==================== bus_arbiter2
**bus_arbiter2: the metal 2 layer**

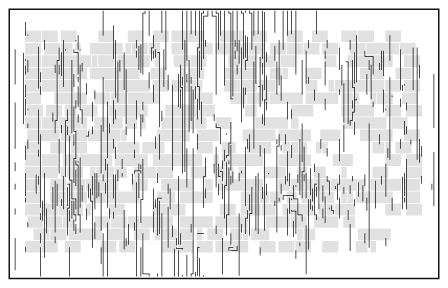

## config.mk

```make
export PLATFORM = sky130hd
export DESIGN_NAME = bus_arbiter2
export DESIGN_NICKNAME = d
export VERILOG_FILES = /design/src/rtl/bus_arbiter2_pkg.sv /design/src/rtl/bus_arbiter2_mux.sv /design/src/rtl/bus_arbiter2.sv
export SDC_FILE = /design/constraint.sdc
export NUM_CORES = 1
export LEC_CHECK = 0
export ABC_CLOCK_PERIOD_IN_PS = 4100
export CORE_ASPECT_RATIO = 0.6
export CORE_MARGIN = 3
export CORE_UTILIZATION = 41
export DETAILED_ROUTE_END_ITERATION = 10
export PLACE_DENSITY = 0.88
export SLEW_MARGIN = 20
export SYNTH_ARGS = -nofsm -noshare
export SYNTH_HDL_FRONTEND = slang
export SYNTH_SLANG_ARGS = --single-unit
```

## constraint.sdc

```tcl
create_clock -name clk -period 4.1 [get_ports clk]
set_input_delay 0.82 -clock clk [delete_from_list [all_inputs] [get_ports clk]]
set_output_delay 0.82 -clock clk [all_outputs]
set_load 0.02 [all_outputs]
```

## src/rtl/bus_arbiter2_pkg.sv

```systemverilog
`default_nettype none
// ============================================================================
//  Module      : bus_arbiter2_pkg
//  Description : Shared definitions for the two-requester bus arbiter: the
//                2-bit arbiter state encoding and the default ownership limit.
//  Revision    : 1.0 - initial release
// ============================================================================
package bus_arbiter2_pkg;

    // Default maximum number of consecutive cycles a single requester may own the bus
    localparam int c_MAX_HOLD_DEFAULT = 8;

    // Arbiter state encoding
    localparam int c_STATE_W = 2;

    typedef enum logic [c_STATE_W-1:0] {
        ST_IDLE = 2'd0,
        ST_OWN0 = 2'd1,
        ST_OWN1 = 2'd2
    } arb_state_t;

endpackage : bus_arbiter2_pkg
`default_nettype wire

```

## src/rtl/bus_arbiter2_mux.sv

```systemverilog
`default_nettype none
// ============================================================================
//  Module      : MainMux
//  Description : W-bit 2:1 multiplexer. Out = sel ? One : Zero.
//  Ports       : One, Zero - data inputs (W bits)
//                sel       - select, 1 picks One
//                Out       - selected data (W bits)
//  Revision    : 1.0 - initial release
// ============================================================================
module MainMux #(
    parameter int W = 32
) (
    input  logic [W-1:0] One,
    input  logic [W-1:0] Zero,
    input  logic         sel,
    output logic [W-1:0] Out
);

    assign Out = sel ? One : Zero;

endmodule : MainMux
`default_nettype wire

```

## src/rtl/bus_arbiter2.sv

```systemverilog
`default_nettype none
// ============================================================================
//  Module      : bus_arbiter2
//  Description : Two-requester shared-bus arbiter. Grants are one-hot from a
//                three-state FSM (IDLE/OWN0/OWN1), ties resolve to the
//                requester that did not own the bus last, and ownership is
//                capped at MAX_HOLD consecutive cycles. The owner's data is
//                registered onto bus_out one cycle after the grant.
//  Ports       : clk, rst          - clock, synchronous active-high reset
//                req0/req1         - bus requests
//                done0/done1       - end of transaction from the owner
//                data0/data1       - requester data (W bits)
//                gnt0/gnt1         - grants (one-hot or both zero)
//                sel               - data select (1 = data1)
//                bus_out/bus_valid - registered bus data and its qualifier
//                busy              - a requester currently owns the bus
//  Revision    : 1.0 - initial release
// ============================================================================
module bus_arbiter2
    import bus_arbiter2_pkg::*;
#(
    parameter int W        = 32,
    parameter int MAX_HOLD = c_MAX_HOLD_DEFAULT
) (
    input  logic         clk,
    input  logic         rst,
    input  logic         req0,
    input  logic         req1,
    input  logic         done0,
    input  logic         done1,
    input  logic [W-1:0] data0,
    input  logic [W-1:0] data1,
    output logic         gnt0,
    output logic         gnt1,
    output logic         sel,
    output logic [W-1:0] bus_out,
    output logic         bus_valid,
    output logic         busy
);

    localparam int                c_HOLD_W    = $clog2(MAX_HOLD);
    localparam logic [c_HOLD_W-1:0] c_HOLD_LAST = c_HOLD_W'(MAX_HOLD - 1);

    arb_state_t          r_state;
    arb_state_t          w_state_nxt;
    logic [c_HOLD_W-1:0] r_hold_cnt;
    logic                r_last_owner;
    logic [W-1:0]        r_bus_out;
    logic                r_bus_valid;
    logic                w_hold_last;
    logic                w_enter;
    logic [W-1:0]        w_mux_out;

    // ------------------------------------------------------------------
    // FSM state register
    // ------------------------------------------------------------------
    always_ff @(posedge clk) begin
        if (rst) begin
            r_state <= ST_IDLE;
        end else begin
            r_state <= w_state_nxt;
        end
    end

    // ------------------------------------------------------------------
    // FSM next-state and Moore outputs
    // ------------------------------------------------------------------
    assign w_hold_last = (r_hold_cnt == c_HOLD_LAST);

    always_comb begin
        w_state_nxt = r_state;
        gnt0        = 1'b0;
        gnt1        = 1'b0;
        sel         = 1'b0;
        busy        = 1'b0;
        case (r_state)
            ST_IDLE: begin
                // On a tie the requester that did not own the bus last wins
                if (req0 && req1) begin
                    w_state_nxt = r_last_owner ? ST_OWN0 : ST_OWN1;
                end else if (req0) begin
                    w_state_nxt = ST_OWN0;
                end else if (req1) begin
                    w_state_nxt = ST_OWN1;
                end
            end
            ST_OWN0: begin
                gnt0 = 1'b1;
                busy = 1'b1;
                // All release causes collapse into one transition
                if (done0 || !req0 || w_hold_last) begin
                    w_state_nxt = req1 ? ST_OWN1 : ST_IDLE;
                end
            end
            ST_OWN1: begin
                gnt1 = 1'b1;
                sel  = 1'b1;
                busy = 1'b1;
                if (done1 || !req1 || w_hold_last) begin
                    w_state_nxt = req0 ? ST_OWN0 : ST_IDLE;
                end
            end
            default: begin
                w_state_nxt = ST_IDLE;
            end
        endcase
    end

    // Entry into an ownership state, from IDLE or a direct handover
    assign w_enter = (w_state_nxt != r_state) && (w_state_nxt != ST_IDLE);

    // ------------------------------------------------------------------
    // Hold counter and last-owner tracking
    // ------------------------------------------------------------------
    always_ff @(posedge clk) begin
        if (rst) begin
            r_hold_cnt   <= '0;
            r_last_owner <= 1'b1;
        end else begin
            if (w_enter) begin
                r_last_owner <= (w_state_nxt == ST_OWN1);
            end
            // Staying in an OWN state implies the count is below the limit,
            // so the increment never wraps.
            if (w_enter || (w_state_nxt == ST_IDLE)) begin
                r_hold_cnt <= '0;
            end else begin
                r_hold_cnt <= r_hold_cnt + 1'b1;
            end
        end
    end

    // ------------------------------------------------------------------
    // Data path
    // ------------------------------------------------------------------
    MainMux #(
        .W    (W)
    ) u_mux (
        .One  (data1),
        .Zero (data0),
        .sel  (sel),
        .Out  (w_mux_out)
    );

    always_ff @(posedge clk) begin
        if (rst) begin
            r_bus_out   <= '0;
            r_bus_valid <= 1'b0;
        end else begin
            r_bus_valid <= busy;
            if (busy) begin
                r_bus_out <= w_mux_out;
            end
        end
    end

    assign bus_out   = r_bus_out;
    assign bus_valid = r_bus_valid;

endmodule : bus_arbiter2
`default_nettype wire

```

==================== coin_acceptor
--- src/rtl/coin_acceptor.sv ---
// Coin acceptor front end for the vending FSM.
// Two slot sensors are synchronized and debounced. Each debounced rising edge
// is a coin event: it is either queued in a 4-deep FIFO or refused with a
// reject pulse. Queued coins are replayed to the vending FSM as one-cycle
// {i,j} strobes, with a fixed number of idle cycles after every strobe.
module coin_acceptor #(
  parameter int DEBOUNCE = 4,
  parameter int GAP      = 1
) (
  input  logic       clk,
  input  logic       rst,
  input  logic       coin1_raw,
  input  logic       coin2_raw,
  input  logic       accept_en,
  output logic       i,
  output logic       j,
  output logic       reject,
  output logic       jam,
  output logic [2:0] fifo_cnt
);

  localparam logic [1:0] ST_IDLE = 2'd0;
  localparam logic [1:0] ST_EMIT = 2'd1;
  localparam logic [1:0] ST_GAP  = 2'd2;

  localparam logic [3:0] DEB_LIMIT = 4'(DEBOUNCE);
  localparam logic [2:0] GAP_LAST  = 3'(GAP - 1);

  // Channel 0 is the 1 Rs slot, channel 1 the 2 Rs slot.
  logic [1:0]      raw_s;
  logic [1:0]      sync1_q, sync1_d;
  logic [1:0]      sync2_q, sync2_d;
  logic [1:0]      deb_q, deb_d;
  logic [1:0]      deb_prev_q, deb_prev_d;
  logic [1:0][3:0] dcnt_q, dcnt_d;
  logic [1:0]      evt_q, evt_d;

  logic [3:0]      mem_q, mem_d;
  logic [1:0]      wr_ptr_q, wr_ptr_d;
  logic [1:0]      rd_ptr_q, rd_ptr_d;
  logic [2:0]      cnt_q, cnt_d;

  logic [1:0]      state_q, state_d;
  logic [2:0]      gap_cnt_q, gap_cnt_d;
  logic            i_q, i_d;
  logic            j_q, j_d;
  logic            reject_q, reject_d;
  logic            jam_q, jam_d;

  logic            push_s;
  logic            push_data_s;
  logic            pop_s;
  logic            pop_data_s;
  logic            full_s;
  logic            empty_s;

  assign raw_s       = {coin2_raw, coin1_raw};
  assign full_s      = (cnt_q == 3'd4);
  assign empty_s     = (cnt_q == 3'd0);
  assign pop_data_s  = mem_q[rd_ptr_q];
  assign push_data_s = evt_q[1];

  // Synchronize, debounce and detect rising edges of the debounced levels.
  always_comb begin
    sync1_d    = raw_s;
    sync2_d    = sync1_q;
    deb_prev_d = deb_q;
    deb_d      = deb_q;
    dcnt_d     = dcnt_q;
    for (int k = 0; k < 2; k++) begin
      if (sync2_q[k] != deb_q[k]) begin
        if ((dcnt_q[k] + 4'd1) == DEB_LIMIT) begin
          deb_d[k]  = ~deb_q[k];
          dcnt_d[k] = 4'd0;
        end else begin
          deb_d[k]  = deb_q[k];
          dcnt_d[k] = dcnt_q[k] + 4'd1;
        end
      end else begin
        deb_d[k]  = deb_q[k];
        dcnt_d[k] = 4'd0;
      end
    end
    evt_d = deb_q & ~deb_prev_q;
  end

  // Decide whether a coin event is queued, rejected or flagged as a jam.
  always_comb begin
    push_s   = 1'b0;
    reject_d = 1'b0;
    jam_d    = 1'b0;
    case (evt_q)
      2'b11: begin
        jam_d    = 1'b1;
        reject_d = 1'b1;
      end
      2'b01, 2'b10: begin
        // Fullness is judged on the occupancy before any same-cycle pop.
        if (!accept_en || full_s) begin
          reject_d = 1'b1;
        end else begin
          push_s = 1'b1;
        end
      end
      default: begin
        push_s = 1'b0;
      end
    endcase
  end

  // Output sequencer: pop a coin, strobe it for one cycle, then idle GAP cycles.
  always_comb begin
    state_d   = state_q;
    gap_cnt_d = gap_cnt_q;
    pop_s     = 1'b0;
    i_d       = 1'b0;
    j_d       = 1'b0;
    case (state_q)
      ST_IDLE: begin
        if (!empty_s) begin
          pop_s   = 1'b1;
          state_d = ST_EMIT;
          i_d     = 1'b1;
          j_d     = pop_data_s;
        end else begin
          state_d = ST_IDLE;
        end
      end
      ST_EMIT: begin
        state_d   = ST_GAP;
        gap_cnt_d = 3'd0;
      end
      ST_GAP: begin
        if (gap_cnt_q == GAP_LAST) begin
          if (!empty_s) begin
            pop_s   = 1'b1;
            state_d = ST_EMIT;
            i_d     = 1'b1;
            j_d     = pop_data_s;
          end else begin
            state_d = ST_IDLE;
          end
        end else begin
          gap_cnt_d = gap_cnt_q + 3'd1;
        end
      end
      default: begin
        state_d = ST_IDLE;
      end
    endcase
  end

  // FIFO storage, wrap-around pointers and occupancy.
  always_comb begin
    mem_d    = mem_q;
    wr_ptr_d = wr_ptr_q;
    rd_ptr_d = rd_ptr_q;
    if (push_s) begin
      mem_d[wr_ptr_q] = push_data_s;
      wr_ptr_d        = wr_ptr_q + 2'd1;
    end else begin
      wr_ptr_d = wr_ptr_q;
    end
    if (pop_s) begin
      rd_ptr_d = rd_ptr_q + 2'd1;
    end else begin
      rd_ptr_d = rd_ptr_q;
    end
    case ({push_s, pop_s})
      2'b10:   cnt_d = cnt_q + 3'd1;
      2'b01:   cnt_d = cnt_q - 3'd1;
      default: cnt_d = cnt_q;
    endcase
  end

  // State registers with synchronous active-low reset.
  always_ff @(posedge clk) begin
    if (!rst) begin
      sync1_q    <= 2'b00;
      sync2_q    <= 2'b00;
      deb_q      <= 2'b00;
      deb_prev_q <= 2'b00;
      dcnt_q     <= '0;
      evt_q      <= 2'b00;
      mem_q      <= 4'd0;
      wr_ptr_q   <= 2'd0;
      rd_ptr_q   <= 2'd0;
      cnt_q      <= 3'd0;
      state_q    <= ST_IDLE;
      gap_cnt_q  <= 3'd0;
      i_q        <= 1'b0;
      j_q        <= 1'b0;
      reject_q   <= 1'b0;
      jam_q      <= 1'b0;
    end else begin
      sync1_q    <= sync1_d;
      sync2_q    <= sync2_d;
      deb_q      <= deb_d;
      deb_prev_q <= deb_prev_d;
      dcnt_q     <= dcnt_d;
      evt_q      <= evt_d;
      mem_q      <= mem_d;
      wr_ptr_q   <= wr_ptr_d;
      rd_ptr_q   <= rd_ptr_d;
      cnt_q      <= cnt_d;
      state_q    <= state_d;
      gap_cnt_q  <= gap_cnt_d;
      i_q        <= i_d;
      j_q        <= j_d;
      reject_q   <= reject_d;
      jam_q      <= jam_d;
    end
  end

  assign i        = i_q;
  assign j        = j_q;
  assign reject   = reject_q;
  assign jam      = jam_q;
  assign fifo_cnt = cnt_q;

endmodule

--- config.mk ---
export PLATFORM = sky130hd
export DESIGN_NAME = coin_acceptor
export DESIGN_NICKNAME = d
export VERILOG_FILES = /design/src/rtl/coin_acceptor.sv
export SDC_FILE = /design/constraint.sdc
export NUM_CORES = 1
export LEC_CHECK = 0
export ABC_AREA = 0
export CAP_MARGIN = 20
export CORE_MARGIN = 4
export CORE_UTILIZATION = 30
export DETAILED_ROUTE_END_ITERATION = 10
export GPL_TIMING_DRIVEN = 1
export PLACE_DENSITY_LB_ADDON = 0.3
export RECOVER_POWER = 25
export SETUP_SLACK_MARGIN = 0.05
export SLEW_MARGIN = 20
export SYNTH_ARGS = -nofsm -noshare
export SYNTH_HDL_FRONTEND = slang
export SYNTH_SLANG_ARGS = --single-unit
--- constraint.sdc ---
create_clock -name clk -period 2.25 [get_ports clk]
set_input_delay 0.225 -clock clk [delete_from_list [all_inputs] [get_ports clk]]
set_output_delay 0.225 -clock clk [all_outputs]
set_load 0.01 [all_outputs]

## Gallery

Drive-strength map.
Scale bar: 20 µm.
picture 1
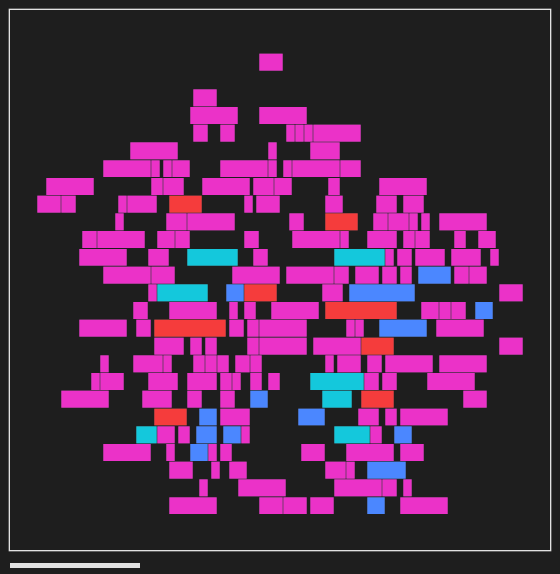
picture 2
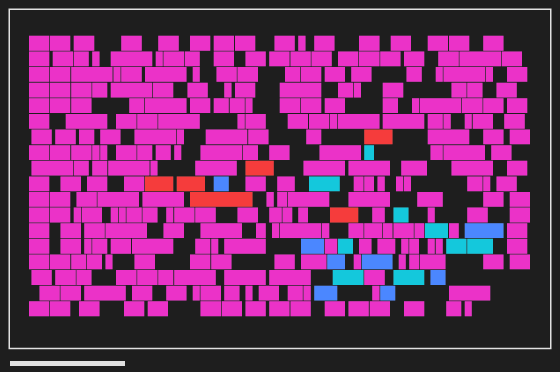
Picture 1 comes from coin_acceptor.
Picture 2 comes from bus_arbiter2.
Of these, most cells: picture 2

Key to picture 2:
| size | colour | cells |
|---|---|---|
| x2 | cyan | 9 |
| x6 and larger | red | 6 |
| x3 and x4 | blue | 8 |
| x1 and smaller | magenta | 279 |

**coin_acceptor: the metal 2 layer**

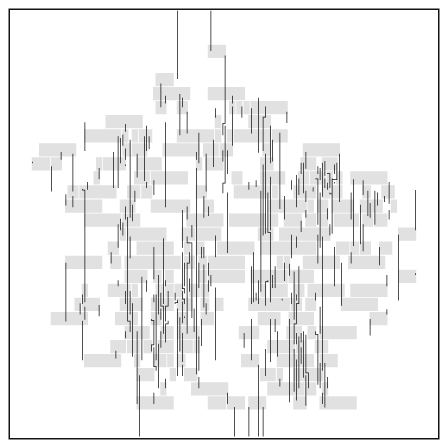
nets with wire on the layer: 164
main direction: vertical
wire length on this layer: 1300 µm
longest straight run: 39.8 µm
Post-Route WL: 2855 µm
GR Util met2: 0.1436
detailed-route via count: 1169

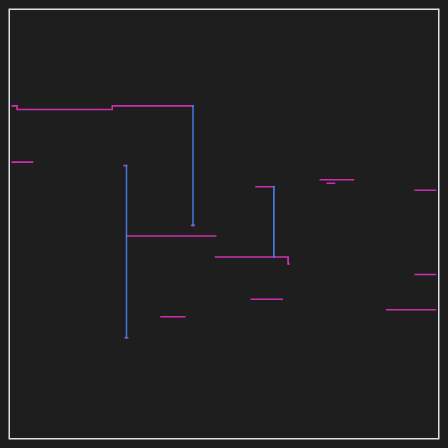
**Above:** coin_acceptor (signal wires by layer).
Only two layers are drawn.
| layer | colour | wire length |
|---|---|---|
| M3 | magenta | 113 µm |
| M4 | blue | 70.0 µm |
wire per inst: 10.90 µm
Total Routing Usage GR: 0.08713

==> results.ini, coin_acceptor <==
[yosys]
fp_nets = 185

[cts]
cts_tree = yes
cts_max_path_buffers = 2
hold_buffers = 0

[cells_and_area]
inverters = 13
antennaDiodeCount = 0
top_regs = dcnt_q x8, mem_q x4
seq_cells = 38
logic_area_um2 = 872.1
largest_class = combinational gates

[worst_setup_path]
critical_path.max_stage_delay_ns = 0.37
endpoint = fifo_cnt[2]
worstSetupStartpointType = flop
crit_type = flop to flop
cp.required_ns = 2.47
path_depth = 9
r2r-start = evt_q[1]
startpoint = evt_q[1]

[final_timing]
fin_skew_ns = 0.003835
timing.fmax_mhz = 471.8

[power_and_ir_drop]
clockPowerShare = 0.366
irDropWorstVdd_mv = 0.3474
swShare = 0.2663
powerSeq_uw = 801

[status]
status = complete, no violations

[floorplan]
coreArea_um2 = 5270
die_h_um = 82.82

[route]
drc = 0
routed_via_density = 4.462

[global_route]
grt_pass1_vias = 1117

[min_path]
worstHoldPathType = flop to flop
whs_path_depth = 1

-- coin_acceptor: cell usage after synthesis, types with 3 or more instances --
cell type / n
dfxtp_1: 38
inv_1: 13
ha_1: 11
nor2_1: 11
and2_1: 9
a21oi_1: 8
nand2_1: 7
nand3_1: 7
mux2i_1: 6
nor2b_1: 6
xnor2_1: 5
o21ai_0: 4
and3_1: 3
nand2b_1: 3
nand3b_1: 3
o21ai_1: 3
or3_1: 3
xor2_1: 3
-- coin_acceptor: cell families (layout without fill, tap and decap cells) --
logic type	count (synthesis)	in the layout	share of synthesized area
fa+ha+maj	12	12	0.09389
mux	7	7	0.04918
simple gates	61	61	0.2161
buf+inv	17	41	0.03875
flops	38	38	0.4531
xor+xnor	8	8	0.04173
compound gates	25	25	0.1073
-- coin_acceptor: through the flow --
step	std cells	worst slack [ns]	util	area [µm²]	power, µW
after detailed placement	253	0.06407	0.3649	1923	1209
after global routing	262	0.02860	0.3965	2090	2068
after global placement	253	0.08840	0.3649	1923	1207
after CTS	261	0.05363	0.3920	2066	1932
after floorplan	168	0.05113	-	1682	1081
final	262	0.1304	0.3965	2090	1960
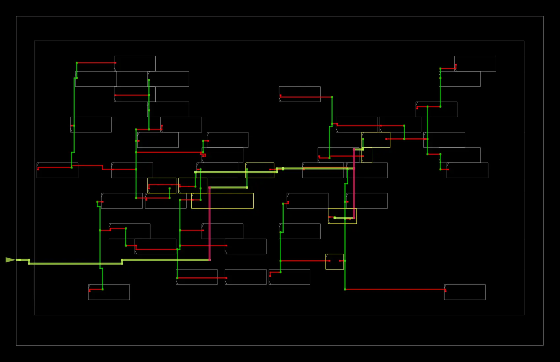
**Above:** bus_arbiter2 (clock routing).
Flops: 39
Clock Buffer Count: 5
clk latency late pin: 0.29 ns
clock buffer count from CTS: 5

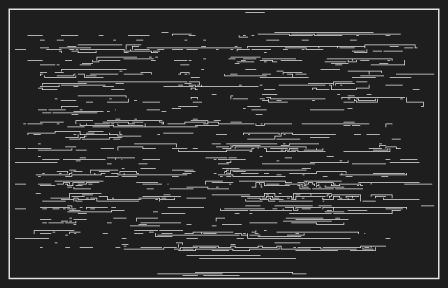
**Above:** bus_arbiter2 (the metal 1 layer).
main direction: horizontal
nets with wire on the layer: 320
wire length on this layer: 2500 µm
longest straight run: 25.8 µm
share of all routed wire: 45%

Notes on 'the metal 2 layer' of bus_arbiter2 above:
share of all routed wire: 43%
nets with wire on the layer: 310
detailed-route via count: 1844
Post-Route WL: 5491 µm
GR Util met2: 0.3068

==> results.ini, bus_arbiter2 <==
[route]
routed_via_density = 5.094

[status]
status = complete, no violations

[cells_and_area]
inverters = 3
final_cell_mix = clkdlybuf4s50_1, dfxtp_1, nor2_1
buffer_area_frac = 0.3482
multiInputCombCellCount = 143
final_util = 0.7272
flop_area_um2 = 780.7
fin_area_um2 = 3112
fin_nets = 377

[worst_setup_path]
cp_max_fo = 15
crit_type = flop to output pin
reg2reg_to = r_hold_cnt[0]
critical_path.max_stage_delay_ns = 0.69
cp.required_ns = 3.28
worstRegToRegCells = 7

[place]
place_congestion = 0.9196

[global_route]
grt_overflow = 0
grt_max_degree = 66
antenna_found_initial = 0
grtUsageTotal = 0.2043

[final_timing]
setup_viol = 0
hold_viol = 0
fin_setup_tns_ns = 0
timing.fmax_mhz = 349.7
rsz0062_at_grt = false

[cts]
clock_tree.root_cell = clkbuf_8
clk_pin_slew_worst_paths_ns = 0.08
cts_resized = 0
cts_sinks = 39
hold_buffers = 0

[yosys]
edf_count = 0
yosys-dominant-comb-family = AND-OR/OR-AND gates
yosysWarningCount = 0
fa_ha_area_frac = 0.03937
synth.yosys.seq_area_share = 0.4094
top_area_cell = dfxtp_1
ys_types = 32
ys_sh_xor = 0

[min_path]
worstHoldPathType = flop to flop
hold_end = r_hold_cnt[0]

[job]
maxCapViolations = 0

==> bus_arbiter2: stage by stage <==
| stage | setup slack, ns | total power [µW] |
|---|---|---|
| final | 1.240 | 1783 |
| after global routing | 1.141 | 1904 |
| after CTS | 1.219 | 1797 |
| after detailed placement | 1.003 | 1475 |
| after global placement | 1.021 | 1460 |
| after floorplan | 1.637 | 1094 |
==> bus_arbiter2: cell families (layout without fill, tap and decap cells) <==
family          count (synthesis)  after routing
flops                          39             39
simple gates                   56             56
compound gates                 47             47
mux                            34             34
fa+ha+maj                       6              6
buf+inv                        19            120
==> bus_arbiter2: power by group through the flow <==
stage / sequential, µW / clock (µW) / combinational (µW)
2_1_floorplan: 702 / 0 / 392
3_3_place_gp: 571 / 0 / 889
3_5_place_dp: 574 / 0 / 900
4_1_cts: 569 / 324 / 904
5_1_grt: 584 / 340 / 981
6_report: 569 / 318 / 897
==> bus_arbiter2: layer usage <==
metal	wire length [µm]	up-vias
li1	-	938
met1	2495	824
met2	2342	77
met3	628	5
met4	25	0
met5	0	-
==> bus_arbiter2: registers in the layout, indices dropped and copies added (netlist names) <==
name,cells
bus_out,32
bus_valid,1
r_hold_cnt,3
r_last_owner,1
r_state,2

==================== nibble_packer
**nibble_packer: drive-strength map**

Scale bar: 20 µm.
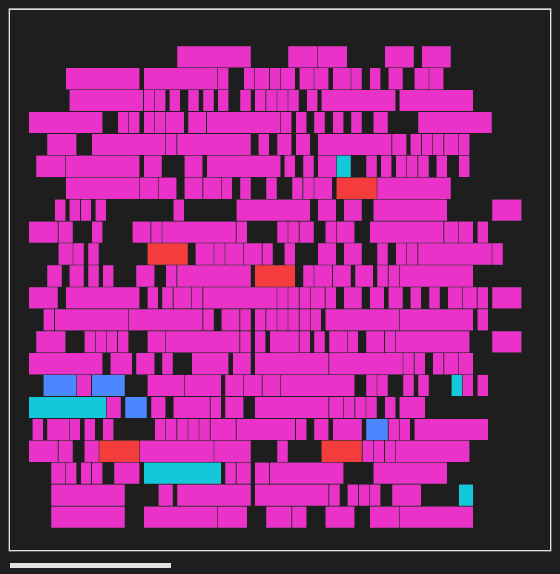

$ cat src/rtl/nibble_packer.sv
// Packs pairs of periodically captured nibbles into bytes and buffers them in a small FIFO.
// Latency: a byte is visible on out_data one cycle after the edge that captures its second nibble.
// Backpressure: out_ready stalls the FIFO; when full with no pop, new bytes are dropped and overflow sticks.
module nibble_packer #(
  parameter int PERIOD = 13,
  parameter int DEPTH  = 4
) (
  input  logic                     clk_in,
  input  logic                     rst,
  input  logic [3:0]               data_in,
  input  logic                     sample_en,
  output logic [7:0]               out_data,
  output logic                     out_valid,
  input  logic                     out_ready,
  output logic [$clog2(DEPTH):0]   fill,
  output logic                     overflow
);

  localparam int CW = $clog2(PERIOD);
  localparam int AW = $clog2(DEPTH);
  localparam logic [CW-1:0] RELOAD = CW'(PERIOD - 1);
  localparam logic [AW:0]   FULL   = (AW + 1)'(DEPTH);

  logic [CW-1:0] cnt;
  logic          half;
  logic [3:0]    lo;
  logic [7:0]    mem [DEPTH];
  logic [AW-1:0] rd_ptr;
  logic [AW-1:0] wr_ptr;

  logic       capture;
  logic       push;
  logic [7:0] push_byte;
  logic       pop;
  logic       accept;

  // A capture happens on the enabled edge where the down-counter has reached zero.
  assign capture   = sample_en && (cnt == '0);
  assign push      = capture && half;
  assign push_byte = {data_in, lo};

  // Outputs come from registered FIFO state only.
  assign out_valid = (fill != '0);
  assign out_data  = out_valid ? mem[rd_ptr] : 8'h00;
  assign pop       = out_valid && out_ready;

  // A full FIFO still accepts a byte when the head leaves on the same edge.
  assign accept    = push && ((fill != FULL) || pop);

  // Capture cadence: count down while enabled, reload after each capture.
  always_ff @(posedge clk_in or negedge rst) begin
    if (!rst) begin
      cnt <= RELOAD;
    end else if (sample_en) begin
      if (cnt == '0) begin
        cnt <= RELOAD;
      end else begin
        cnt <= cnt - 1'b1;
      end
    end
  end

  // Pair assembly: first nibble parks in lo until its partner arrives, even across disabled spans.
  always_ff @(posedge clk_in or negedge rst) begin
    if (!rst) begin
      half <= 1'b0;
      lo   <= 4'h0;
    end else if (capture) begin
      if (!half) begin
        lo   <= data_in;
        half <= 1'b1;
      end else begin
        half <= 1'b0;
      end
    end
  end

  // Byte storage: write at wr_ptr on an accepted push.
  always_ff @(posedge clk_in or negedge rst) begin
    if (!rst) begin
      for (int i = 0; i < DEPTH; i++) begin
        mem[i] <= 8'h00;
      end
    end else if (accept) begin
      mem[wr_ptr] <= push_byte;
    end
  end

  // FIFO bookkeeping: pointers wrap naturally at DEPTH, fill tracked explicitly, drops flagged.
  always_ff @(posedge clk_in or negedge rst) begin
    if (!rst) begin
      rd_ptr   <= '0;
      wr_ptr   <= '0;
      fill     <= '0;
      overflow <= 1'b0;
    end else begin
      if (accept) begin
        wr_ptr <= wr_ptr + 1'b1;
      end
      if (pop) begin
        rd_ptr <= rd_ptr + 1'b1;
      end
      case ({accept, pop})
        2'b10:   fill <= fill + 1'b1;
        2'b01:   fill <= fill - 1'b1;
        default: fill <= fill;
      endcase
      if (push && !accept) begin
        overflow <= 1'b1;
      end
    end
  end

endmodule

$ cat config.mk
export PLATFORM = sky130hd
export DESIGN_NAME = nibble_packer
export DESIGN_NICKNAME = d
export VERILOG_FILES = /design/src/rtl/nibble_packer.sv
export SDC_FILE = /design/constraint.sdc
export NUM_CORES = 1
export LEC_CHECK = 0
export ABC_AREA = 1
export CORE_MARGIN = 2
export CORE_UTILIZATION = 61
export DETAILED_ROUTE_END_ITERATION = 12
export PLACE_DENSITY = 0.92
export SLEW_MARGIN = 5
export SYNTH_ARGS = -nofsm -noshare
export SYNTH_HDL_FRONTEND = slang
export SYNTH_SLANG_ARGS = --single-unit
$ cat constraint.sdc
create_clock -name clk_in -period 4.2 [get_ports clk_in]
set_input_delay 0.84 -clock clk_in [delete_from_list [all_inputs] [get_ports clk_in]]
set_output_delay 0.84 -clock clk_in [all_outputs]
set_load 0.01 [all_outputs]
==================== pc_sequencer
$ cat src/rtl/cpu_pkg.sv
// Shared sequencer definitions: FSM state encoding and ALU flag bit positions.
package cpu_pkg;

  localparam int NFLAGS = 3;
  localparam int FLAG_Z = 0;
  localparam int FLAG_S = 1;
  localparam int FLAG_C = 2;

  typedef enum logic [2:0] {
    S_IDLE   = 3'd0,
    S_FETCH  = 3'd1,
    S_DECODE = 3'd2,
    S_EXEC   = 3'd3,
    S_UPDATE = 3'd4,
    S_HALTED = 3'd5
  } state_t;

endpackage

$ cat src/rtl/pc_sequencer_jump_unit.sv
// Next-PC selection: branch decision from flags/condition mask, target mux, pc+1 fallthrough.
module jump_unit
  import cpu_pkg::*;
#(
  parameter int PC_W = 32
) (
  input  logic [PC_W-1:0]   pc,
  input  logic              is_branch,
  input  logic              unconditional,
  input  logic [NFLAGS-1:0] conditional,
  input  logic [NFLAGS-1:0] flags,
  input  logic              ad_sel,
  input  logic [PC_W-1:0]   address,
  input  logic [PC_W-1:0]   res,
  output logic              taken,
  output logic [PC_W-1:0]   next_pc
);

  assign taken   = is_branch & (unconditional | (|(conditional & flags)));
  assign next_pc = taken ? (ad_sel ? res : address) : pc + PC_W'(1);

endmodule

$ cat src/rtl/pc_sequencer.sv
// Instruction sequencer FSM: fetch/decode/exec/update with PC and flag registers.
// Define PC_SEQ_PERF_CNT_EN to build the taken-branch counter (taken_cnt is 0 otherwise).
module pc_sequencer
  import cpu_pkg::*;
#(
  parameter int              PC_W     = 32,
  parameter logic [PC_W-1:0] RESET_PC = '0
) (
  input  logic              clk,
  input  logic              rst,
  input  logic              start,
  input  logic              halt,
  output logic              imem_req,
  input  logic              imem_ack,
  output logic              ir_load,
  output logic              alu_start,
  input  logic              alu_done,
  input  logic              is_branch,
  input  logic              unconditional,
  input  logic [NFLAGS-1:0] conditional,
  input  logic              ad_sel,
  input  logic [PC_W-1:0]   address,
  input  logic [PC_W-1:0]   res,
  input  logic [NFLAGS-1:0] alu_flags,
  input  logic              flag_we,
  output logic [PC_W-1:0]   pc,
  output logic [NFLAGS-1:0] flags,
  output logic              busy,
  output logic [2:0]        state,
  output logic [31:0]       taken_cnt
);

  state_t            state_q, state_d;
  logic [PC_W-1:0]   pc_q, pc_d;
  logic [NFLAGS-1:0] flags_q, flags_d;
  logic              halt_pend_q, halt_pend_d;
  logic              imem_req_q, imem_req_d;
  logic              ir_load_q, ir_load_d;
  logic              alu_start_q, alu_start_d;
  logic              taken;
  logic [PC_W-1:0]   next_pc;

  jump_unit #(.PC_W(PC_W)) u_jump (
    .pc(pc_q), .is_branch(is_branch), .unconditional(unconditional),
    .conditional(conditional), .flags(flags_q), .ad_sel(ad_sel),
    .address(address), .res(res), .taken(taken), .next_pc(next_pc)
  );

  // Strobe outputs are registered, so they are set on the edge entering their state.
  always_comb begin
    state_d     = state_q;
    pc_d        = pc_q;
    flags_d     = flags_q;
    halt_pend_d = halt_pend_q;
    imem_req_d  = 1'b0;
    ir_load_d   = 1'b0;
    alu_start_d = 1'b0;
    case (state_q)
      S_IDLE: if (start) begin
        state_d    = S_FETCH;
        imem_req_d = 1'b1;
      end
      S_FETCH: begin
        halt_pend_d = halt_pend_q | halt;
        if (imem_ack) begin
          state_d   = S_DECODE;
          ir_load_d = 1'b1;
        end else begin
          imem_req_d = 1'b1;
        end
      end
      S_DECODE: begin
        halt_pend_d = halt_pend_q | halt;
        state_d     = S_EXEC;
        alu_start_d = 1'b1;
      end
      S_EXEC: begin
        halt_pend_d = halt_pend_q | halt;
        if (alu_done) state_d = S_UPDATE;
      end
      S_UPDATE: begin
        pc_d = next_pc;
        if (flag_we) flags_d = alu_flags;
        if (halt_pend_q | halt) begin
          state_d = S_HALTED;
        end else begin
          state_d     = S_FETCH;
          imem_req_d  = 1'b1;
          halt_pend_d = 1'b0;
        end
      end
      default: state_d = state_q;
    endcase
  end

  always_ff @(posedge clk or posedge rst) begin
    if (rst) begin
      state_q     <= S_IDLE;
      pc_q        <= RESET_PC;
      flags_q     <= '0;
      halt_pend_q <= 1'b0;
      imem_req_q  <= 1'b0;
      ir_load_q   <= 1'b0;
      alu_start_q <= 1'b0;
    end else begin
      state_q     <= state_d;
      pc_q        <= pc_d;
      flags_q     <= flags_d;
      halt_pend_q <= halt_pend_d;
      imem_req_q  <= imem_req_d;
      ir_load_q   <= ir_load_d;
      alu_start_q <= alu_start_d;
    end
  end

`ifdef PC_SEQ_PERF_CNT_EN
  logic [31:0] taken_cnt_q, taken_cnt_d;

  always_comb begin
    taken_cnt_d = taken_cnt_q;
    if (state_q == S_UPDATE && taken) taken_cnt_d = taken_cnt_q + 32'd1;
  end

  always_ff @(posedge clk or posedge rst) begin
    if (rst) taken_cnt_q <= '0;
    else     taken_cnt_q <= taken_cnt_d;
  end

  assign taken_cnt = taken_cnt_q;
`else
  logic unused_taken;
  assign unused_taken = taken;
  assign taken_cnt    = '0;
`endif

  assign pc        = pc_q;
  assign flags     = flags_q;
  assign state     = state_q;
  assign busy      = (state_q == S_FETCH) || (state_q == S_DECODE) ||
                     (state_q == S_EXEC)  || (state_q == S_UPDATE);
  assign imem_req  = imem_req_q;
  assign ir_load   = ir_load_q;
  assign alu_start = alu_start_q;

endmodule

$ cat config.mk
export PLATFORM = sky130hd
export DESIGN_NAME = pc_sequencer
export DESIGN_NICKNAME = d
export VERILOG_FILES = /design/src/rtl/cpu_pkg.sv /design/src/rtl/pc_sequencer_jump_unit.sv /design/src/rtl/pc_sequencer.sv
export SDC_FILE = /design/constraint.sdc
export NUM_CORES = 1
export LEC_CHECK = 0
export CAP_MARGIN = 25
export CELL_PAD_IN_SITES_DETAIL_PLACEMENT = 1
export CELL_PAD_IN_SITES_GLOBAL_PLACEMENT = 2
export CORE_AREA = 2 2 117 119
export DETAILED_ROUTE_END_ITERATION = 8
export DIE_AREA = 0 0 119 121
export PLACE_DENSITY = 0.95
export SLEW_MARGIN = 20
export SYNTH_ARGS = -nofsm -noshare
export SYNTH_HDL_FRONTEND = slang
export SYNTH_SLANG_ARGS = --single-unit
$ cat constraint.sdc
create_clock -name clk -period 4.9 [get_ports clk]
set_input_delay 0.49 -clock clk [delete_from_list [all_inputs] [get_ports clk]]
set_output_delay 0.49 -clock clk [all_outputs]
set_load 0.02 [all_outputs]
==================== atb_protocol_monitor
**src/rtl/atb_protocol_monitor.sv**
```systemverilog
// Passive ATB link monitor: sticky per-rule error flags, error pulse, beat/byte/flush counters.
// Results are registered one sample after the observed cycle; the monitor never drives or backpressures the link.
module atb_protocol_monitor #(
   parameter int DATA_WIDTH       = 32,
   parameter int BYTES_WIDTH      = (DATA_WIDTH / 8 > 1) ? $clog2(DATA_WIDTH / 8) : 1,
   parameter int ID_WIDTH         = 7,
   parameter int CNT_WIDTH        = 16,
   parameter int MAX_STALL        = 256,
   parameter bit STRICT_IDLE_DATA = 1'b1
) (
   input  logic                   atclk,
   input  logic                   atreset,
   input  logic                   atclken,
   input  logic                   atvalid,
   input  logic                   atready,
   input  logic [DATA_WIDTH-1:0]  atdata,
   input  logic [BYTES_WIDTH-1:0] atbytes,
   input  logic [ID_WIDTH-1:0]    atid,
   input  logic                   afvalid,
   input  logic                   afready,
   input  logic                   clear,
   output logic [6:0]             err_flags,
   output logic                   err_pulse,
   output logic [CNT_WIDTH-1:0]   beat_count,
   output logic [CNT_WIDTH-1:0]   byte_count,
   output logic [CNT_WIDTH-1:0]   flush_count,
   output logic                   stalled
);

   localparam int                  SCW       = $clog2(MAX_STALL + 1);
   localparam int                  SW        = CNT_WIDTH + 1;
   localparam logic [SCW-1:0]      STALL_MAX = SCW'(MAX_STALL);
   localparam logic [CNT_WIDTH-1:0] CNT_MAX  = '1;

   typedef enum logic {T_IDLE, T_STALL} xfer_state_e;
   typedef enum logic {F_IDLE, F_FLUSH} flush_state_e;

   xfer_state_e            xs_q, xs_d;
   flush_state_e           fs_q, fs_d;
   logic [SCW-1:0]         stall_cnt_q, stall_cnt_d;
   logic [DATA_WIDTH-1:0]  cap_data_q, cap_data_d;
   logic [BYTES_WIDTH-1:0] cap_bytes_q, cap_bytes_d;
   logic [ID_WIDTH-1:0]    cap_id_q, cap_id_d;
   logic [6:0]             err_flags_q, err_flags_d;
   logic                   err_pulse_q, err_pulse_d;
   logic [CNT_WIDTH-1:0]   beat_q, beat_d;
   logic [CNT_WIDTH-1:0]   byte_q, byte_d;
   logic [CNT_WIDTH-1:0]   flush_q, flush_d;
   logic [6:0]             err_new;
   logic [SW-1:0]          byte_sum;

   always_comb begin
      xs_d        = xs_q;
      fs_d        = fs_q;
      stall_cnt_d = stall_cnt_q;
      cap_data_d  = cap_data_q;
      cap_bytes_d = cap_bytes_q;
      cap_id_d    = cap_id_q;
      err_flags_d = err_flags_q;
      err_pulse_d = 1'b0;
      beat_d      = beat_q;
      byte_d      = byte_q;
      flush_d     = flush_q;
      err_new     = '0;
      byte_sum    = {1'b0, byte_q} + SW'(atbytes) + SW'(1);

      if (atclken) begin
         case (xs_q)
            T_IDLE: begin
               if (atvalid && !atready) begin
                  xs_d        = T_STALL;
                  cap_data_d  = atdata;
                  cap_bytes_d = atbytes;
                  cap_id_d    = atid;
                  stall_cnt_d = SCW'(1);
                  err_new[4]  = (STALL_MAX == SCW'(1));
               end
            end
            T_STALL: begin
               if (!atvalid) begin
                  xs_d       = T_IDLE;
                  err_new[0] = 1'b1;
               end else begin
                  err_new[1] = ({atdata, atbytes, atid} != {cap_data_q, cap_bytes_q, cap_id_q});
                  if (atready) begin
                     xs_d = T_IDLE;
                  end else if (stall_cnt_q != STALL_MAX) begin
                     // saturating at STALL_MAX keeps the timeout to one per episode
                     stall_cnt_d = stall_cnt_q + SCW'(1);
                     err_new[4]  = (stall_cnt_d == STALL_MAX);
                  end
               end
            end
         endcase

         err_new[2] = STRICT_IDLE_DATA && !atvalid && (atdata != '0);
         err_new[3] = atvalid && ((atid == '0) || (atid[ID_WIDTH-1 -: 3] == 3'b111));

         case (fs_q)
            F_IDLE: begin
               if (afvalid && afready) begin
                  flush_d = (flush_q == CNT_MAX) ? flush_q : flush_q + CNT_WIDTH'(1);
               end else if (afvalid) begin
                  fs_d = F_FLUSH;
               end else if (afready) begin
                  err_new[6] = 1'b1;
               end
            end
            F_FLUSH: begin
               if (!afvalid) begin
                  fs_d       = F_IDLE;
                  err_new[5] = 1'b1;
               end else if (afready) begin
                  fs_d    = F_IDLE;
                  flush_d = (flush_q == CNT_MAX) ? flush_q : flush_q + CNT_WIDTH'(1);
               end
            end
         endcase

         if (atvalid && atready) begin
            beat_d = (beat_q == CNT_MAX) ? beat_q : beat_q + CNT_WIDTH'(1);
            byte_d = byte_sum[CNT_WIDTH] ? CNT_MAX : byte_sum[CNT_WIDTH-1:0];
         end

         if (clear) begin
            err_flags_d = '0;
            beat_d      = '0;
            byte_d      = '0;
            flush_d     = '0;
            stall_cnt_d = '0;
         end else begin
            err_flags_d = err_flags_q | err_new;
            err_pulse_d = |(err_new & ~err_flags_q);
         end
      end
   end

   always_ff @(posedge atclk or posedge atreset) begin
      if (atreset) begin
         xs_q        <= T_IDLE;
         fs_q        <= F_IDLE;
         stall_cnt_q <= '0;
         cap_data_q  <= '0;
         cap_bytes_q <= '0;
         cap_id_q    <= '0;
         err_flags_q <= '0;
         err_pulse_q <= 1'b0;
         beat_q      <= '0;
         byte_q      <= '0;
         flush_q     <= '0;
      end else begin
         xs_q        <= xs_d;
         fs_q        <= fs_d;
         stall_cnt_q <= stall_cnt_d;
         cap_data_q  <= cap_data_d;
         cap_bytes_q <= cap_bytes_d;
         cap_id_q    <= cap_id_d;
         err_flags_q <= err_flags_d;
         err_pulse_q <= err_pulse_d;
         beat_q      <= beat_d;
         byte_q      <= byte_d;
         flush_q     <= flush_d;
      end
   end

   assign err_flags   = err_flags_q;
   assign err_pulse   = err_pulse_q;
   assign beat_count  = beat_q;
   assign byte_count  = byte_q;
   assign flush_count = flush_q;
   assign stalled     = (xs_q == T_STALL);

endmodule

```
**config.mk**
```make
export PLATFORM = sky130hd
export DESIGN_NAME = atb_protocol_monitor
export DESIGN_NICKNAME = d
export VERILOG_FILES = /design/src/rtl/atb_protocol_monitor.sv
export SDC_FILE = /design/constraint.sdc
export NUM_CORES = 1
export LEC_CHECK = 0
export CORE_ASPECT_RATIO = 0.5
export CORE_MARGIN = 10
export CORE_UTILIZATION = 53
export CTS_BUF_LIST = sky130_fd_sc_hd__clkbuf_4 sky130_fd_sc_hd__clkbuf_8 sky130_fd_sc_hd__clkbuf_16
export DETAILED_ROUTE_END_ITERATION = 12
export PLACE_DENSITY = 0.86
export SLEW_MARGIN = 10
export SYNTH_ARGS = -nofsm -noshare
export SYNTH_HDL_FRONTEND = slang
export SYNTH_SLANG_ARGS = --single-unit
```
**constraint.sdc**
```tcl
create_clock -name atclk -period 3.85 [get_ports atclk]
set_input_delay 0.77 -clock atclk [delete_from_list [all_inputs] [get_ports atclk]]
set_output_delay 0.77 -clock atclk [all_outputs]
set_load 0.05 [all_outputs]
```
==================== uart_tx_frame
===== src/rtl/uart_pkg.sv =====
// Shared UART definitions: FSM state encoding, baud divisor helper and
// legal bounds for the frame-shape parameters.
package uart_pkg;

    typedef enum logic [2:0] {
        IDLE,
        START,
        DATA,
        PARITY,
        STOP
    } uart_state_e;

    localparam int DATA_BITS_MIN = 5;
    localparam int DATA_BITS_MAX = 9;
    localparam int STOP_BITS_MIN = 1;
    localparam int STOP_BITS_MAX = 2;

    // Divisor rounded to nearest so the bit period error stays within half a clock.
    function automatic int baud_div(input int clk_freq, input int baud);
        return (clk_freq + baud / 2) / baud;
    endfunction

endpackage


===== src/rtl/uart_baud_tick.sv =====
// DIV-cycle bit timer: counts while running, emits a one-cycle tick on the
// last cycle of each bit period; cleared when a frame starts.
module uart_baud_tick #(
    parameter int DIV = 434
) (
    input  logic clk,
    input  logic rst_n,
    input  logic i_clear,
    input  logic i_run,
    output logic o_tick
);

    localparam int CW = $clog2(DIV);
    localparam logic [CW-1:0] LAST = CW'(DIV - 1);

    logic [CW-1:0] r_cnt;

    assign o_tick = i_run && (r_cnt == LAST);

    always_ff @(posedge clk) begin
        if (!rst_n)
            r_cnt <= '0;
        else if (i_clear || o_tick)
            r_cnt <= '0;
        else if (i_run)
            r_cnt <= r_cnt + 1'b1;
    end

endmodule


===== src/rtl/uart_tx_frame.sv =====
// Parametrised UART transmitter with a one-word holding register for
// back-to-back frames. Optional parity bit enabled by UART_TX_PARITY_EN.
module uart_tx_frame
    import uart_pkg::*;
#(
    parameter int CLK_FREQ   = 50_000_000,
    parameter int BAUD       = 115200,
    parameter int DATA_BITS  = 8,
    parameter int STOP_BITS  = 1,
    parameter int PARITY_ODD = 0
) (
    input  logic                 clk,
    input  logic                 rst_n,
    input  logic                 txEn,
    input  logic                 txStart,
    input  logic [DATA_BITS-1:0] in_data,
    output logic                 tx,
    output logic                 txBusy,
    output logic                 txReady,
    output logic                 txDone
);

    localparam int DIV = baud_div(CLK_FREQ, BAUD);
    localparam logic [3:0] LAST_DATA = 4'(DATA_BITS - 1);
    localparam logic [3:0] LAST_STOP = 4'(STOP_BITS - 1);

    if (DATA_BITS < DATA_BITS_MIN || DATA_BITS > DATA_BITS_MAX ||
        STOP_BITS < STOP_BITS_MIN || STOP_BITS > STOP_BITS_MAX ||
        DIV < 4 || (PARITY_ODD != 0 && PARITY_ODD != 1)) begin : g_bad_cfg
        $error("uart_tx_frame: illegal parameter set");
    end

    uart_state_e          r_state, w_next;
    logic [DATA_BITS-1:0] r_hold, r_shift;
    logic                 r_hold_full, r_done;
    logic [3:0]           r_bitcnt;
    logic                 w_tick, w_load, w_frame_end, w_accept;
`ifdef UART_TX_PARITY_EN
    logic                 r_parity;
`endif

    uart_baud_tick #(.DIV(DIV)) u_baud (
        .clk    (clk),
        .rst_n  (rst_n),
        .i_clear(w_load),
        .i_run  (txBusy),
        .o_tick (w_tick)
    );

    assign txBusy   = (r_state != IDLE);
    // A load on this edge frees the holding register, so a new word may land in it.
    assign txReady  = !r_hold_full || w_load;
    assign w_accept = txStart && txEn && txReady;
    assign txDone   = r_done;

    always_ff @(posedge clk) begin
        if (!rst_n) r_state <= IDLE;
        else        r_state <= w_next;
    end

    always_comb begin
        w_next      = r_state;
        w_load      = 1'b0;
        w_frame_end = 1'b0;
        case (r_state)
            IDLE: if (r_hold_full && txEn) begin
                w_next = START;
                w_load = 1'b1;
            end
            START: if (w_tick) w_next = DATA;
            DATA: if (w_tick && r_bitcnt == LAST_DATA) begin
`ifdef UART_TX_PARITY_EN
                w_next = PARITY;
`else
                w_next = STOP;
`endif
            end
`ifdef UART_TX_PARITY_EN
            PARITY: if (w_tick) w_next = STOP;
`endif
            STOP: if (w_tick && r_bitcnt == LAST_STOP) begin
                w_frame_end = 1'b1;
                if (r_hold_full && txEn) begin
                    w_next = START;
                    w_load = 1'b1;
                end else begin
                    w_next = IDLE;
                end
            end
            default: w_next = IDLE;
        endcase
    end

    always_comb begin
        tx = 1'b1;
        case (r_state)
            START:  tx = 1'b0;
            DATA:   tx = r_shift[0];
`ifdef UART_TX_PARITY_EN
            PARITY: tx = r_parity;
`endif
            default: tx = 1'b1;
        endcase
    end

    always_ff @(posedge clk) begin
        if (!rst_n) begin
            r_hold      <= '0;
            r_hold_full <= 1'b0;
            r_shift     <= '0;
            r_bitcnt    <= '0;
            r_done      <= 1'b0;
`ifdef UART_TX_PARITY_EN
            r_parity    <= 1'b0;
`endif
        end else begin
            r_done <= w_frame_end;
            if (w_accept) begin
                r_hold      <= in_data;
                r_hold_full <= 1'b1;
            end else if (w_load) begin
                r_hold_full <= 1'b0;
            end
            if (w_load)
                r_shift <= r_hold;
            else if (w_tick && r_state == DATA)
                r_shift <= r_shift >> 1;
`ifdef UART_TX_PARITY_EN
            if (w_load)
                r_parity <= (^r_hold) ^ 1'(PARITY_ODD);
`endif
            // Bit index restarts whenever the FSM moves to a new phase.
            if (w_tick)
                r_bitcnt <= (w_next == r_state) ? r_bitcnt + 4'd1 : 4'd0;
        end
    end

endmodule


===== config.mk =====
export PLATFORM = sky130hd
export DESIGN_NAME = uart_tx_frame
export DESIGN_NICKNAME = d
export VERILOG_FILES = /design/src/rtl/uart_pkg.sv /design/src/rtl/uart_baud_tick.sv /design/src/rtl/uart_tx_frame.sv
export SDC_FILE = /design/constraint.sdc
export NUM_CORES = 1
export LEC_CHECK = 0
export CAP_MARGIN = 5
export CELL_PAD_IN_SITES_DETAIL_PLACEMENT = 0
export CELL_PAD_IN_SITES_GLOBAL_PLACEMENT = 2
export CORE_MARGIN = 2
export CORE_UTILIZATION = 37
export CTS_BUF_LIST = sky130_fd_sc_hd__clkbuf_8 sky130_fd_sc_hd__clkbuf_16
export CTS_CLUSTER_SIZE = 30
export DETAILED_ROUTE_END_ITERATION = 8
export PLACE_DENSITY = 0.91
export SYNTH_ARGS = -nofsm -noshare
export SYNTH_HDL_FRONTEND = slang
export SYNTH_SLANG_ARGS = --single-unit

===== constraint.sdc =====
create_clock -name clk -period 2.98 [get_ports clk]
set_input_delay 0.596 -clock clk [delete_from_list [all_inputs] [get_ports clk]]
set_output_delay 0.596 -clock clk [all_outputs]
set_load 0.005 [all_outputs]

**pc_sequencer: the metal 1 layer**

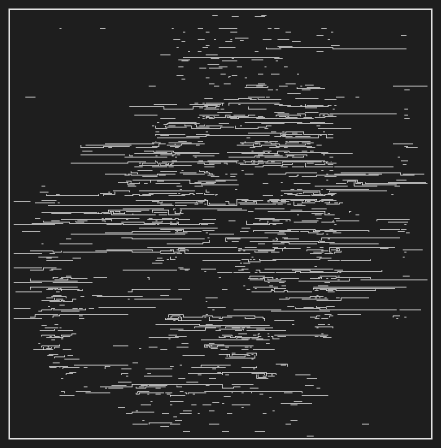
main direction: horizontal
nets with wire on the layer: 476
grt met1 use: 0.1807
Post-Route WL: 10740 µm
detailed-route via count: 3185

==> results.ini, pc_sequencer <==
[cts]
clkLatencyLatePin_ns = 0.28
post_cts_buffers = 0
hold_buffers = 0
htreeDepth = 2

[yosys]
yosys.area_share.aoi = 0.2271
synth.top_cell.area_share = 0.3371
async_flop_share = 1.000
syn_inst = 366
yosysWarningCount = 0
ff_type = dfrtp_1
synth_top_cell_by_count = a21oi_1
ys_types = 58

[power_and_ir_drop]
power.density_nw_per_um2 = 385.9
p_int_uw = 1021
p_leak_uw = 0.001791
power_leader = combinational cells
clock_power_uw = 332
clockPowerShare = 0.190
power_uw = 1748

[final_timing]
fin_crit_sh = 0.5143
timing.final.max_slew_violations = 0
hold_viol = 0
worstMarginPinSlew_ns = 0.9667
fin_setup_tns_ns = 0

[cells_and_area]
clkCellAreaFrac = 0.03150
logic_area_um2 = 1813
seq-cell-share = 0.2321
seq_cells = 42

[worst_setup_path]
cpMostUsedCell = nor3_1
startpoint = pc[0]
cp.required_ns = 5.07
r2r-start = pc[0]
crit_type = flop to flop
cp-end-kind = flop
cp_slowest_cell = nor4_4
cp_max_fo = 10

[global_route]
antenna_found_initial = 0
grtUsageTotal = 0.1494

[floorplan]
n_tap_cell = 176

[status]
status = complete, no violations

==> pc_sequencer: layer usage <==
metal  track usage  part of all wire
met1        0.1807              0.42
met2        0.2662              0.51
met3       0.03383             0.056
met4       0.04092             0.012
met5             0                 0
==> pc_sequencer: sequential cells by signal, summed over array words and instances (netlist names) <==
signal,flops
flags,3
halt_pend_q,1
state,3
ir_load,1
alu_start,1
imem_req,1
pc,32
==> pc_sequencer: metrics by stage <==
step	setup slack (ns)	cell area (µm²)
floorplan	2.799	3234
detailed placement	2.329	4358
global placement	2.358	4358
finish	2.380	4528
CTS	2.380	4501
global route	2.125	4528
==> pc_sequencer: cells in the final DEF (no fill, tap or decap), drive strengths merged, types with 3 or more instances in the layout <==
cell           count
clkdlybuf4s50    120
a21oi             45
dfrtp             42
conb              32
nand3             25
nand2             23
o21ai             19
mux2              17
mux2i             16
nor2              15
nor3              14
o22ai             13
inv               12
nand4              8
a2bb2oi            6
clkbuf             6
and3               5
buf                5
a211oi             4
o31ai              4
nor4               4
and4               4
o22a               3
a31oi              3
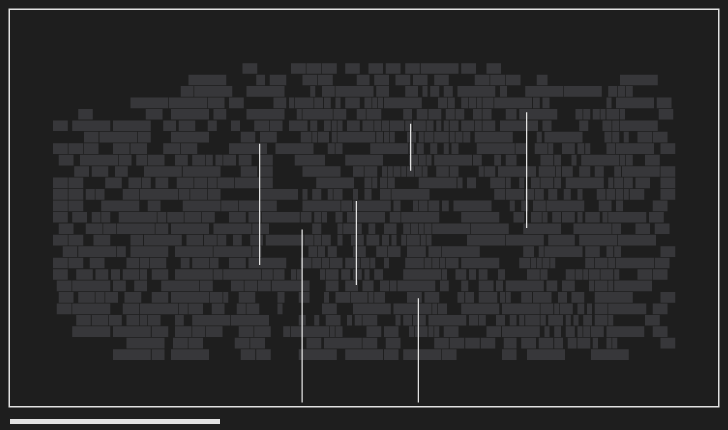
**Above:** atb_protocol_monitor (the metal 4 layer).
Scale bar: 50 µm.
wire length on this layer: 152 µm
main direction: vertical
longest straight run: 40.8 µm
share of all routed wire: 1.0%

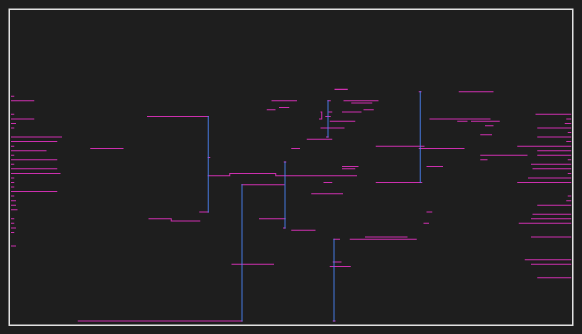
**Above:** atb_protocol_monitor (signal wires by layer).
Only two layers are drawn.
| layer | colour | wire length |
|---|---|---|
| M3 | magenta | 767 µm |
| M4 | blue | 152 µm |
detailed-route via count: 4894
wire per inst: 17.74 µm
Post-Route WL: 14670 µm
Total Routing Usage GR: 0.1822

==> results.ini, atb_protocol_monitor <==
[route]
wl_met2_um = 6890
routed.top_layer = met4

[status]
status = complete, no violations

[yosys]
yosys_area_um2 = 5828
yosysWarningCount = 0
ys_top_cells_by_area = dfrtp_1, xor2_1, mux2_2
ys_sh_xor = 0.08716
simple_gate_share = 0.1857
synth.avg_cell_area_um2 = 10.01
syn_area_um2 = 5828
top_cells_by_count = dfrtp_1, nor2_1, xor2_1
muxShareOfSynthArea = 0.07922

[worst_setup_path]
cp.required_ns = 4.04
r2r-start = byte_count[0]
worstSetupStartpointType = primary input

[power_and_ir_drop]
power_leader = registers
powerSeq_uw = 1330
irDropWorstVdd_mv = 0.2373
p_leak_uw = 0.002943

[final_timing]
rsz0062_at_grt = false
fin_skew_ns = 0.01450

[global_route]
grt_first_pass_wirelength_um = 24030
met3_usage = 0.04470
antenna_found_initial = 0

[min_path]
worstHoldPathType = flop to flop

[floorplan]
coreArea_um2 = 10480

[cells_and_area]
syn_to_final_growth_pct = 25.33

[place]
dp.cells = 811
dpl.hpwl_um = 10800

[cts]
post_cts_buffers = 0
cts_resized = 0

-- atb_protocol_monitor: final cells by class --
class / count / area (µm²) / share of cell area
clock buffers: 12 / 247.7 / 0.03392
clock inverters: 4 / 35.03 / 0.004796
inverters: 20 / 77.57 / 0.01062
multi-input cells: 433 / 2965 / 0.4060
flip-flops and latches: 108 / 2703 / 0.3700
well taps: 140 / 175.2 / 0.02398
repair buffers: 110 / 1101 / 0.1507
-- atb_protocol_monitor: worst max path at each step --
stage	startpoint	end	slack (ns)	cells past startpoint
after floorplan	atreset	beat_count[0]	0.23	1
after detailed placement	atbytes[0]	byte_count[7]	0.38	9
after global routing	atbytes[0]	byte_count[7]	0.46	9
after global placement	atbytes[0]	byte_count[7]	0.57	9
final	atbytes[0]	byte_count[7]	0.59	9
after CTS	atbytes[0]	byte_count[7]	0.73	9
-- atb_protocol_monitor: state kept, by name, summed over array words and instances, names as in the netlist --
register and count:
flush_count 16, byte_count 16, beat_count 16, stall_cnt_q 9, cap_data_q 32, err_flags 7, stalled 1, cap_id_q 7
fs_q 1, cap_bytes_q 2, err_pulse 1
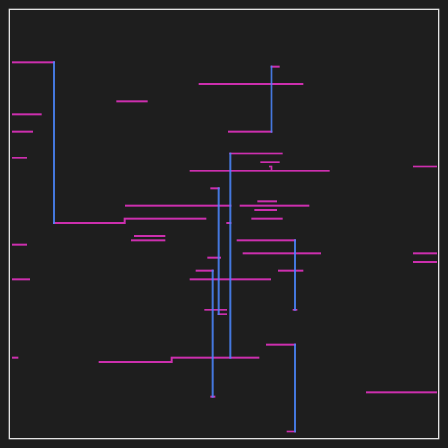
**Above:** nibble_packer (signal wires by layer).
Only two layers are drawn.
| layer | colour | wire length |
|---|---|---|
| M3 | magenta | 254 µm |
| M4 | blue | 131 µm |
Post-Route WL: 5272 µm
Total Routing Usage GR: 0.2818
detailed-route via count: 2065
wire per inst: 14.81 µm

Notes on 'drive-strength map' of nibble_packer above:
| size | colour | cells |
|---|---|---|
| x3 and x4 | blue | 4 |
| x2 | cyan | 5 |
| x6 and larger | red | 5 |
| x1 and smaller | magenta | 294 |
final setup margin: 1.202 ns
design area: 2680 µm²
Synth-to-Final Area Change: 10.70%
Buffers, non-clock: 22

==> results.ini, nibble_packer <==
[final_timing]
setup_viol = 0
fin_hold_ws_ns = 0.4719
fin_skew_ns = 0.008179

[place]
io_buffers = 20
place_congestion = 0.7921
place_area_um2 = 2599

[cells_and_area]
buffer_area_frac = 0.07843
fill_cells = 300
clkCellAreaFrac = 0.03035

[yosys]
syn_inst = 293
synth.ff_latch_count = 49
fp_nets = 307

[worst_setup_path]
crit_family = buffers and inverters

[status]
status = complete, no violations

[cts]
post_cts_buffers = 0

[power_and_ir_drop]
p_leak_uw = 0.001352

[global_route]
grt_first_pass_wirelength_um = 9218

nibble_packer: routing by layer:
| metal | global-route usage | wire [µm] |
|---|---|---|
| met4 | 0.1020 | 131 |
| met5 | 0 | 0 |
| met2 | 0.4505 | 2573 |
| met1 | 0.3758 | 2313 |
| met3 | 0.06419 | 254 |
nibble_packer: final timing paths:
check | depth (start not counted) | from | slack (ns) | endpoint
max in group asynchronous | 1 | rst | 2.86 | mem[13]
hold reg to reg | 2 | mem[23] | 0.47 | mem[23]
setup / recovery | 4 | rd_ptr[0] | 1.20 | out_data[6]
setup reg to reg | 9 | cnt[2] | 1.85 | fill[1]
min in group asynchronous | 1 | rst | 0.71 | fill[1]
hold / removal | 2 | mem[23] | 0.47 | mem[23]
nibble_packer: report_power, final:
part / internal, µW / switching [µW] / total (µW)
clock network: 117 / 141 / 258
logic: 334 / 445 / 779
registers: 635 / 162 / 797
total: 1090 / 748 / 1830
nibble_packer: state kept, by name (all words and copies together), names as in the netlist:
name and flops:
cnt 4, fill 3, half 1, lo 4, mem 32, overflow 1
rd_ptr 2, wr_ptr 2
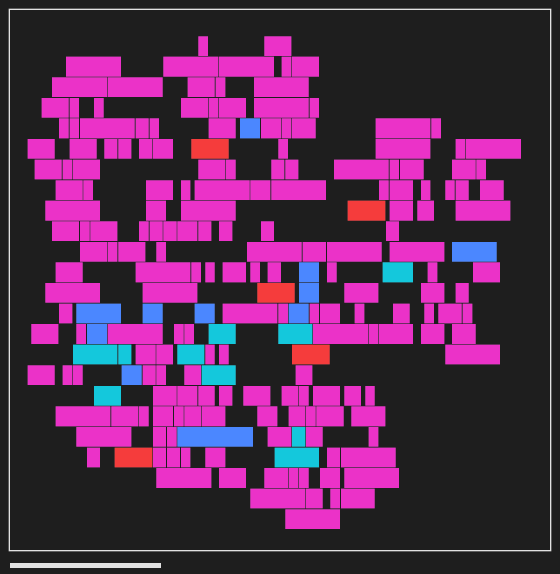
**Above:** uart_tx_frame (drive-strength map).
Scale bar: 20 µm.
| size | colour | cells |
|---|---|---|
| x1 and smaller | magenta | 185 |
| x6 and larger | red | 5 |
| x2 | cyan | 10 |
| x3 and x4 | blue | 11 |
Synth-to-Final Area Change: 18.82%
final setup margin: 0.1430 ns
Buffers, non-clock: 23

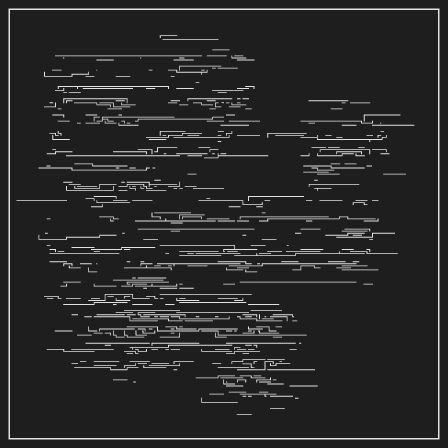
**Above:** uart_tx_frame (the metal 1 layer).
nets with wire on the layer: 206
wire length on this layer: 1650 µm
main direction: horizontal
longest straight run: 24.4 µm
share of all routed wire: 46%
grt met1 use: 0.1972
Post-Route WL: 3597 µm
detailed-route via count: 1429

==> results.ini, uart_tx_frame <==
[status]
status = complete, no violations

[cells_and_area]
fin_area_um2 = 1998
seq_cells = 34
comb_share = 0.4728
largest_class = combinational gates
seq-cell-share = 0.3406
drive_gt1_frac = 0.1232
fill_cells = 419

[power_and_ir_drop]
irDropWorstVdd_mv = 0.2323
power_uw = 874.1
power_leader = registers
pg_comb_uw = 79.1
power.share.combinational = 0.091
p_leak_uw = 0.0007313
power.density_nw_per_um2 = 437.4
powerSeq_uw = 474
switchingPower_uw = 211.8

[floorplan]
die_w_um = 71.42
rows = 24
chip_area_um2 = 5100
die_h_um = 71.42

[job]
maxCapViolations = 0
warnings = 28

[place]
place_congestion = 0.7553
place_area_um2 = 1889

[final_timing]
final.min_clock_period_ns = 2.837
rsz0062_at_grt = false

[yosys]
yosys_cells = 190
syn_inst = 190
synth.ff_latch_count = 34
yosys-dominant-comb-family = simple AND/OR/NAND/NOR gates
ys_sh_xor = 0.04167
synth.top_cell.area_share = 0.4048
top_area_cell = dfxtp_1

[worst_setup_path]
cp-end-kind = output pin
endpoint = txReady

[min_path]
hold_start = r_hold[5]
hold_end = r_hold[5]
whs_path_depth = 2

[route]
antenna_left = 0
drt_first_iter_violations = 27

[cts]
numCtsBuffers = 5
cts_tree = yes

[global_route]
grt_first_pass_wirelength_um = 6230

==> uart_tx_frame: per-stage QoR <==
stage / utilization / worst slack (ns)
after floorplan: - / 0.8339
after global placement: 0.4339 / 0.1529
after detailed placement: 0.4339 / 0.1116
after CTS: 0.4520 / 0.02348
after global routing: 0.4589 / 0.01380
final: 0.4589 / 0.1430
==> uart_tx_frame: routing by layer <==
metal / wire (µm) / GRT usage / up-vias
met5: 0 / 0 / -
met4: 50 / 0.06289 / 0
met3: 162 / 0.04641 / 6
met2: 1732 / 0.2490 / 32
met1: 1651 / 0.1972 / 679
li1: - / - / 712
==> uart_tx_frame: critical path, stage by stage <==
cell and delay, ns:
clkdlybuf4s50_1 0.48, nor4bb_2 0.31, a21bo_2 0.26, nand2_1 0.08
clkdlybuf4s50_1 0.51
==> uart_tx_frame: sequential cells by signal, summed over array words and instances, names as in the netlist <==
register and count:
r_bitcnt 4, r_state 3, txDone 1, r_shift 8, r_hold 8, u_baud.r_cnt 9, r_hold_full 1

==================== ysyx_23060184_lsu
**ysyx_23060184_lsu: the metal 4 layer**

Scale bar: 50 µm.
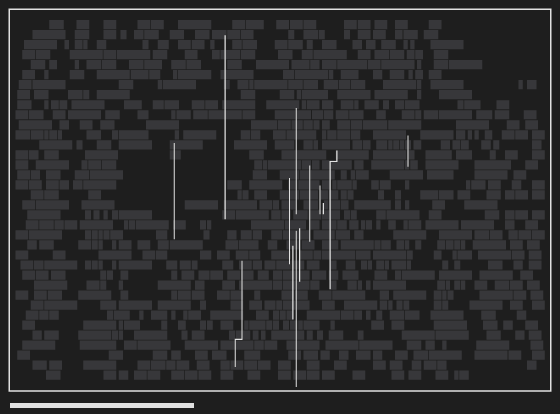

===== src/rtl/ysyx_23060184_lsu_pkg.sv =====
// Shared definitions for the memory-access stage: load/store width codes,
// FSM state encoding and a funct3 size decoder.
package ysyx_23060184_lsu_pkg;

  localparam logic [2:0] MEM_B  = 3'b000;
  localparam logic [2:0] MEM_H  = 3'b001;
  localparam logic [2:0] MEM_W  = 3'b010;
  localparam logic [2:0] MEM_BU = 3'b100;
  localparam logic [2:0] MEM_HU = 3'b101;

  typedef enum logic [1:0] {
    S_IDLE = 2'd0,
    S_REQ  = 2'd1,
    S_WAIT = 2'd2,
    S_DONE = 2'd3
  } lsu_state_e;

  typedef enum logic [1:0] {
    SZ_BYTE = 2'd0,
    SZ_HALF = 2'd1,
    SZ_WORD = 2'd2
  } lsu_size_e;

  // Undefined funct3 encodings fall back to a word access.
  function automatic lsu_size_e mem_size(input logic [2:0] funct3);
    lsu_size_e sz;
    case (funct3)
      MEM_B, MEM_BU: sz = SZ_BYTE;
      MEM_H, MEM_HU: sz = SZ_HALF;
      MEM_W:         sz = SZ_WORD;
      default:       sz = SZ_WORD;
    endcase
    return sz;
  endfunction

endpackage


===== src/rtl/ysyx_23060184_lsu_align.sv =====
// Combinational lane logic: store data replication and byte strobes,
// load byte/half extraction with sign/zero extension, misalignment check.
module ysyx_23060184_lsu_align
  import ysyx_23060184_lsu_pkg::*;
(
  input  logic [1:0]  lane_i,
  input  logic [2:0]  funct3_i,
  input  logic        is_store_i,
  input  logic [31:0] store_data_i,
  input  logic [31:0] rdata_i,
  output logic [31:0] wdata_o,
  output logic [3:0]  wmask_o,
  output logic [31:0] load_data_o,
  output logic        misalign_o
);

  lsu_size_e   size_s;
  logic [31:0] byte_word_s;
  logic [7:0]  byte_s;
  logic [15:0] half_s;

  assign size_s      = mem_size(funct3_i);
  assign byte_word_s = rdata_i >> {lane_i, 3'b000};
  assign byte_s      = byte_word_s[7:0];
  assign half_s      = lane_i[1] ? rdata_i[31:16] : rdata_i[15:0];

  // Load extraction and extension.
  always_comb begin
    case (funct3_i)
      MEM_B:   load_data_o = {{24{byte_s[7]}}, byte_s};
      MEM_BU:  load_data_o = {24'd0, byte_s};
      MEM_H:   load_data_o = {{16{half_s[15]}}, half_s};
      MEM_HU:  load_data_o = {16'd0, half_s};
      MEM_W:   load_data_o = rdata_i;
      default: load_data_o = rdata_i;
    endcase
  end

  // Store lane replication, strobes and alignment check; loads never strobe.
  always_comb begin
    case (size_s)
      SZ_BYTE: begin
        wdata_o    = {4{store_data_i[7:0]}};
        wmask_o    = 4'b0001 << lane_i;
        misalign_o = 1'b0;
      end
      SZ_HALF: begin
        wdata_o    = {2{store_data_i[15:0]}};
        wmask_o    = 4'b0011 << lane_i;
        misalign_o = lane_i[0];
      end
      default: begin
        wdata_o    = store_data_i;
        wmask_o    = 4'b1111;
        misalign_o = (lane_i != 2'b00);
      end
    endcase
    if (!is_store_i) begin
      wmask_o = 4'b0000;
    end else begin
      wmask_o = wmask_o;
    end
  end

endmodule


===== src/rtl/ysyx_23060184_lsu.sv =====
// Memory-access stage: takes the ALU result, performs the optional data-memory
// access over req/gnt/rvalid and hands the result to write-back.
module ysyx_23060184_lsu
  import ysyx_23060184_lsu_pkg::*;
#(
  parameter int DATA_WIDTH = 32,
  parameter int ADDR_WIDTH = 32
) (
  input  logic                  clk,
  input  logic                  rstn,
  input  logic                  Evalid,
  output logic                  Mready,
  input  logic [DATA_WIDTH-1:0] ALUResult,
  input  logic [DATA_WIDTH-1:0] StoreData,
  input  logic                  MemRead,
  input  logic                  MemWrite,
  input  logic [2:0]            MemFunct3,
  output logic                  mem_req,
  output logic                  mem_we,
  output logic [ADDR_WIDTH-1:0] mem_addr,
  output logic [DATA_WIDTH-1:0] mem_wdata,
  output logic [3:0]            mem_wmask,
  input  logic                  mem_gnt,
  input  logic                  mem_rvalid,
  input  logic [DATA_WIDTH-1:0] mem_rdata,
  output logic                  Mvalid,
  input  logic                  Wready,
  output logic [DATA_WIDTH-1:0] MemResult,
  output logic                  MisAlign
);

  lsu_state_e            state_q, state_d;
  logic [DATA_WIDTH-1:0] addr_q, addr_d;
  logic [DATA_WIDTH-1:0] sdata_q, sdata_d;
  logic                  rd_q, rd_d;
  logic                  wr_q, wr_d;
  logic [2:0]            f3_q, f3_d;
  logic [DATA_WIDTH-1:0] result_q, result_d;
  logic                  mis_q, mis_d;

  logic                  idle_s;
  logic [1:0]            lane_s;
  logic [2:0]            f3_s;
  logic                  store_s;
  logic [DATA_WIDTH-1:0] load_data_s;
  logic [DATA_WIDTH-1:0] resp_s;
  logic                  mis_s;

  // In IDLE the aligner looks at the incoming op so misalignment is known at capture.
  assign idle_s  = (state_q == S_IDLE);
  assign lane_s  = idle_s ? ALUResult[1:0] : addr_q[1:0];
  assign f3_s    = idle_s ? MemFunct3 : f3_q;
  assign store_s = idle_s ? MemWrite : wr_q;

  ysyx_23060184_lsu_align u_align (
    .lane_i       (lane_s),
    .funct3_i     (f3_s),
    .is_store_i   (store_s),
    .store_data_i (sdata_q),
    .rdata_i      (mem_rdata),
    .wdata_o      (mem_wdata),
    .wmask_o      (mem_wmask),
    .load_data_o  (load_data_s),
    .misalign_o   (mis_s)
  );

  assign resp_s    = wr_q ? {DATA_WIDTH{1'b0}} : load_data_s;
  assign Mready    = idle_s;
  assign mem_req   = (state_q == S_REQ);
  assign mem_we    = wr_q;
  assign mem_addr  = {addr_q[ADDR_WIDTH-1:2], 2'b00};
  assign Mvalid    = (state_q == S_DONE);
  assign MemResult = result_q;
  assign MisAlign  = mis_q;

  // Next-state and capture logic.
  always_comb begin
    state_d  = state_q;
    addr_d   = addr_q;
    sdata_d  = sdata_q;
    rd_d     = rd_q;
    wr_d     = wr_q;
    f3_d     = f3_q;
    result_d = result_q;
    mis_d    = mis_q;
    case (state_q)
      S_IDLE: begin
        if (Evalid) begin
          addr_d  = ALUResult;
          sdata_d = StoreData;
          rd_d    = MemRead;
          wr_d    = MemWrite;
          f3_d    = MemFunct3;
          if (!MemRead && !MemWrite) begin
            result_d = ALUResult;
            mis_d    = 1'b0;
            state_d  = S_DONE;
          end else if (mis_s) begin
            result_d = {DATA_WIDTH{1'b0}};
            mis_d    = 1'b1;
            state_d  = S_DONE;
          end else begin
            mis_d    = 1'b0;
            state_d  = S_REQ;
          end
        end else begin
          state_d = S_IDLE;
        end
      end
      S_REQ: begin
        if (mem_gnt && mem_rvalid) begin
          result_d = resp_s;
          state_d  = S_DONE;
        end else if (mem_gnt) begin
          state_d  = S_WAIT;
        end else begin
          state_d  = S_REQ;
        end
      end
      S_WAIT: begin
        if (mem_rvalid) begin
          result_d = resp_s;
          state_d  = S_DONE;
        end else begin
          state_d  = S_WAIT;
        end
      end
      S_DONE: begin
        if (Wready) begin
          state_d = S_IDLE;
        end else begin
          state_d = S_DONE;
        end
      end
      default: state_d = S_IDLE;
    endcase
  end

  // State and operand registers.
  always_ff @(posedge clk or negedge rstn) begin
    if (!rstn) begin
      state_q  <= S_IDLE;
      addr_q   <= {DATA_WIDTH{1'b0}};
      sdata_q  <= {DATA_WIDTH{1'b0}};
      rd_q     <= 1'b0;
      wr_q     <= 1'b0;
      f3_q     <= 3'b000;
      result_q <= {DATA_WIDTH{1'b0}};
      mis_q    <= 1'b0;
    end else begin
      state_q  <= state_d;
      addr_q   <= addr_d;
      sdata_q  <= sdata_d;
      rd_q     <= rd_d;
      wr_q     <= wr_d;
      f3_q     <= f3_d;
      result_q <= result_d;
      mis_q    <= mis_d;
    end
  end

endmodule


===== config.mk =====
export PLATFORM = sky130hd
export DESIGN_NAME = ysyx_23060184_lsu
export DESIGN_NICKNAME = d
export VERILOG_FILES = /design/src/rtl/ysyx_23060184_lsu_pkg.sv /design/src/rtl/ysyx_23060184_lsu_align.sv /design/src/rtl/ysyx_23060184_lsu.sv
export SDC_FILE = /design/constraint.sdc
export NUM_CORES = 1
export LEC_CHECK = 0
export CORE_ASPECT_RATIO = 0.7
export CORE_UTILIZATION = 38
export CTS_CLUSTER_DIAMETER = 120
export DETAILED_ROUTE_END_ITERATION = 12
export GPL_TIMING_DRIVEN = 0
export PLACE_DENSITY_LB_ADDON = 0.15
export SKIP_CTS_REPAIR_TIMING = 1
export SLEW_MARGIN = 10
export SYNTH_ARGS = -nofsm -noshare
export SYNTH_HDL_FRONTEND = slang
export SYNTH_SLANG_ARGS = --single-unit

===== constraint.sdc =====
create_clock -name clk -period 2 [get_ports clk]
set_input_delay 0.2 -clock clk [delete_from_list [all_inputs] [get_ports clk]]
set_output_delay 0.2 -clock clk [all_outputs]
set_load 0.02 [all_outputs]

==================== uart_rx_frame_timer
<file path="src/rtl/uart_rx_frame_timer.sv">
// Oversampling bit/frame timer for a UART receiver: start, data, optional parity, 1-2 stop bits.
// Optional macro UART_RX_TIMER_OVERSAMPLE3_EN widens sample_stb to three cycles and adds sample_last.
module uart_rx_frame_timer #(
  parameter int MAX_DATA_WIDTH = 8,
  parameter int PRESCALE_W     = 6,
  parameter int BIT_CNT_W      = 4
) (
  input  logic                  CLK,
  input  logic                  RST,
  input  logic                  enable,
  input  logic [PRESCALE_W-1:0] prescale,
  input  logic [3:0]            data_len,
  input  logic                  par_en,
  input  logic                  stop2,
  output logic [PRESCALE_W-1:0] edge_cnt,
  output logic [BIT_CNT_W-1:0]  bit_cnt,
  output logic [1:0]            phase,
  output logic                  sample_stb,
  output logic                  bit_done,
  output logic                  frame_done,
  output logic                  cfg_err
`ifdef UART_RX_TIMER_OVERSAMPLE3_EN
  ,
  output logic                  sample_last
`endif
);

  typedef enum logic {RUN, HOLD} state_t;

  localparam logic [3:0] MAX_LEN = 4'(MAX_DATA_WIDTH);

  state_t                state_q, state_d;
  logic [PRESCALE_W-1:0] edge_cnt_q, edge_cnt_d;
  logic [BIT_CNT_W-1:0]  bit_cnt_q, bit_cnt_d;
  logic [PRESCALE_W-1:0] p_q, p_d;
  logic [3:0]            len_q, len_d;
  logic                  par_q, par_d;
  logic                  stop2_q, stop2_d;
  logic                  cfg_err_q, cfg_err_d;

  logic [PRESCALE_W-1:0] p_m1, mid;
  logic [BIT_CNT_W-1:0]  last_bit, len_ext;
  logic                  active;

  assign p_m1     = p_q - PRESCALE_W'(1);
  assign mid      = p_q >> 1;
  assign len_ext  = BIT_CNT_W'(len_q);
  assign last_bit = len_ext + BIT_CNT_W'(par_q) + BIT_CNT_W'(stop2_q) + BIT_CNT_W'(1);
  assign active   = enable & (state_q == RUN) & ~cfg_err_q;

  assign bit_done   = active & (edge_cnt_q == p_m1);
  assign frame_done = bit_done & (bit_cnt_q == last_bit);

`ifdef UART_RX_TIMER_OVERSAMPLE3_EN
  // Three-sample window around mid-bit for majority voting.
  assign sample_stb  = active & ((edge_cnt_q == mid - PRESCALE_W'(1)) |
                                 (edge_cnt_q == mid) |
                                 (edge_cnt_q == mid + PRESCALE_W'(1)));
  assign sample_last = active & (edge_cnt_q == mid + PRESCALE_W'(1));
`else
  assign sample_stb  = active & (edge_cnt_q == mid);
`endif

  assign edge_cnt = edge_cnt_q;
  assign bit_cnt  = bit_cnt_q;
  assign cfg_err  = cfg_err_q;

  always_comb begin
    phase = 2'd3;
    if (bit_cnt_q == '0)
      phase = 2'd0;
    else if (bit_cnt_q <= len_ext)
      phase = 2'd1;
    else if (par_q && (bit_cnt_q == len_ext + BIT_CNT_W'(1)))
      phase = 2'd2;
  end

  always_comb begin
    state_d    = state_q;
    edge_cnt_d = edge_cnt_q;
    bit_cnt_d  = bit_cnt_q;
    p_d        = p_q;
    len_d      = len_q;
    par_d      = par_q;
    stop2_d    = stop2_q;
    cfg_err_d  = cfg_err_q;
    if (!enable) begin
      // Idle: track the configuration inputs so the next frame uses fresh settings.
      p_d        = prescale;
      len_d      = data_len;
      par_d      = par_en;
      stop2_d    = stop2;
      cfg_err_d  = (prescale < PRESCALE_W'(4)) | (data_len < 4'd5) | (data_len > MAX_LEN);
      state_d    = RUN;
      edge_cnt_d = '0;
      bit_cnt_d  = '0;
    end else if (cfg_err_q || (state_q == HOLD)) begin
      edge_cnt_d = '0;
      bit_cnt_d  = '0;
    end else if (bit_done) begin
      edge_cnt_d = '0;
      if (frame_done) begin
        bit_cnt_d = '0;
        state_d   = HOLD;
      end else begin
        bit_cnt_d = bit_cnt_q + BIT_CNT_W'(1);
      end
    end else begin
      edge_cnt_d = edge_cnt_q + PRESCALE_W'(1);
    end
  end

  always_ff @(posedge CLK or negedge RST) begin
    if (!RST) begin
      state_q    <= RUN;
      edge_cnt_q <= '0;
      bit_cnt_q  <= '0;
      p_q        <= PRESCALE_W'(8);
      len_q      <= 4'd8;
      par_q      <= 1'b0;
      stop2_q    <= 1'b0;
      cfg_err_q  <= 1'b0;
    end else begin
      state_q    <= state_d;
      edge_cnt_q <= edge_cnt_d;
      bit_cnt_q  <= bit_cnt_d;
      p_q        <= p_d;
      len_q      <= len_d;
      par_q      <= par_d;
      stop2_q    <= stop2_d;
      cfg_err_q  <= cfg_err_d;
    end
  end

endmodule

</file>
<file path="config.mk">
export PLATFORM = sky130hd
export DESIGN_NAME = uart_rx_frame_timer
export DESIGN_NICKNAME = d
export VERILOG_FILES = /design/src/rtl/uart_rx_frame_timer.sv
export SDC_FILE = /design/constraint.sdc
export NUM_CORES = 1
export LEC_CHECK = 0
export CAP_MARGIN = 20
export CELL_PAD_IN_SITES_DETAIL_PLACEMENT = 0
export CELL_PAD_IN_SITES_GLOBAL_PLACEMENT = 2
export CORE_MARGIN = 4
export CORE_UTILIZATION = 33
export CTS_CLUSTER_SIZE = 30
export DETAILED_ROUTE_END_ITERATION = 10
export MAX_ROUTING_LAYER = met4
export PLACE_DENSITY = 0.82
export SLEW_MARGIN = 25
export SYNTH_ARGS = -nofsm -noshare
export SYNTH_HDL_FRONTEND = slang
export SYNTH_SLANG_ARGS = --single-unit
export TNS_END_PERCENT = 20
</file>
<file path="constraint.sdc">
create_clock -name CLK -period 3.4 [get_ports CLK]
set_clock_uncertainty 0.1 [all_clocks]
set_input_delay 0.85 -clock CLK [delete_from_list [all_inputs] [get_ports CLK]]
set_output_delay 0.85 -clock CLK [all_outputs]
set_load 0.01 [all_outputs]
</file>
**uart_rx_frame_timer: the metal 1 layer**

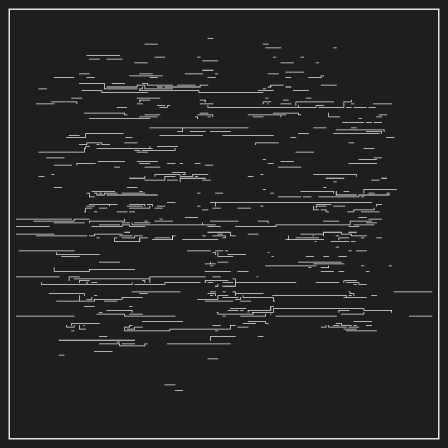
main direction: horizontal
share of all routed wire: 42%
longest straight run: 29.4 µm
wire length on this layer: 1450 µm
nets with wire on the layer: 204
Post-Route WL: 3421 µm
detailed-route via count: 1247
grt met1 use: 0.1388

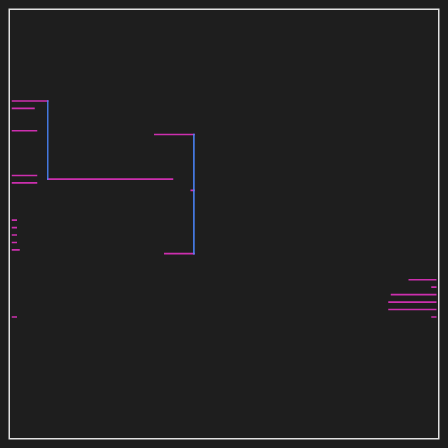
**Above:** uart_rx_frame_timer (signal wires by layer).
Only two layers are drawn.
| layer | colour | wire length |
|---|---|---|
| M4 | blue | 36.0 µm |
| M3 | magenta | 94.8 µm |
wire per inst: 13.01 µm
Total Routing Usage GR: 0.1229

==> results.ini, uart_rx_frame_timer <==
[cells_and_area]
fin_area_um2 = 2162
largest_class = combinational gates
inverters = 14
fin_cells = 263
clkCellAreaFrac = 0.02546
antennaDiodeCount = 0
flop_area_um2 = 604.3
fill_cells = 483

[global_route]
grt_first_pass_wirelength_um = 5878
met2_usage = 0.2252
met3_usage = 0.01835

[final_timing]
slew_headroom = 0.6569
setup_viol = 0
rsz0062_at_grt = true
timing.fmax_mhz = 298.9

[worst_setup_path]
startpoint = enable
worstSetupStartpointType = primary input
cp.required_ns = 2.45
worstPathArrival_ns = 2.40
cp-end-kind = output pin
crit_type = primary input to output pin

[power_and_ir_drop]
p_int_uw = 501.7
power.share.combinational = 0.251
p_leak_uw = 0.0009263
power_uw = 694.2

[cts]
clk_pin_slew_worst_paths_ns = 0.08
htreeDepth = 1
cts_max_path_buffers = 2
numCtsBuffers = 3
cts_resized = 12

[min_path]
hold_start = par_q
hold_end = par_q

[floorplan]
fp_util = 0.3416
die_w_um = 78.15
ios = 31
chip_area_um2 = 6107
rows = 25

[yosys]
yosys.area_share.aoi = 0.06394
fp_nets = 183
simple_gate_share = 0.1649
syn_inst = 155
ys_sh_xor = 0.1595
ys_types = 38

[status]
status = complete, no violations

[place]
io_buffers = 30
dp.cells = 259

[route]
routed.top_layer = met4

## uart_rx_frame_timer: synth_stat cells, types with 2 or more instances
| cell | n | area, µm² |
|---|---|---|
| dfrtp_1 | 22 | 550.5 |
| inv_1 | 14 | 52.55 |
| xnor2_1 | 14 | 122.6 |
| mux2_2 | 13 | 146.4 |
| xor2_1 | 13 | 113.9 |
| ha_1 | 12 | 150.1 |
| nor2_1 | 12 | 45.04 |
| nand2_1 | 6 | 22.52 |
| nand3_1 | 5 | 25.02 |
| nand4_1 | 4 | 25.02 |
| nor3_1 | 4 | 20.02 |
| o22ai_1 | 3 | 18.77 |
| a21o_1 | 2 | 15.01 |
| dfstp_2 | 2 | 52.55 |
| nand2b_1 | 2 | 12.51 |
| nor2b_1 | 2 | 12.51 |
| nor3_2 | 2 | 20.02 |
| nor4_1 | 2 | 12.51 |
| o21ai_0 | 2 | 10.01 |
## uart_rx_frame_timer: power groups by stage
stage | Combinational [µW] | Sequential, µW | Clock (µW)
detailed placement | 166 | 332 | 0
floorplan | 108 | 328 | 0
finish | 174 | 327 | 193
global route | 197 | 329 | 213
global placement | 161 | 331 | 0
CTS | 167 | 327 | 199
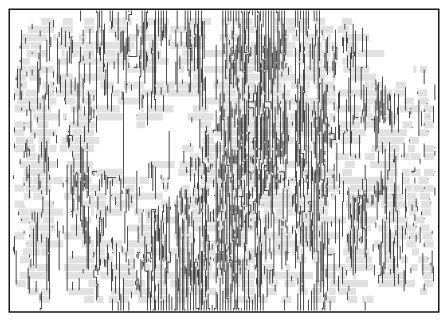
**Above:** ysyx_23060184_lsu (the metal 2 layer).
nets with wire on the layer: 783
longest straight run: 43.2 µm
detailed-route via count: 5098
GR Util met2: 0.3620

Notes on 'the metal 4 layer' of ysyx_23060184_lsu above:
longest straight run: 49.6 µm
main direction: vertical
nets with wire on the layer: 12
wire length on this layer: 312 µm
share of all routed wire: 1.6%

==> results.ini, ysyx_23060184_lsu <==
[status]
status = complete, but fails checks
violations = setup timing

[cts]
cts_max_path_buffers = 2
clkLatencyLatePin_ns = 0.35
cts_tree = yes
cts_sinks = 103
htreeDepth = 3
clk_pin_slew_worst_paths_ns = 0.08

[yosys]
ys_top_cells_by_area = dfrtp_1, mux2_2, buf_4
top_area_cell = dfrtp_1
fa_ha_area_frac = 0.008993
yosys-dominant-comb-family = multiplexers
ys_sh_xor = 0
synth.avg_cell_area_um2 = 10.60

[route]
antenna_left = 0
drt-wirelength-per-cell_um = 19.70

[place]
dp.cells = 925
place_congestion = 0.8846
place_area_um2 = 8029
io_buffers = 208

[worst_setup_path]
worstSetupStartpointType = flop
reg2reg_to = MemResult[24]
cp_max_fo = 6
cpMostUsedCell = buf_6
crit_path_cell_trace = inv_2 -> ha_4 -> clkbuf_16 -> a211oi_1 -> a21o_1 -> a22oi_4 -> a221oi_4 -> buf_6 -> buf_6 -> o22ai_2
path_buffers = 4
crit_type = flop to flop
worstRegToRegCells = 10

[final_timing]
fin_skew_ns = 0.01048
timing.fmax_mhz = 409.3
hold_viol = 0
rsz0062_at_grt = true
slew_headroom = 0.6226
fin_hold_ws_ns = 0.2842
setup_viol = 60
layout_setup_ws_ns = -0.4430

[cells_and_area]
final_util = 0.6286
fill_cells = 1139
multiInputCombCellCount = 347
largest_class = buffers

[floorplan]
ios = 212
coreArea_um2 = 14100
chip_area_um2 = 15140

[power_and_ir_drop]
irDropWorstVdd_mv = 0.8840

[job]
warnings = 31

[global_route]
grt_max_degree = 75
grt_pass1_vias = 4866
grt_first_pass_wirelength_um = 26900

==> ysyx_23060184_lsu: metal layers <==
layer,wire [µm],global-route usage,up-vias
li1,-,-,2356
met1,8577,0.3270,2484
met2,8580,0.3620,230
met3,1565,0.06711,28
met4,311,0.05689,0
met5,0,0,-
==> ysyx_23060184_lsu: synthesized netlist by cell type, types with 2 or more instances <==
cell	n
ha_1	4
buf_4	41
nand3_1	15
a222oi_1	7
buf_6	4
mux2i_1	21
nand2_1	51
buf_2	13
o221ai_1	7
dfrtp_1	103
a211oi_1	3
o21ai_0	28
a2bb2oi_1	7
mux2_2	77
or2_2	2
nand2b_1	3
o21a_1	2
inv_1	4
nor3_1	3
nor2_1	32
clkbuf_1	13
o22ai_1	23
a21oi_1	35
nor2b_1	5
==> ysyx_23060184_lsu: worst reg2reg max path: cells and delay by family, from the launching register on <==
family | cells | cell delay (ns)
DFF | 1 | 0.41
AOI/OAI and AO/OA | 5 | 1.14
buffers and inverters | 4 | 0.57
adders and majority gates | 1 | 0.20
==> ysyx_23060184_lsu: power by group <==
group | switching, µW | internal [µW] | total, µW
Clock | 843 | 864 | 1710
Combinational | 6380 | 6280 | 12700
Sequential | 770 | 3170 | 3940
Total | 8000 | 10300 | 18300

==================== per_sft_rst_seq
**per_sft_rst_seq: drive-strength map**

Scale bar: 10 µm.
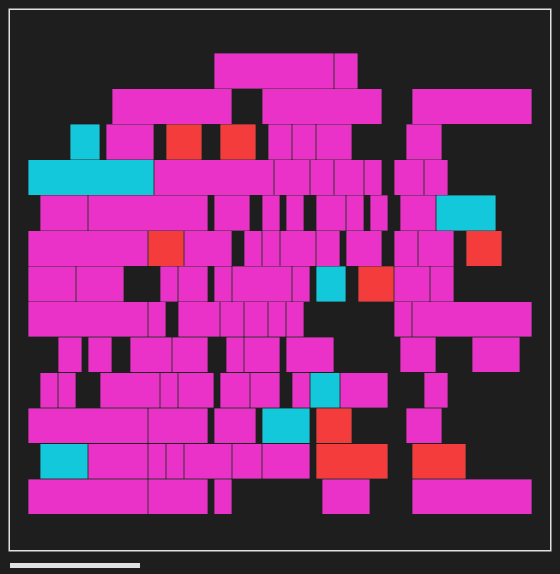

File: src/rtl/per_sft_rst_seq.sv
// Peripheral software-reset sequencer: holds sft_rst_n low for a minimum time,
// waits for downstream clocks to settle after release, then pulses rst_done.
module per_sft_rst_seq #(
  parameter int unsigned MIN_RST_CYCLES = 4,
  parameter int unsigned RELEASE_WAIT   = 2
) (
  input  logic i_clk,
  input  logic sys_rst_n,
  input  logic rst_req,
  input  logic per_ker_clk_req_in,
  input  logic testmode,
  output logic sft_rst_n,
  output logic ker_clk_req,
  output logic rst_busy,
  output logic rst_done
);

  typedef enum logic [1:0] {
    IDLE    = 2'd0,
    ASSERT  = 2'd1,
    RELEASE = 2'd2,
    DONE    = 2'd3
  } state_t;

  localparam logic [7:0] MIN_LOAD = 8'(MIN_RST_CYCLES - 1);
  localparam logic [7:0] REL_LOAD = 8'(RELEASE_WAIT - 1);

  state_t     r_state;
  state_t     w_state_nxt;
  logic [7:0] r_cnt;
  logic [7:0] w_cnt_nxt;
  logic       r_sft_rst_n;
  logic       r_busy;
  logic       r_done;

  always_comb begin
    w_state_nxt = r_state;
    w_cnt_nxt   = r_cnt;
    case (r_state)
      IDLE: begin
        if (rst_req) begin
          w_state_nxt = ASSERT;
          w_cnt_nxt   = MIN_LOAD;
        end
      end
      ASSERT: begin
        // Minimum hold first; afterwards the request level extends the reset.
        if (r_cnt != '0) begin
          w_cnt_nxt = r_cnt - 8'd1;
        end else if (!rst_req) begin
          w_state_nxt = RELEASE;
          w_cnt_nxt   = REL_LOAD;
        end
      end
      RELEASE: begin
        if (rst_req) begin
          w_state_nxt = ASSERT;
          w_cnt_nxt   = MIN_LOAD;
        end else if (r_cnt != '0) begin
          w_cnt_nxt = r_cnt - 8'd1;
        end else begin
          w_state_nxt = DONE;
        end
      end
      DONE: begin
        if (rst_req) begin
          w_state_nxt = ASSERT;
          w_cnt_nxt   = MIN_LOAD;
        end else begin
          w_state_nxt = IDLE;
        end
      end
      default: begin
        w_state_nxt = IDLE;
        w_cnt_nxt   = '0;
      end
    endcase
  end

  // Outputs are registered from the next state so they change on the same
  // edge as the state itself, with no combinational path from rst_req.
  always_ff @(posedge i_clk or negedge sys_rst_n) begin
    if (!sys_rst_n) begin
      r_state     <= IDLE;
      r_cnt       <= '0;
      r_sft_rst_n <= 1'b1;
      r_busy      <= 1'b0;
      r_done      <= 1'b0;
    end else begin
      r_state     <= w_state_nxt;
      r_cnt       <= w_cnt_nxt;
      r_sft_rst_n <= (w_state_nxt != ASSERT);
      r_busy      <= (w_state_nxt != IDLE);
      r_done      <= (w_state_nxt == DONE);
    end
  end

  assign sft_rst_n   = r_sft_rst_n | testmode;
  assign ker_clk_req = per_ker_clk_req_in | (r_state == ASSERT);
  assign rst_busy    = r_busy;
  assign rst_done    = r_done;

endmodule
File: config.mk
export PLATFORM = sky130hd
export DESIGN_NAME = per_sft_rst_seq
export DESIGN_NICKNAME = d
export VERILOG_FILES = /design/src/rtl/per_sft_rst_seq.sv
export SDC_FILE = /design/constraint.sdc
export NUM_CORES = 1
export LEC_CHECK = 0
export CORE_UTILIZATION = 54
export DETAILED_ROUTE_END_ITERATION = 10
export PLACE_DENSITY = 0.87
export SLEW_MARGIN = 10
export SYNTH_ARGS = -nofsm -noshare
export SYNTH_HDL_FRONTEND = slang
export SYNTH_SLANG_ARGS = --single-unit
File: constraint.sdc
create_clock -name i_clk -period 2.5 [get_ports i_clk]
set_input_delay 0.5 -clock i_clk [delete_from_list [all_inputs] [get_ports i_clk]]
set_output_delay 0.5 -clock i_clk [all_outputs]
set_load 0.005 [all_outputs]
==================== instr_sequencer
--- src/rtl/instr_sequencer.sv ---
// ---------------------------------------------------------------------------
// instr_sequencer
//   Fetch/decode/dispatch controller that sits above the control unit.
//   It fetches 16-bit instructions from a synchronous ROM, handles NOP, JMP
//   and HALT itself, and presents data-path opcodes to the control unit
//   until exec_done. After every dispatched or NOP instruction it drives one
//   opcode=0000 cycle so the control unit returns to idle, and advances pc.
//
//   Optional feature macro: SEQ_WATCHDOG_EN
//     When defined, an EXEC that lasts WDT_CYCLES cycles without exec_done
//     is aborted: one opcode=0000 cycle, then HALT with fault=1. pc keeps
//     the address of the faulting instruction.
//
//   Ports
//     clk, rst_n        clock (rising edge), async active-low reset
//     run               level, free-run instructions
//     step              one-cycle pulse, single instruction from IDLE
//     rom_address       ROM address (= pc)
//     rom_read_enable   ROM read strobe, high in FETCH
//     rom_data          ROM data, valid one cycle after the strobe
//     opcode/dest/src   instruction fields to the control unit
//     exec_done         control unit finished the current opcode
//     pc                program counter
//     busy              high in every state except IDLE and HALT
//     halted            high in HALT
//     fault             watchdog abort flag (0 without SEQ_WATCHDOG_EN)
//
//   state  | meaning
//   IDLE   | waiting for run or a step pulse
//   FETCH  | ROM strobe with address = pc
//   WAIT   | ROM access latency
//   DECODE | capture rom_data into ir and branch on opcode
//   EXEC   | opcode/dest/src presented until exec_done
//   CLEAR  | opcode=0000 for one cycle, pc+1
//   HALT   | terminal, left only by reset
//   ABORT  | watchdog: opcode=0000 for one cycle, pc held, then HALT
// ---------------------------------------------------------------------------
module instr_sequencer #(
    parameter int PC_W       = 8,
    parameter int WDT_CYCLES = 16
) (
    input  logic            clk,
    input  logic            rst_n,
    input  logic            run,
    input  logic            step,
    output logic [PC_W-1:0] rom_address,
    output logic            rom_read_enable,
    input  logic [15:0]     rom_data,
    output logic [3:0]      opcode,
    output logic [5:0]      dest,
    output logic [5:0]      src,
    input  logic            exec_done,
    output logic [PC_W-1:0] pc,
    output logic            busy,
    output logic            halted,
    output logic            fault
);

    typedef enum logic [2:0] {
        S_IDLE, S_FETCH, S_WAIT, S_DECODE, S_EXEC, S_CLEAR, S_HALT, S_ABORT
    } state_t;

    localparam logic [3:0] OP_NOP  = 4'b0000;
    localparam logic [3:0] OP_RSVD = 4'b1110;
    localparam logic [3:0] OP_JMP  = 4'b1101;
    localparam logic [3:0] OP_HALT = 4'b1111;

    state_t          state_q, state_d;
    logic [PC_W-1:0] pc_q, pc_d;
    logic [15:0]     ir_q, ir_d;
    logic            step_req_q, step_req_d;
    logic [3:0]      opcode_q, opcode_d;
    logic            rre_q, rre_d;
    logic            busy_q, busy_d;
    logic            halted_q, halted_d;
    state_t          cont_state;

`ifdef SEQ_WATCHDOG_EN
    localparam int WDT_W = $clog2(WDT_CYCLES + 1);
    logic [WDT_W-1:0] wdt_q, wdt_d;
    logic             fault_q, fault_d;
`endif

    // Where to go after an instruction retires: keep running only in
    // free-run mode; a step request always ends in IDLE.
    assign cont_state = (run && !step_req_q) ? S_FETCH : S_IDLE;

    always_comb begin
        state_d    = state_q;
        pc_d       = pc_q;
        ir_d       = ir_q;
        step_req_d = step_req_q;
`ifdef SEQ_WATCHDOG_EN
        wdt_d      = wdt_q;
        fault_d    = fault_q;
`endif
        unique case (state_q)
            S_IDLE: begin
                if (run) begin
                    state_d    = S_FETCH;
                    step_req_d = 1'b0;
                end else if (step) begin
                    state_d    = S_FETCH;
                    step_req_d = 1'b1;
                end
            end
            S_FETCH:  state_d = S_WAIT;
            S_WAIT:   state_d = S_DECODE;
            S_DECODE: begin
                ir_d = rom_data;
`ifdef SEQ_WATCHDOG_EN
                wdt_d = '0;
`endif
                unique case (rom_data[15:12])
                    OP_NOP, OP_RSVD: state_d = S_CLEAR;
                    OP_JMP: begin
                        pc_d    = rom_data[PC_W-1:0];
                        state_d = cont_state;
                    end
                    OP_HALT: state_d = S_HALT;
                    default: state_d = S_EXEC;
                endcase
            end
            S_EXEC: begin
                if (exec_done) begin
                    state_d = S_CLEAR;
                end
`ifdef SEQ_WATCHDOG_EN
                // exec_done has priority over the limit in the same cycle
                else if (wdt_q == WDT_W'(WDT_CYCLES - 1)) begin
                    state_d = S_ABORT;
                end else begin
                    wdt_d = wdt_q + WDT_W'(1);
                end
`endif
            end
            S_CLEAR: begin
                pc_d    = pc_q + PC_W'(1);
                state_d = cont_state;
            end
            S_ABORT: begin
                state_d = S_HALT;
`ifdef SEQ_WATCHDOG_EN
                fault_d = 1'b1;
`endif
            end
            S_HALT:  state_d = S_HALT;
            default: state_d = S_IDLE;
        endcase

        if (state_d == S_IDLE) begin
            step_req_d = 1'b0;
        end

        // Outputs are registered from the next state so they line up with it.
        opcode_d = (state_d == S_EXEC) ? ir_d[15:12] : 4'b0000;
        rre_d    = (state_d == S_FETCH);
        busy_d   = (state_d != S_IDLE) && (state_d != S_HALT);
        halted_d = (state_d == S_HALT);
    end

    always_ff @(posedge clk or negedge rst_n) begin
        if (!rst_n) begin
            state_q    <= S_IDLE;
            pc_q       <= '0;
            ir_q       <= '0;
            step_req_q <= 1'b0;
            opcode_q   <= 4'b0000;
            rre_q      <= 1'b0;
            busy_q     <= 1'b0;
            halted_q   <= 1'b0;
        end else begin
            state_q    <= state_d;
            pc_q       <= pc_d;
            ir_q       <= ir_d;
            step_req_q <= step_req_d;
            opcode_q   <= opcode_d;
            rre_q      <= rre_d;
            busy_q     <= busy_d;
            halted_q   <= halted_d;
        end
    end

`ifdef SEQ_WATCHDOG_EN
    always_ff @(posedge clk or negedge rst_n) begin
        if (!rst_n) begin
            wdt_q   <= '0;
            fault_q <= 1'b0;
        end else begin
            wdt_q   <= wdt_d;
            fault_q <= fault_d;
        end
    end
    assign fault = fault_q;
`else
    assign fault = 1'b0;
`endif

    assign rom_address     = pc_q;
    assign rom_read_enable = rre_q;
    assign opcode          = opcode_q;
    assign dest            = ir_q[11:6];
    assign src             = ir_q[5:0];
    assign pc              = pc_q;
    assign busy            = busy_q;
    assign halted          = halted_q;

endmodule
--- config.mk ---
export PLATFORM = sky130hd
export DESIGN_NAME = instr_sequencer
export DESIGN_NICKNAME = d
export VERILOG_FILES = /design/src/rtl/instr_sequencer.sv
export SDC_FILE = /design/constraint.sdc
export NUM_CORES = 1
export LEC_CHECK = 0
export ABC_CLOCK_PERIOD_IN_PS = 1500
export CELL_PAD_IN_SITES_DETAIL_PLACEMENT = 1
export CELL_PAD_IN_SITES_GLOBAL_PLACEMENT = 2
export CORE_MARGIN = 4
export CORE_UTILIZATION = 25
export DETAILED_ROUTE_END_ITERATION = 16
export HOLD_SLACK_MARGIN = 0.05
export PLACE_DENSITY = 0.73
export SYNTH_ARGS = -nofsm -noshare
export SYNTH_HDL_FRONTEND = slang
export SYNTH_SLANG_ARGS = --single-unit
--- constraint.sdc ---
create_clock -name clk -period 1.5 [get_ports clk]
set_clock_uncertainty 0.05 [all_clocks]
set_input_delay 0.15 -clock clk [delete_from_list [all_inputs] [get_ports clk]]
set_output_delay 0.15 -clock clk [all_outputs]
set_load 0.01 [all_outputs]
==================== ped_request
==> src/rtl/ped_pkg.sv <==
// Shared types and sizes for the pedestrian-request front-end.
package ped_pkg;

   localparam int DB_CNT_W   = 16;
   localparam int WAIT_SEC_W = 8;
   localparam int LOCK_CNT_W = 4;

   localparam logic [1:0] ST_IDLE    = 2'b00;
   localparam logic [1:0] ST_PENDING = 2'b01;
   localparam logic [1:0] ST_SERVING = 2'b10;
   localparam logic [1:0] ST_LOCKOUT = 2'b11;

   typedef enum logic [1:0] {
      IDLE    = ST_IDLE,
      PENDING = ST_PENDING,
      SERVING = ST_SERVING,
      LOCKOUT = ST_LOCKOUT
   } ped_state_e;

   // Increment that sticks at the all-ones value.
   function automatic logic [WAIT_SEC_W-1:0] sat_inc(input logic [WAIT_SEC_W-1:0] v);
      return (v == '1) ? v : v + 1'b1;
   endfunction

endpackage

==> src/rtl/ped_debounce.sv <==
// Button front-end: 2-flop synchroniser, consecutive-mismatch debounce counter
// and registered rising-edge detect producing a one-cycle press pulse.
module ped_debounce
   import ped_pkg::*;
#(
   parameter int DEBOUNCE_CYCLES = 50000
) (
   input  logic clk,
   input  logic rst,
   input  logic btn_raw,
   output logic press
);

   localparam logic [DB_CNT_W-1:0] DB_LAST = DB_CNT_W'(DEBOUNCE_CYCLES - 1);

   logic                sync1_q, sync1_d;
   logic                sync2_q, sync2_d;
   logic                btn_db_q, btn_db_d;
   logic                btn_db_dly_q, btn_db_dly_d;
   logic                press_q, press_d;
   logic [DB_CNT_W-1:0] cnt_q, cnt_d;

   // Debounced value flips only after DEBOUNCE_CYCLES consecutive mismatches.
   always_comb begin
      sync1_d      = btn_raw;
      sync2_d      = sync1_q;
      btn_db_d     = btn_db_q;
      cnt_d        = '0;
      if (sync2_q != btn_db_q) begin
         if (cnt_q == DB_LAST) begin
            btn_db_d = sync2_q;
         end else begin
            cnt_d = cnt_q + 1'b1;
         end
      end
      btn_db_dly_d = btn_db_q;
      press_d      = btn_db_q & ~btn_db_dly_q;
   end

   // Front-end registers, all cleared so a held button re-debounces from zero.
   always_ff @(posedge clk or posedge rst) begin
      if (rst) begin
         sync1_q      <= 1'b0;
         sync2_q      <= 1'b0;
         btn_db_q     <= 1'b0;
         btn_db_dly_q <= 1'b0;
         press_q      <= 1'b0;
         cnt_q        <= '0;
      end else begin
         sync1_q      <= sync1_d;
         sync2_q      <= sync2_d;
         btn_db_q     <= btn_db_d;
         btn_db_dly_q <= btn_db_dly_d;
         press_q      <= press_d;
         cnt_q        <= cnt_d;
      end
   end

   assign press = press_q;

endmodule

==> src/rtl/ped_request.sv <==
// Pedestrian-request producer: debounced press -> held ped_req until ack,
// crossing phase tracking, post-service lockout, WAIT/WALK LEDs, wait seconds.
// Optional build macro PED_REQUEST_BLINK_EN: WAIT LED toggles on each tick in
// PENDING instead of staying steady.
module ped_request
   import ped_pkg::*;
#(
   parameter int DEBOUNCE_CYCLES = 50000,
   parameter int LOCKOUT_TICKS   = 3
) (
   input  logic                  clk,
   input  logic                  rst,
   input  logic                  tick,
   input  logic                  ped_btn_raw,
   input  logic                  ped_ack,
   input  logic                  ped_done,
   output logic                  ped_req,
   output logic                  wait_led,
   output logic                  walk_led,
   output logic [WAIT_SEC_W-1:0] wait_sec
);

   localparam logic [LOCK_CNT_W-1:0] LOCK_INIT = LOCK_CNT_W'(LOCKOUT_TICKS);
   localparam logic [LOCK_CNT_W-1:0] LOCK_ONE  = LOCK_CNT_W'(1);

   logic                  press;
   ped_state_e            state_q, state_d;
   logic [LOCK_CNT_W-1:0] lock_cnt_q, lock_cnt_d;
   logic [WAIT_SEC_W-1:0] wait_sec_q, wait_sec_d;
   logic                  ped_req_q, ped_req_d;
   logic                  walk_q, walk_d;

   ped_debounce #(
      .DEBOUNCE_CYCLES(DEBOUNCE_CYCLES)
   ) u_debounce (
      .clk    (clk),
      .rst    (rst),
      .btn_raw(ped_btn_raw),
      .press  (press)
   );

   // Next state, lockout countdown, wait-seconds counter and registered outputs.
   always_comb begin
      state_d    = state_q;
      lock_cnt_d = lock_cnt_q;
      wait_sec_d = wait_sec_q;
      case (state_q)
         IDLE: begin
            if (press) begin
               state_d    = PENDING;
               wait_sec_d = '0;
            end
         end
         PENDING: begin
            if (ped_ack) begin
               if (ped_done) begin
                  state_d    = LOCKOUT;
                  lock_cnt_d = LOCK_INIT;
               end else begin
                  state_d = SERVING;
               end
            end else if (tick) begin
               wait_sec_d = sat_inc(wait_sec_q);
            end
         end
         SERVING: begin
            if (ped_done) begin
               state_d    = LOCKOUT;
               lock_cnt_d = LOCK_INIT;
            end
         end
         LOCKOUT: begin
            if (lock_cnt_q == '0) begin
               state_d = IDLE;
            end else if (tick) begin
               lock_cnt_d = lock_cnt_q - 1'b1;
               if (lock_cnt_q == LOCK_ONE) begin
                  state_d = IDLE;
               end
            end
         end
         default: state_d = IDLE;
      endcase
      ped_req_d = (state_d == PENDING);
      walk_d    = (state_d == SERVING);
   end

   // Phase register and output flops.
   always_ff @(posedge clk or posedge rst) begin
      if (rst) begin
         state_q    <= IDLE;
         lock_cnt_q <= '0;
         wait_sec_q <= '0;
         ped_req_q  <= 1'b0;
         walk_q     <= 1'b0;
      end else begin
         state_q    <= state_d;
         lock_cnt_q <= lock_cnt_d;
         wait_sec_q <= wait_sec_d;
         ped_req_q  <= ped_req_d;
         walk_q     <= walk_d;
      end
   end

`ifdef PED_REQUEST_BLINK_EN
   logic wait_led_q, wait_led_d;

   // WAIT LED starts lit on entry to PENDING and toggles on each tick there.
   always_comb begin
      wait_led_d = 1'b0;
      if (state_d == PENDING) begin
         if (state_q != PENDING) begin
            wait_led_d = 1'b1;
         end else if (tick) begin
            wait_led_d = ~wait_led_q;
         end else begin
            wait_led_d = wait_led_q;
         end
      end
   end

   // Blink toggle flop.
   always_ff @(posedge clk or posedge rst) begin
      if (rst) begin
         wait_led_q <= 1'b0;
      end else begin
         wait_led_q <= wait_led_d;
      end
   end

   assign wait_led = wait_led_q;
`else
   assign wait_led = ped_req_q;
`endif

   assign ped_req  = ped_req_q;
   assign walk_led = walk_q;
   assign wait_sec = wait_sec_q;

endmodule

==> config.mk <==
export PLATFORM = sky130hd
export DESIGN_NAME = ped_request
export DESIGN_NICKNAME = d
export VERILOG_FILES = /design/src/rtl/ped_pkg.sv /design/src/rtl/ped_debounce.sv /design/src/rtl/ped_request.sv
export SDC_FILE = /design/constraint.sdc
export NUM_CORES = 1
export LEC_CHECK = 0
export CAP_MARGIN = 20
export CORE_MARGIN = 5
export CORE_UTILIZATION = 60
export CTS_CLUSTER_SIZE = 12
export DETAILED_ROUTE_END_ITERATION = 8
export PLACE_DENSITY = 0.83
export SLEW_MARGIN = 20
export SYNTH_ARGS = -nofsm -noshare
export SYNTH_HDL_FRONTEND = slang
export SYNTH_SLANG_ARGS = --single-unit
==> constraint.sdc <==
create_clock -name clk -period 3.3 [get_ports clk]
set_input_delay 0.33 -clock clk [delete_from_list [all_inputs] [get_ports clk]]
set_output_delay 0.33 -clock clk [all_outputs]
set_load 0.01 [all_outputs]
**ped_request: the metal 2 layer**

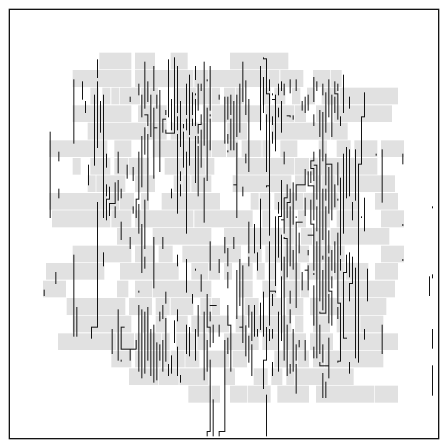
wire length on this layer: 1610 µm
nets with wire on the layer: 186
share of all routed wire: 46%

==> results.ini, ped_request <==
[cts]
post_cts_buffers = 0
hold_buffers = 0

[worst_setup_path]
r2r_setup_slack_ns = 1.32

[route]
met1Wirelength_um = 1629
drt_first_iter_violations = 231

[place]
place_area_um2 = 2087

[yosys]
synth.top_cell.area_share = 0.4852
yosys.area_share.aoi = 0.1233
synth_top_cell_by_count = dfrtp_1

[power_and_ir_drop]
clockPowerShare = 0.351
power.density_nw_per_um2 = 348.2

[global_route]
antenna_found_initial = 0

[cells_and_area]
drive_gt1_frac = 0.08019

[floorplan]
rows = 20
chip_area_um2 = 4408

[status]
status = complete, no violations

[final_timing]
timing.fmax_mhz = 505.6

-- ped_request: worst max-delay path, cell delays in order, from the launching register on --
cell and delay, ns:
dfrtp_1 0.70, and4bb_2 0.38, o21ai_0 0.23, or4_1 0.53, nand3_1 0.09
-- ped_request: power groups by stage --
stage               Sequential (µW)  Combinational, µW  Clock (µW)
floorplan                       469               15.5           0
global placement                469               27.0           0
detailed placement              469               27.6           0
CTS                             460               27.9         276
global route                    462               31.4         296
finish                          460               26.9         264
-- ped_request: flip-flops by register name, summed over array words and instances, names as in the netlist --
| name | flops |
|---|---|
| ped_req | 1 |
| u_debounce.sync1_q | 1 |
| u_debounce.btn_db_dly_q | 1 |
| lock_cnt_q | 4 |
| wait_sec | 8 |
| walk_led | 1 |
| u_debounce.cnt_q | 16 |
| u_debounce.btn_db_dly_d | 1 |
| state_q | 2 |
| u_debounce.sync2_q | 1 |
| u_debounce.press | 1 |
-- ped_request: area by class of cell --
cell class                      count  area [µm²]
Fill cell                         246       895.9
Clock inverter                      1       5.005
Tap cell                           44       55.05
Sequential cell                    37       925.9
Multi-Input combinational cell    145       919.6
Inverter                            5       18.77
Clock buffer                        7       65.06
Timing Repair Buffer               17       167.7
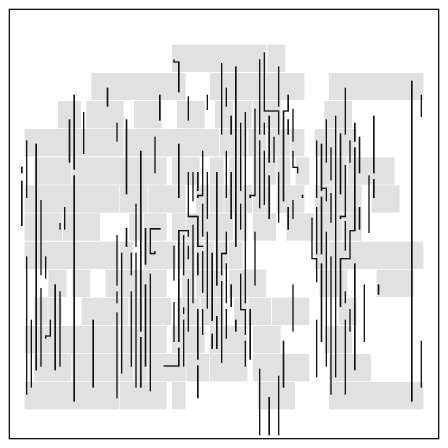
**Above:** per_sft_rst_seq (the metal 2 layer).
nets with wire on the layer: 97
main direction: vertical
wire length on this layer: 807 µm
longest straight run: 30.9 µm
share of all routed wire: 50%

## Picture notes: 'drive-strength map' of per_sft_rst_seq
| size | colour | cells |
|---|---|---|
| x2 | cyan | 7 |
| x3 and x4 | red | 8 |
| x1 and smaller | magenta | 87 |

==> results.ini, per_sft_rst_seq <==
[yosys]
fp_nets = 99
ys_types = 30
synth.ff_latch_count = 13
async_flop_share = 1.000
top_cells_by_count = dfrtp_1, a21oi_1, inv_1, nor2_1, o31ai_1
syn_area_um2 = 838.3
yosys.area_share.aoi = 0.2134
muxShareOfSynthArea = 0.04179

[cells_and_area]
final_cell_mix = dfrtp_1, a21oi_1, inv_1, nor2_1, clkdlybuf4s50_1
final_common_cell = dfrtp_1
drive_gt1_frac = 0.1471
antennaDiodeCount = 0
top_regs = r_cnt x8, r_state x2

[route]
drc = 0
drt_first_iter_violations = 13
vias = 705

[power_and_ir_drop]
clockPowerShare = 0.116
power.share.combinational = 0.570
power_leader = combinational cells
clock_power_uw = 130
irDropWorstVdd_mv = 0.7645

[floorplan]
rows = 13
die_w_um = 41.40

[status]
status = complete, no violations

[final_timing]
rsz0062_at_grt = false
timing.final.max_slew_violations = 0
setup_viol = 0
timing.fmax_mhz = 439.7
slew_headroom = 0.6287
worstMarginPinSlew_ns = 0.5552

[cts]
numCtsBuffers = 3
clock_tree.root_cell = clkbuf_4
htreeDepth = 1
cts_max_path_buffers = 2
cts_resized = 0
cts_tree = yes
clkLatencyLatePin_ns = 0.27
hold_buffers = 0

[worst_setup_path]
reg2reg_to = r_cnt[5]
endpoint = ker_clk_req
r2r-start = r_state[0]
crit_path_cell_trace = inv_1 -> ha_1 -> or2_2 -> clkdlybuf4s50_1

[min_path]
hold_start = r_cnt[0]
whs_path_depth = 1

[global_route]
grt_max_degree = 14

## per_sft_rst_seq: per-stage QoR
| stage | area (µm²) | power [µW] | utilization | setup WS [ns] |
|---|---|---|---|---|
| CTS | 963.4 | 1113 | 0.7051 | 0.2164 |
| detailed placement | 937.1 | 981.2 | 0.6859 | 0.2590 |
| global route | 963.4 | 1211 | 0.7051 | 0.1466 |
| floorplan | 838.3 | 796.4 | - | 0.5834 |
| global placement | 937.1 | 955.8 | 0.6859 | 0.2863 |
| finish | 963.4 | 1115 | 0.7051 | 0.2259 |
## per_sft_rst_seq: cell type report
cell class              count  area, µm²
inverters                   8      30.03
fillers                   108      402.9
clock buffers               4      26.28
repair buffers             11      102.6
multi-input cells          66      459.2
flip-flops and latches     13      326.6
well taps                  15      18.77
## per_sft_rst_seq: worst max-delay path, delay by kind of cell, from the launching register on
family,cells,cell delay [ns]
fa+ha+maj,1,0.26
simple gates,1,0.31
buf+inv,2,0.54
flops,1,0.40
## per_sft_rst_seq: per-layer routing
layer | vias up | part of all wire | global-route usage
met5 | - | 0 | 0
met4 | 0 | 0 | 0.02581
met3 | 0 | 0.045 | 0.04348
met2 | 18 | 0.50 | 0.3781
met1 | 339 | 0.45 | 0.2605
li1 | 348 | - | -
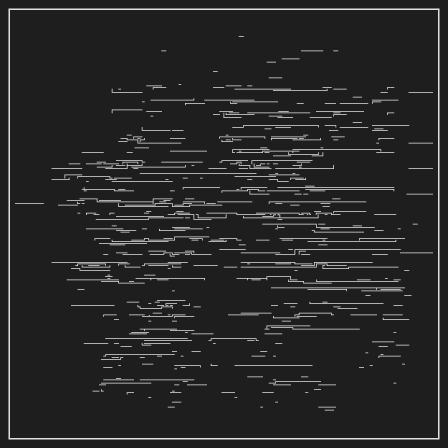
**Above:** instr_sequencer (the metal 1 layer).
main direction: horizontal
nets with wire on the layer: 217
wire length on this layer: 1990 µm
grt met1 use: 0.1392
Post-Route WL: 4657 µm

==> results.ini, instr_sequencer <==
[status]
status = complete, but fails checks
violations = setup timing

[cells_and_area]
flop_area_um2 = 882.1
drive_gt1_frac = 0.3504

[global_route]
grt.busiest_layer = met2
met2_usage = 0.1935
grt_first_pass_wirelength_um = 7686

[power_and_ir_drop]
switchingPower_uw = 1734
irDropWorstVdd_mv = 0.5022
power_leader = combinational cells
swShare = 0.3450
power.density_nw_per_um2 = 1884
power.share.combinational = 0.535

[worst_setup_path]
path_buffers = 0
path_depth = 5
critical_path.max_stage_delay_ns = 0.59
crit_path_cell_trace = nand4b_1 -> o31a_2 -> o32ai_2 -> or4_4 -> nor2b_1
crit_type = flop to flop
worstPathArrival_ns = 1.81

[yosys]
syn_area_um2 = 1745
yosys-dominant-comb-family = simple AND/OR/NAND/NOR gates
ff_type = dfrtp_1
synth.yosys.seq_area_share = 0.5018
syn_inst = 161
ys_top_cells_by_area = dfrtp_1, mux2_2, buf_4
yosysWarningCount = 0
yosys_cells = 161

[route]
routed.top_layer = met4
wl_met2_um = 2271
drt-wirelength-per-cell_um = 14.11
routed_via_density = 4.409
drc = 0

[final_timing]
fin_setup_tns_ns = -0.6248
final.min_clock_period_ns = 1.648
setup_viol = 7
layout_setup_ws_ns = -0.1475

[min_path]
hold_end = ir_q[14]
worstHoldPathType = primary input to flop
hold_start = rom_data[14]

[cts]
clock_tree.root_cell = clkbuf_8
htreeDepth = 2

[floorplan]
fp_util = 0.2569

[job]
warnings = 29
maxCapViolations = 0

-- instr_sequencer: sequential cells by signal, indices dropped and copies added, names as in the netlist --
register         cells
ir_q                16
busy                 1
opcode               4
step_req_q           1
rom_read_enable      1
pc                   8
state_q              3
halted               1
-- instr_sequencer: through the flow --
stage               instances  hold slack [ns]  utilization
CTS                       326           0.2789       0.3808
finish                    330           0.1852       0.3928
global placement          314          0.04978       0.3586
detailed placement        314          0.05835       0.3586
global route              330           0.2006       0.3928
floorplan                 161          -0.1956            -
-- instr_sequencer: final cells by class --
type,count,share of cell area
Sequential cell,35,0.3305
Timing Repair Buffer,91,0.3061
Multi-Input combinational cell,97,0.2836
Tap cell,96,0.04501
Clock buffer,7,0.02860
Inverter,3,0.004219
Clock inverter,1,0.001875
-- instr_sequencer: layout by cell type, fill, tap and decap left out, types with 2 or more instances in the layout --
cell type	instances
nor2_1	9
dlygate4sd2_1	6
and3_4	2
clkdlybuf4s50_1	47
dfrtp_2	5
inv_1	3
nand4b_1	2
clkbuf_1	2
o21ai_0	4
mux2_2	16
nor2b_2	3
dfrtp_1	30
nand2_1	6
clkbuf_8	5
nand2b_1	2
and3_1	4
nor3_1	2
nand3_1	6
a21oi_1	10
buf_4	34

## Gallery

Signal wires by layer.
Only two layers are drawn.
image #1
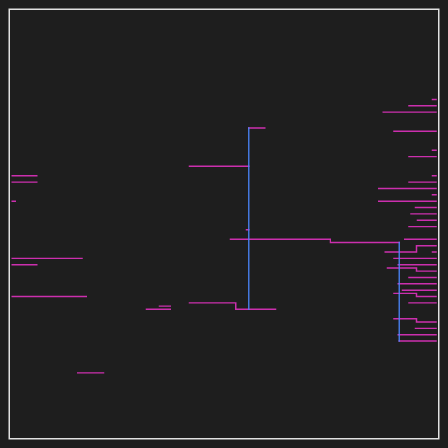
image #2
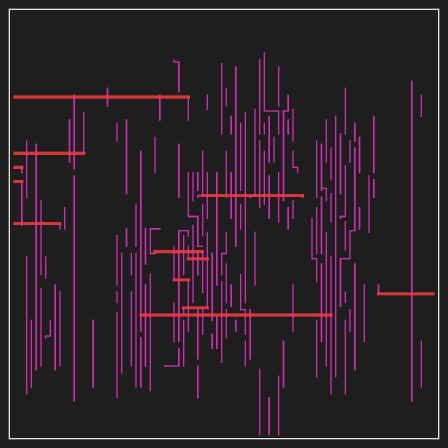
image #3
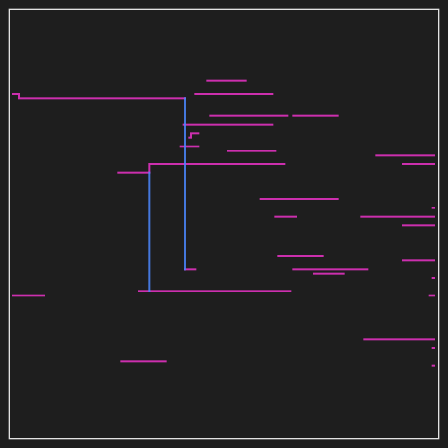
- least wire: image #2
For ped_request, see image #3.
For per_sft_rst_seq, see image #2.
For instr_sequencer, see image #1.



==> layout pictures side by side <==
The metal 2 layer.
Plate I
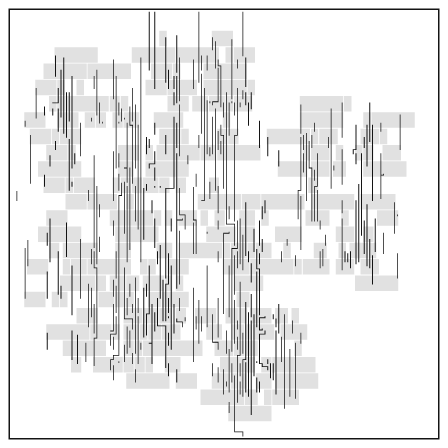
Plate II
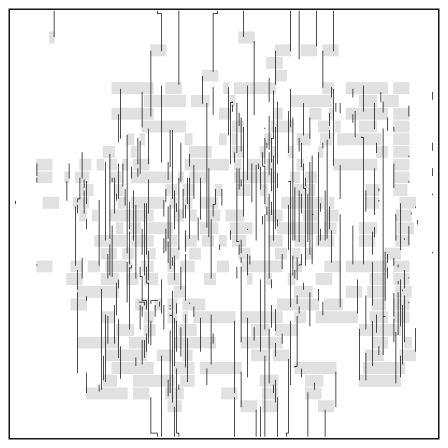
Plate III
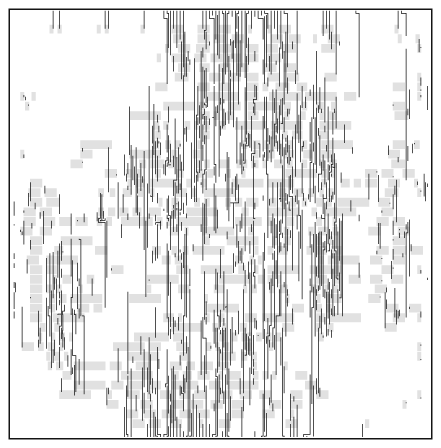
Plate IV
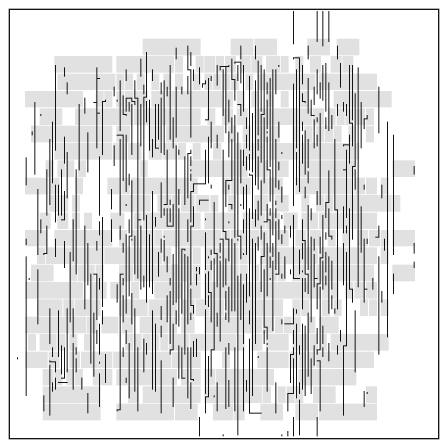
Plate V
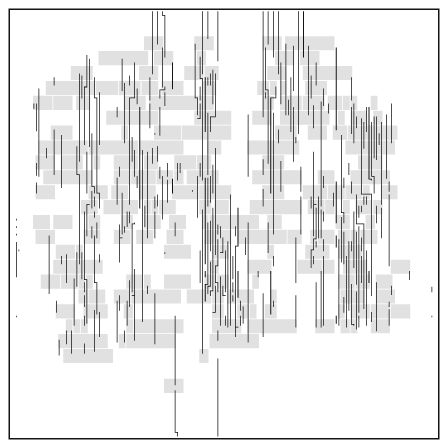
Plate VI
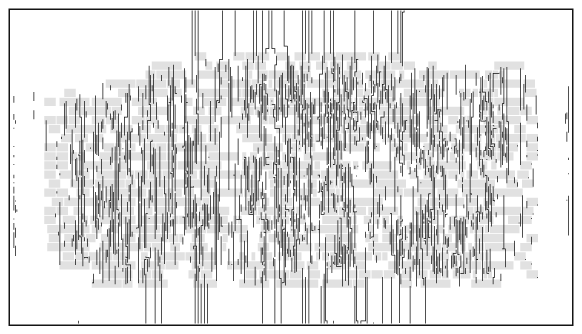
For nibble_packer, see Plate IV.
For instr_sequencer, see Plate II.
For uart_tx_frame, see Plate I.
For uart_rx_frame_timer, see Plate V.
For atb_protocol_monitor, see Plate VI.
For pc_sequencer, see Plate III.

Key to Plate VI:
share of all routed wire: 47%
main direction: vertical
wire length on this layer: 6890 µm
longest straight run: 32.3 µm
nets with wire on the layer: 642


==> notes/layouts.md <==
Pictures saved along the way, in no particular order.

Clock routing.
panel A
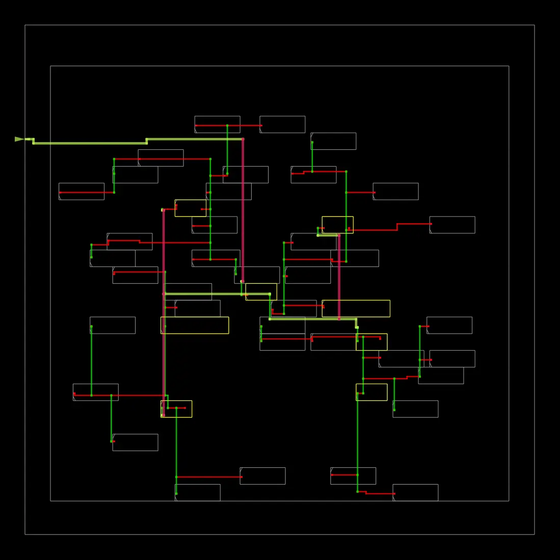
panel B
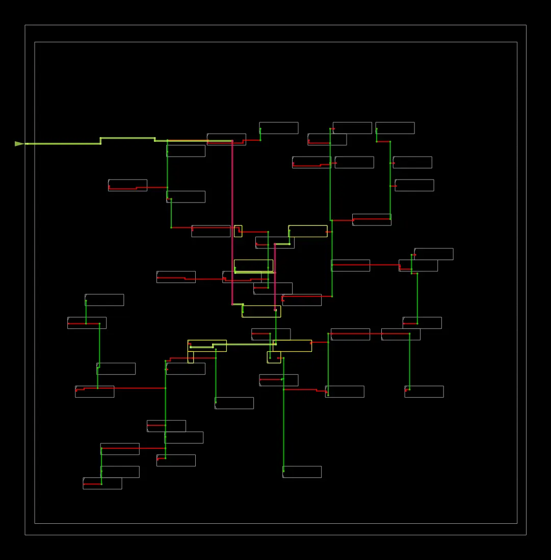
panel C
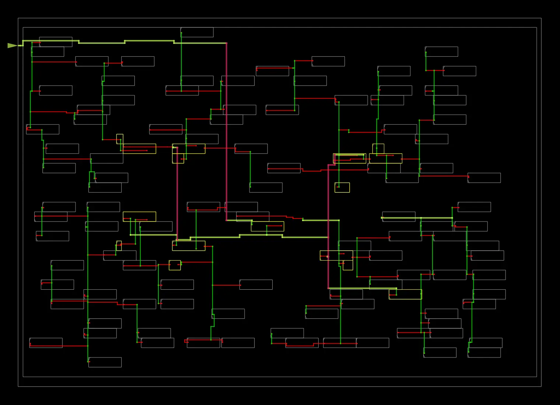
panel D
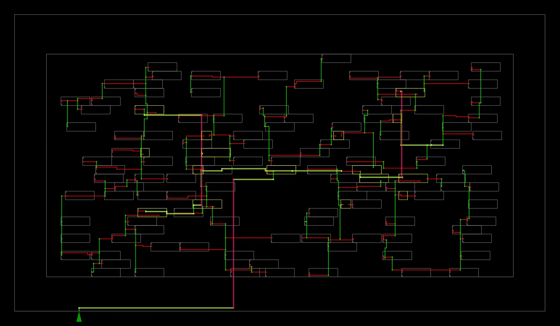
panel E
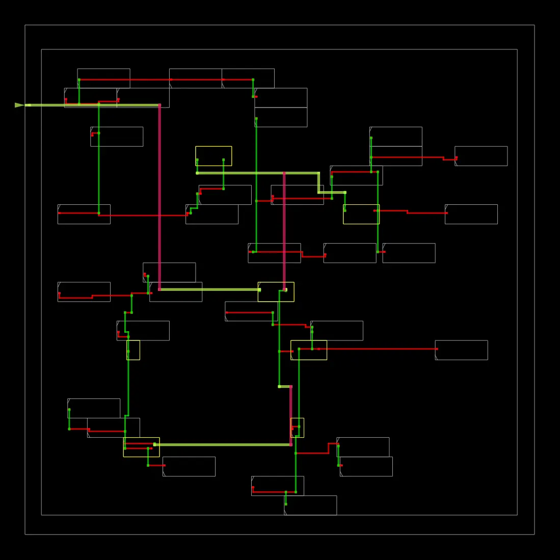
panel F
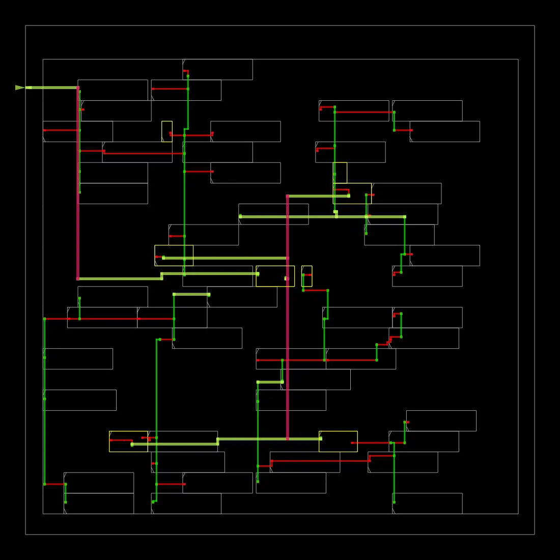
ysyx_23060184_lsu: panel C
nibble_packer: panel F
pc_sequencer: panel B
atb_protocol_monitor: panel D
uart_tx_frame: panel E
coin_acceptor: panel A

Power and IR drop assume default switching activity.
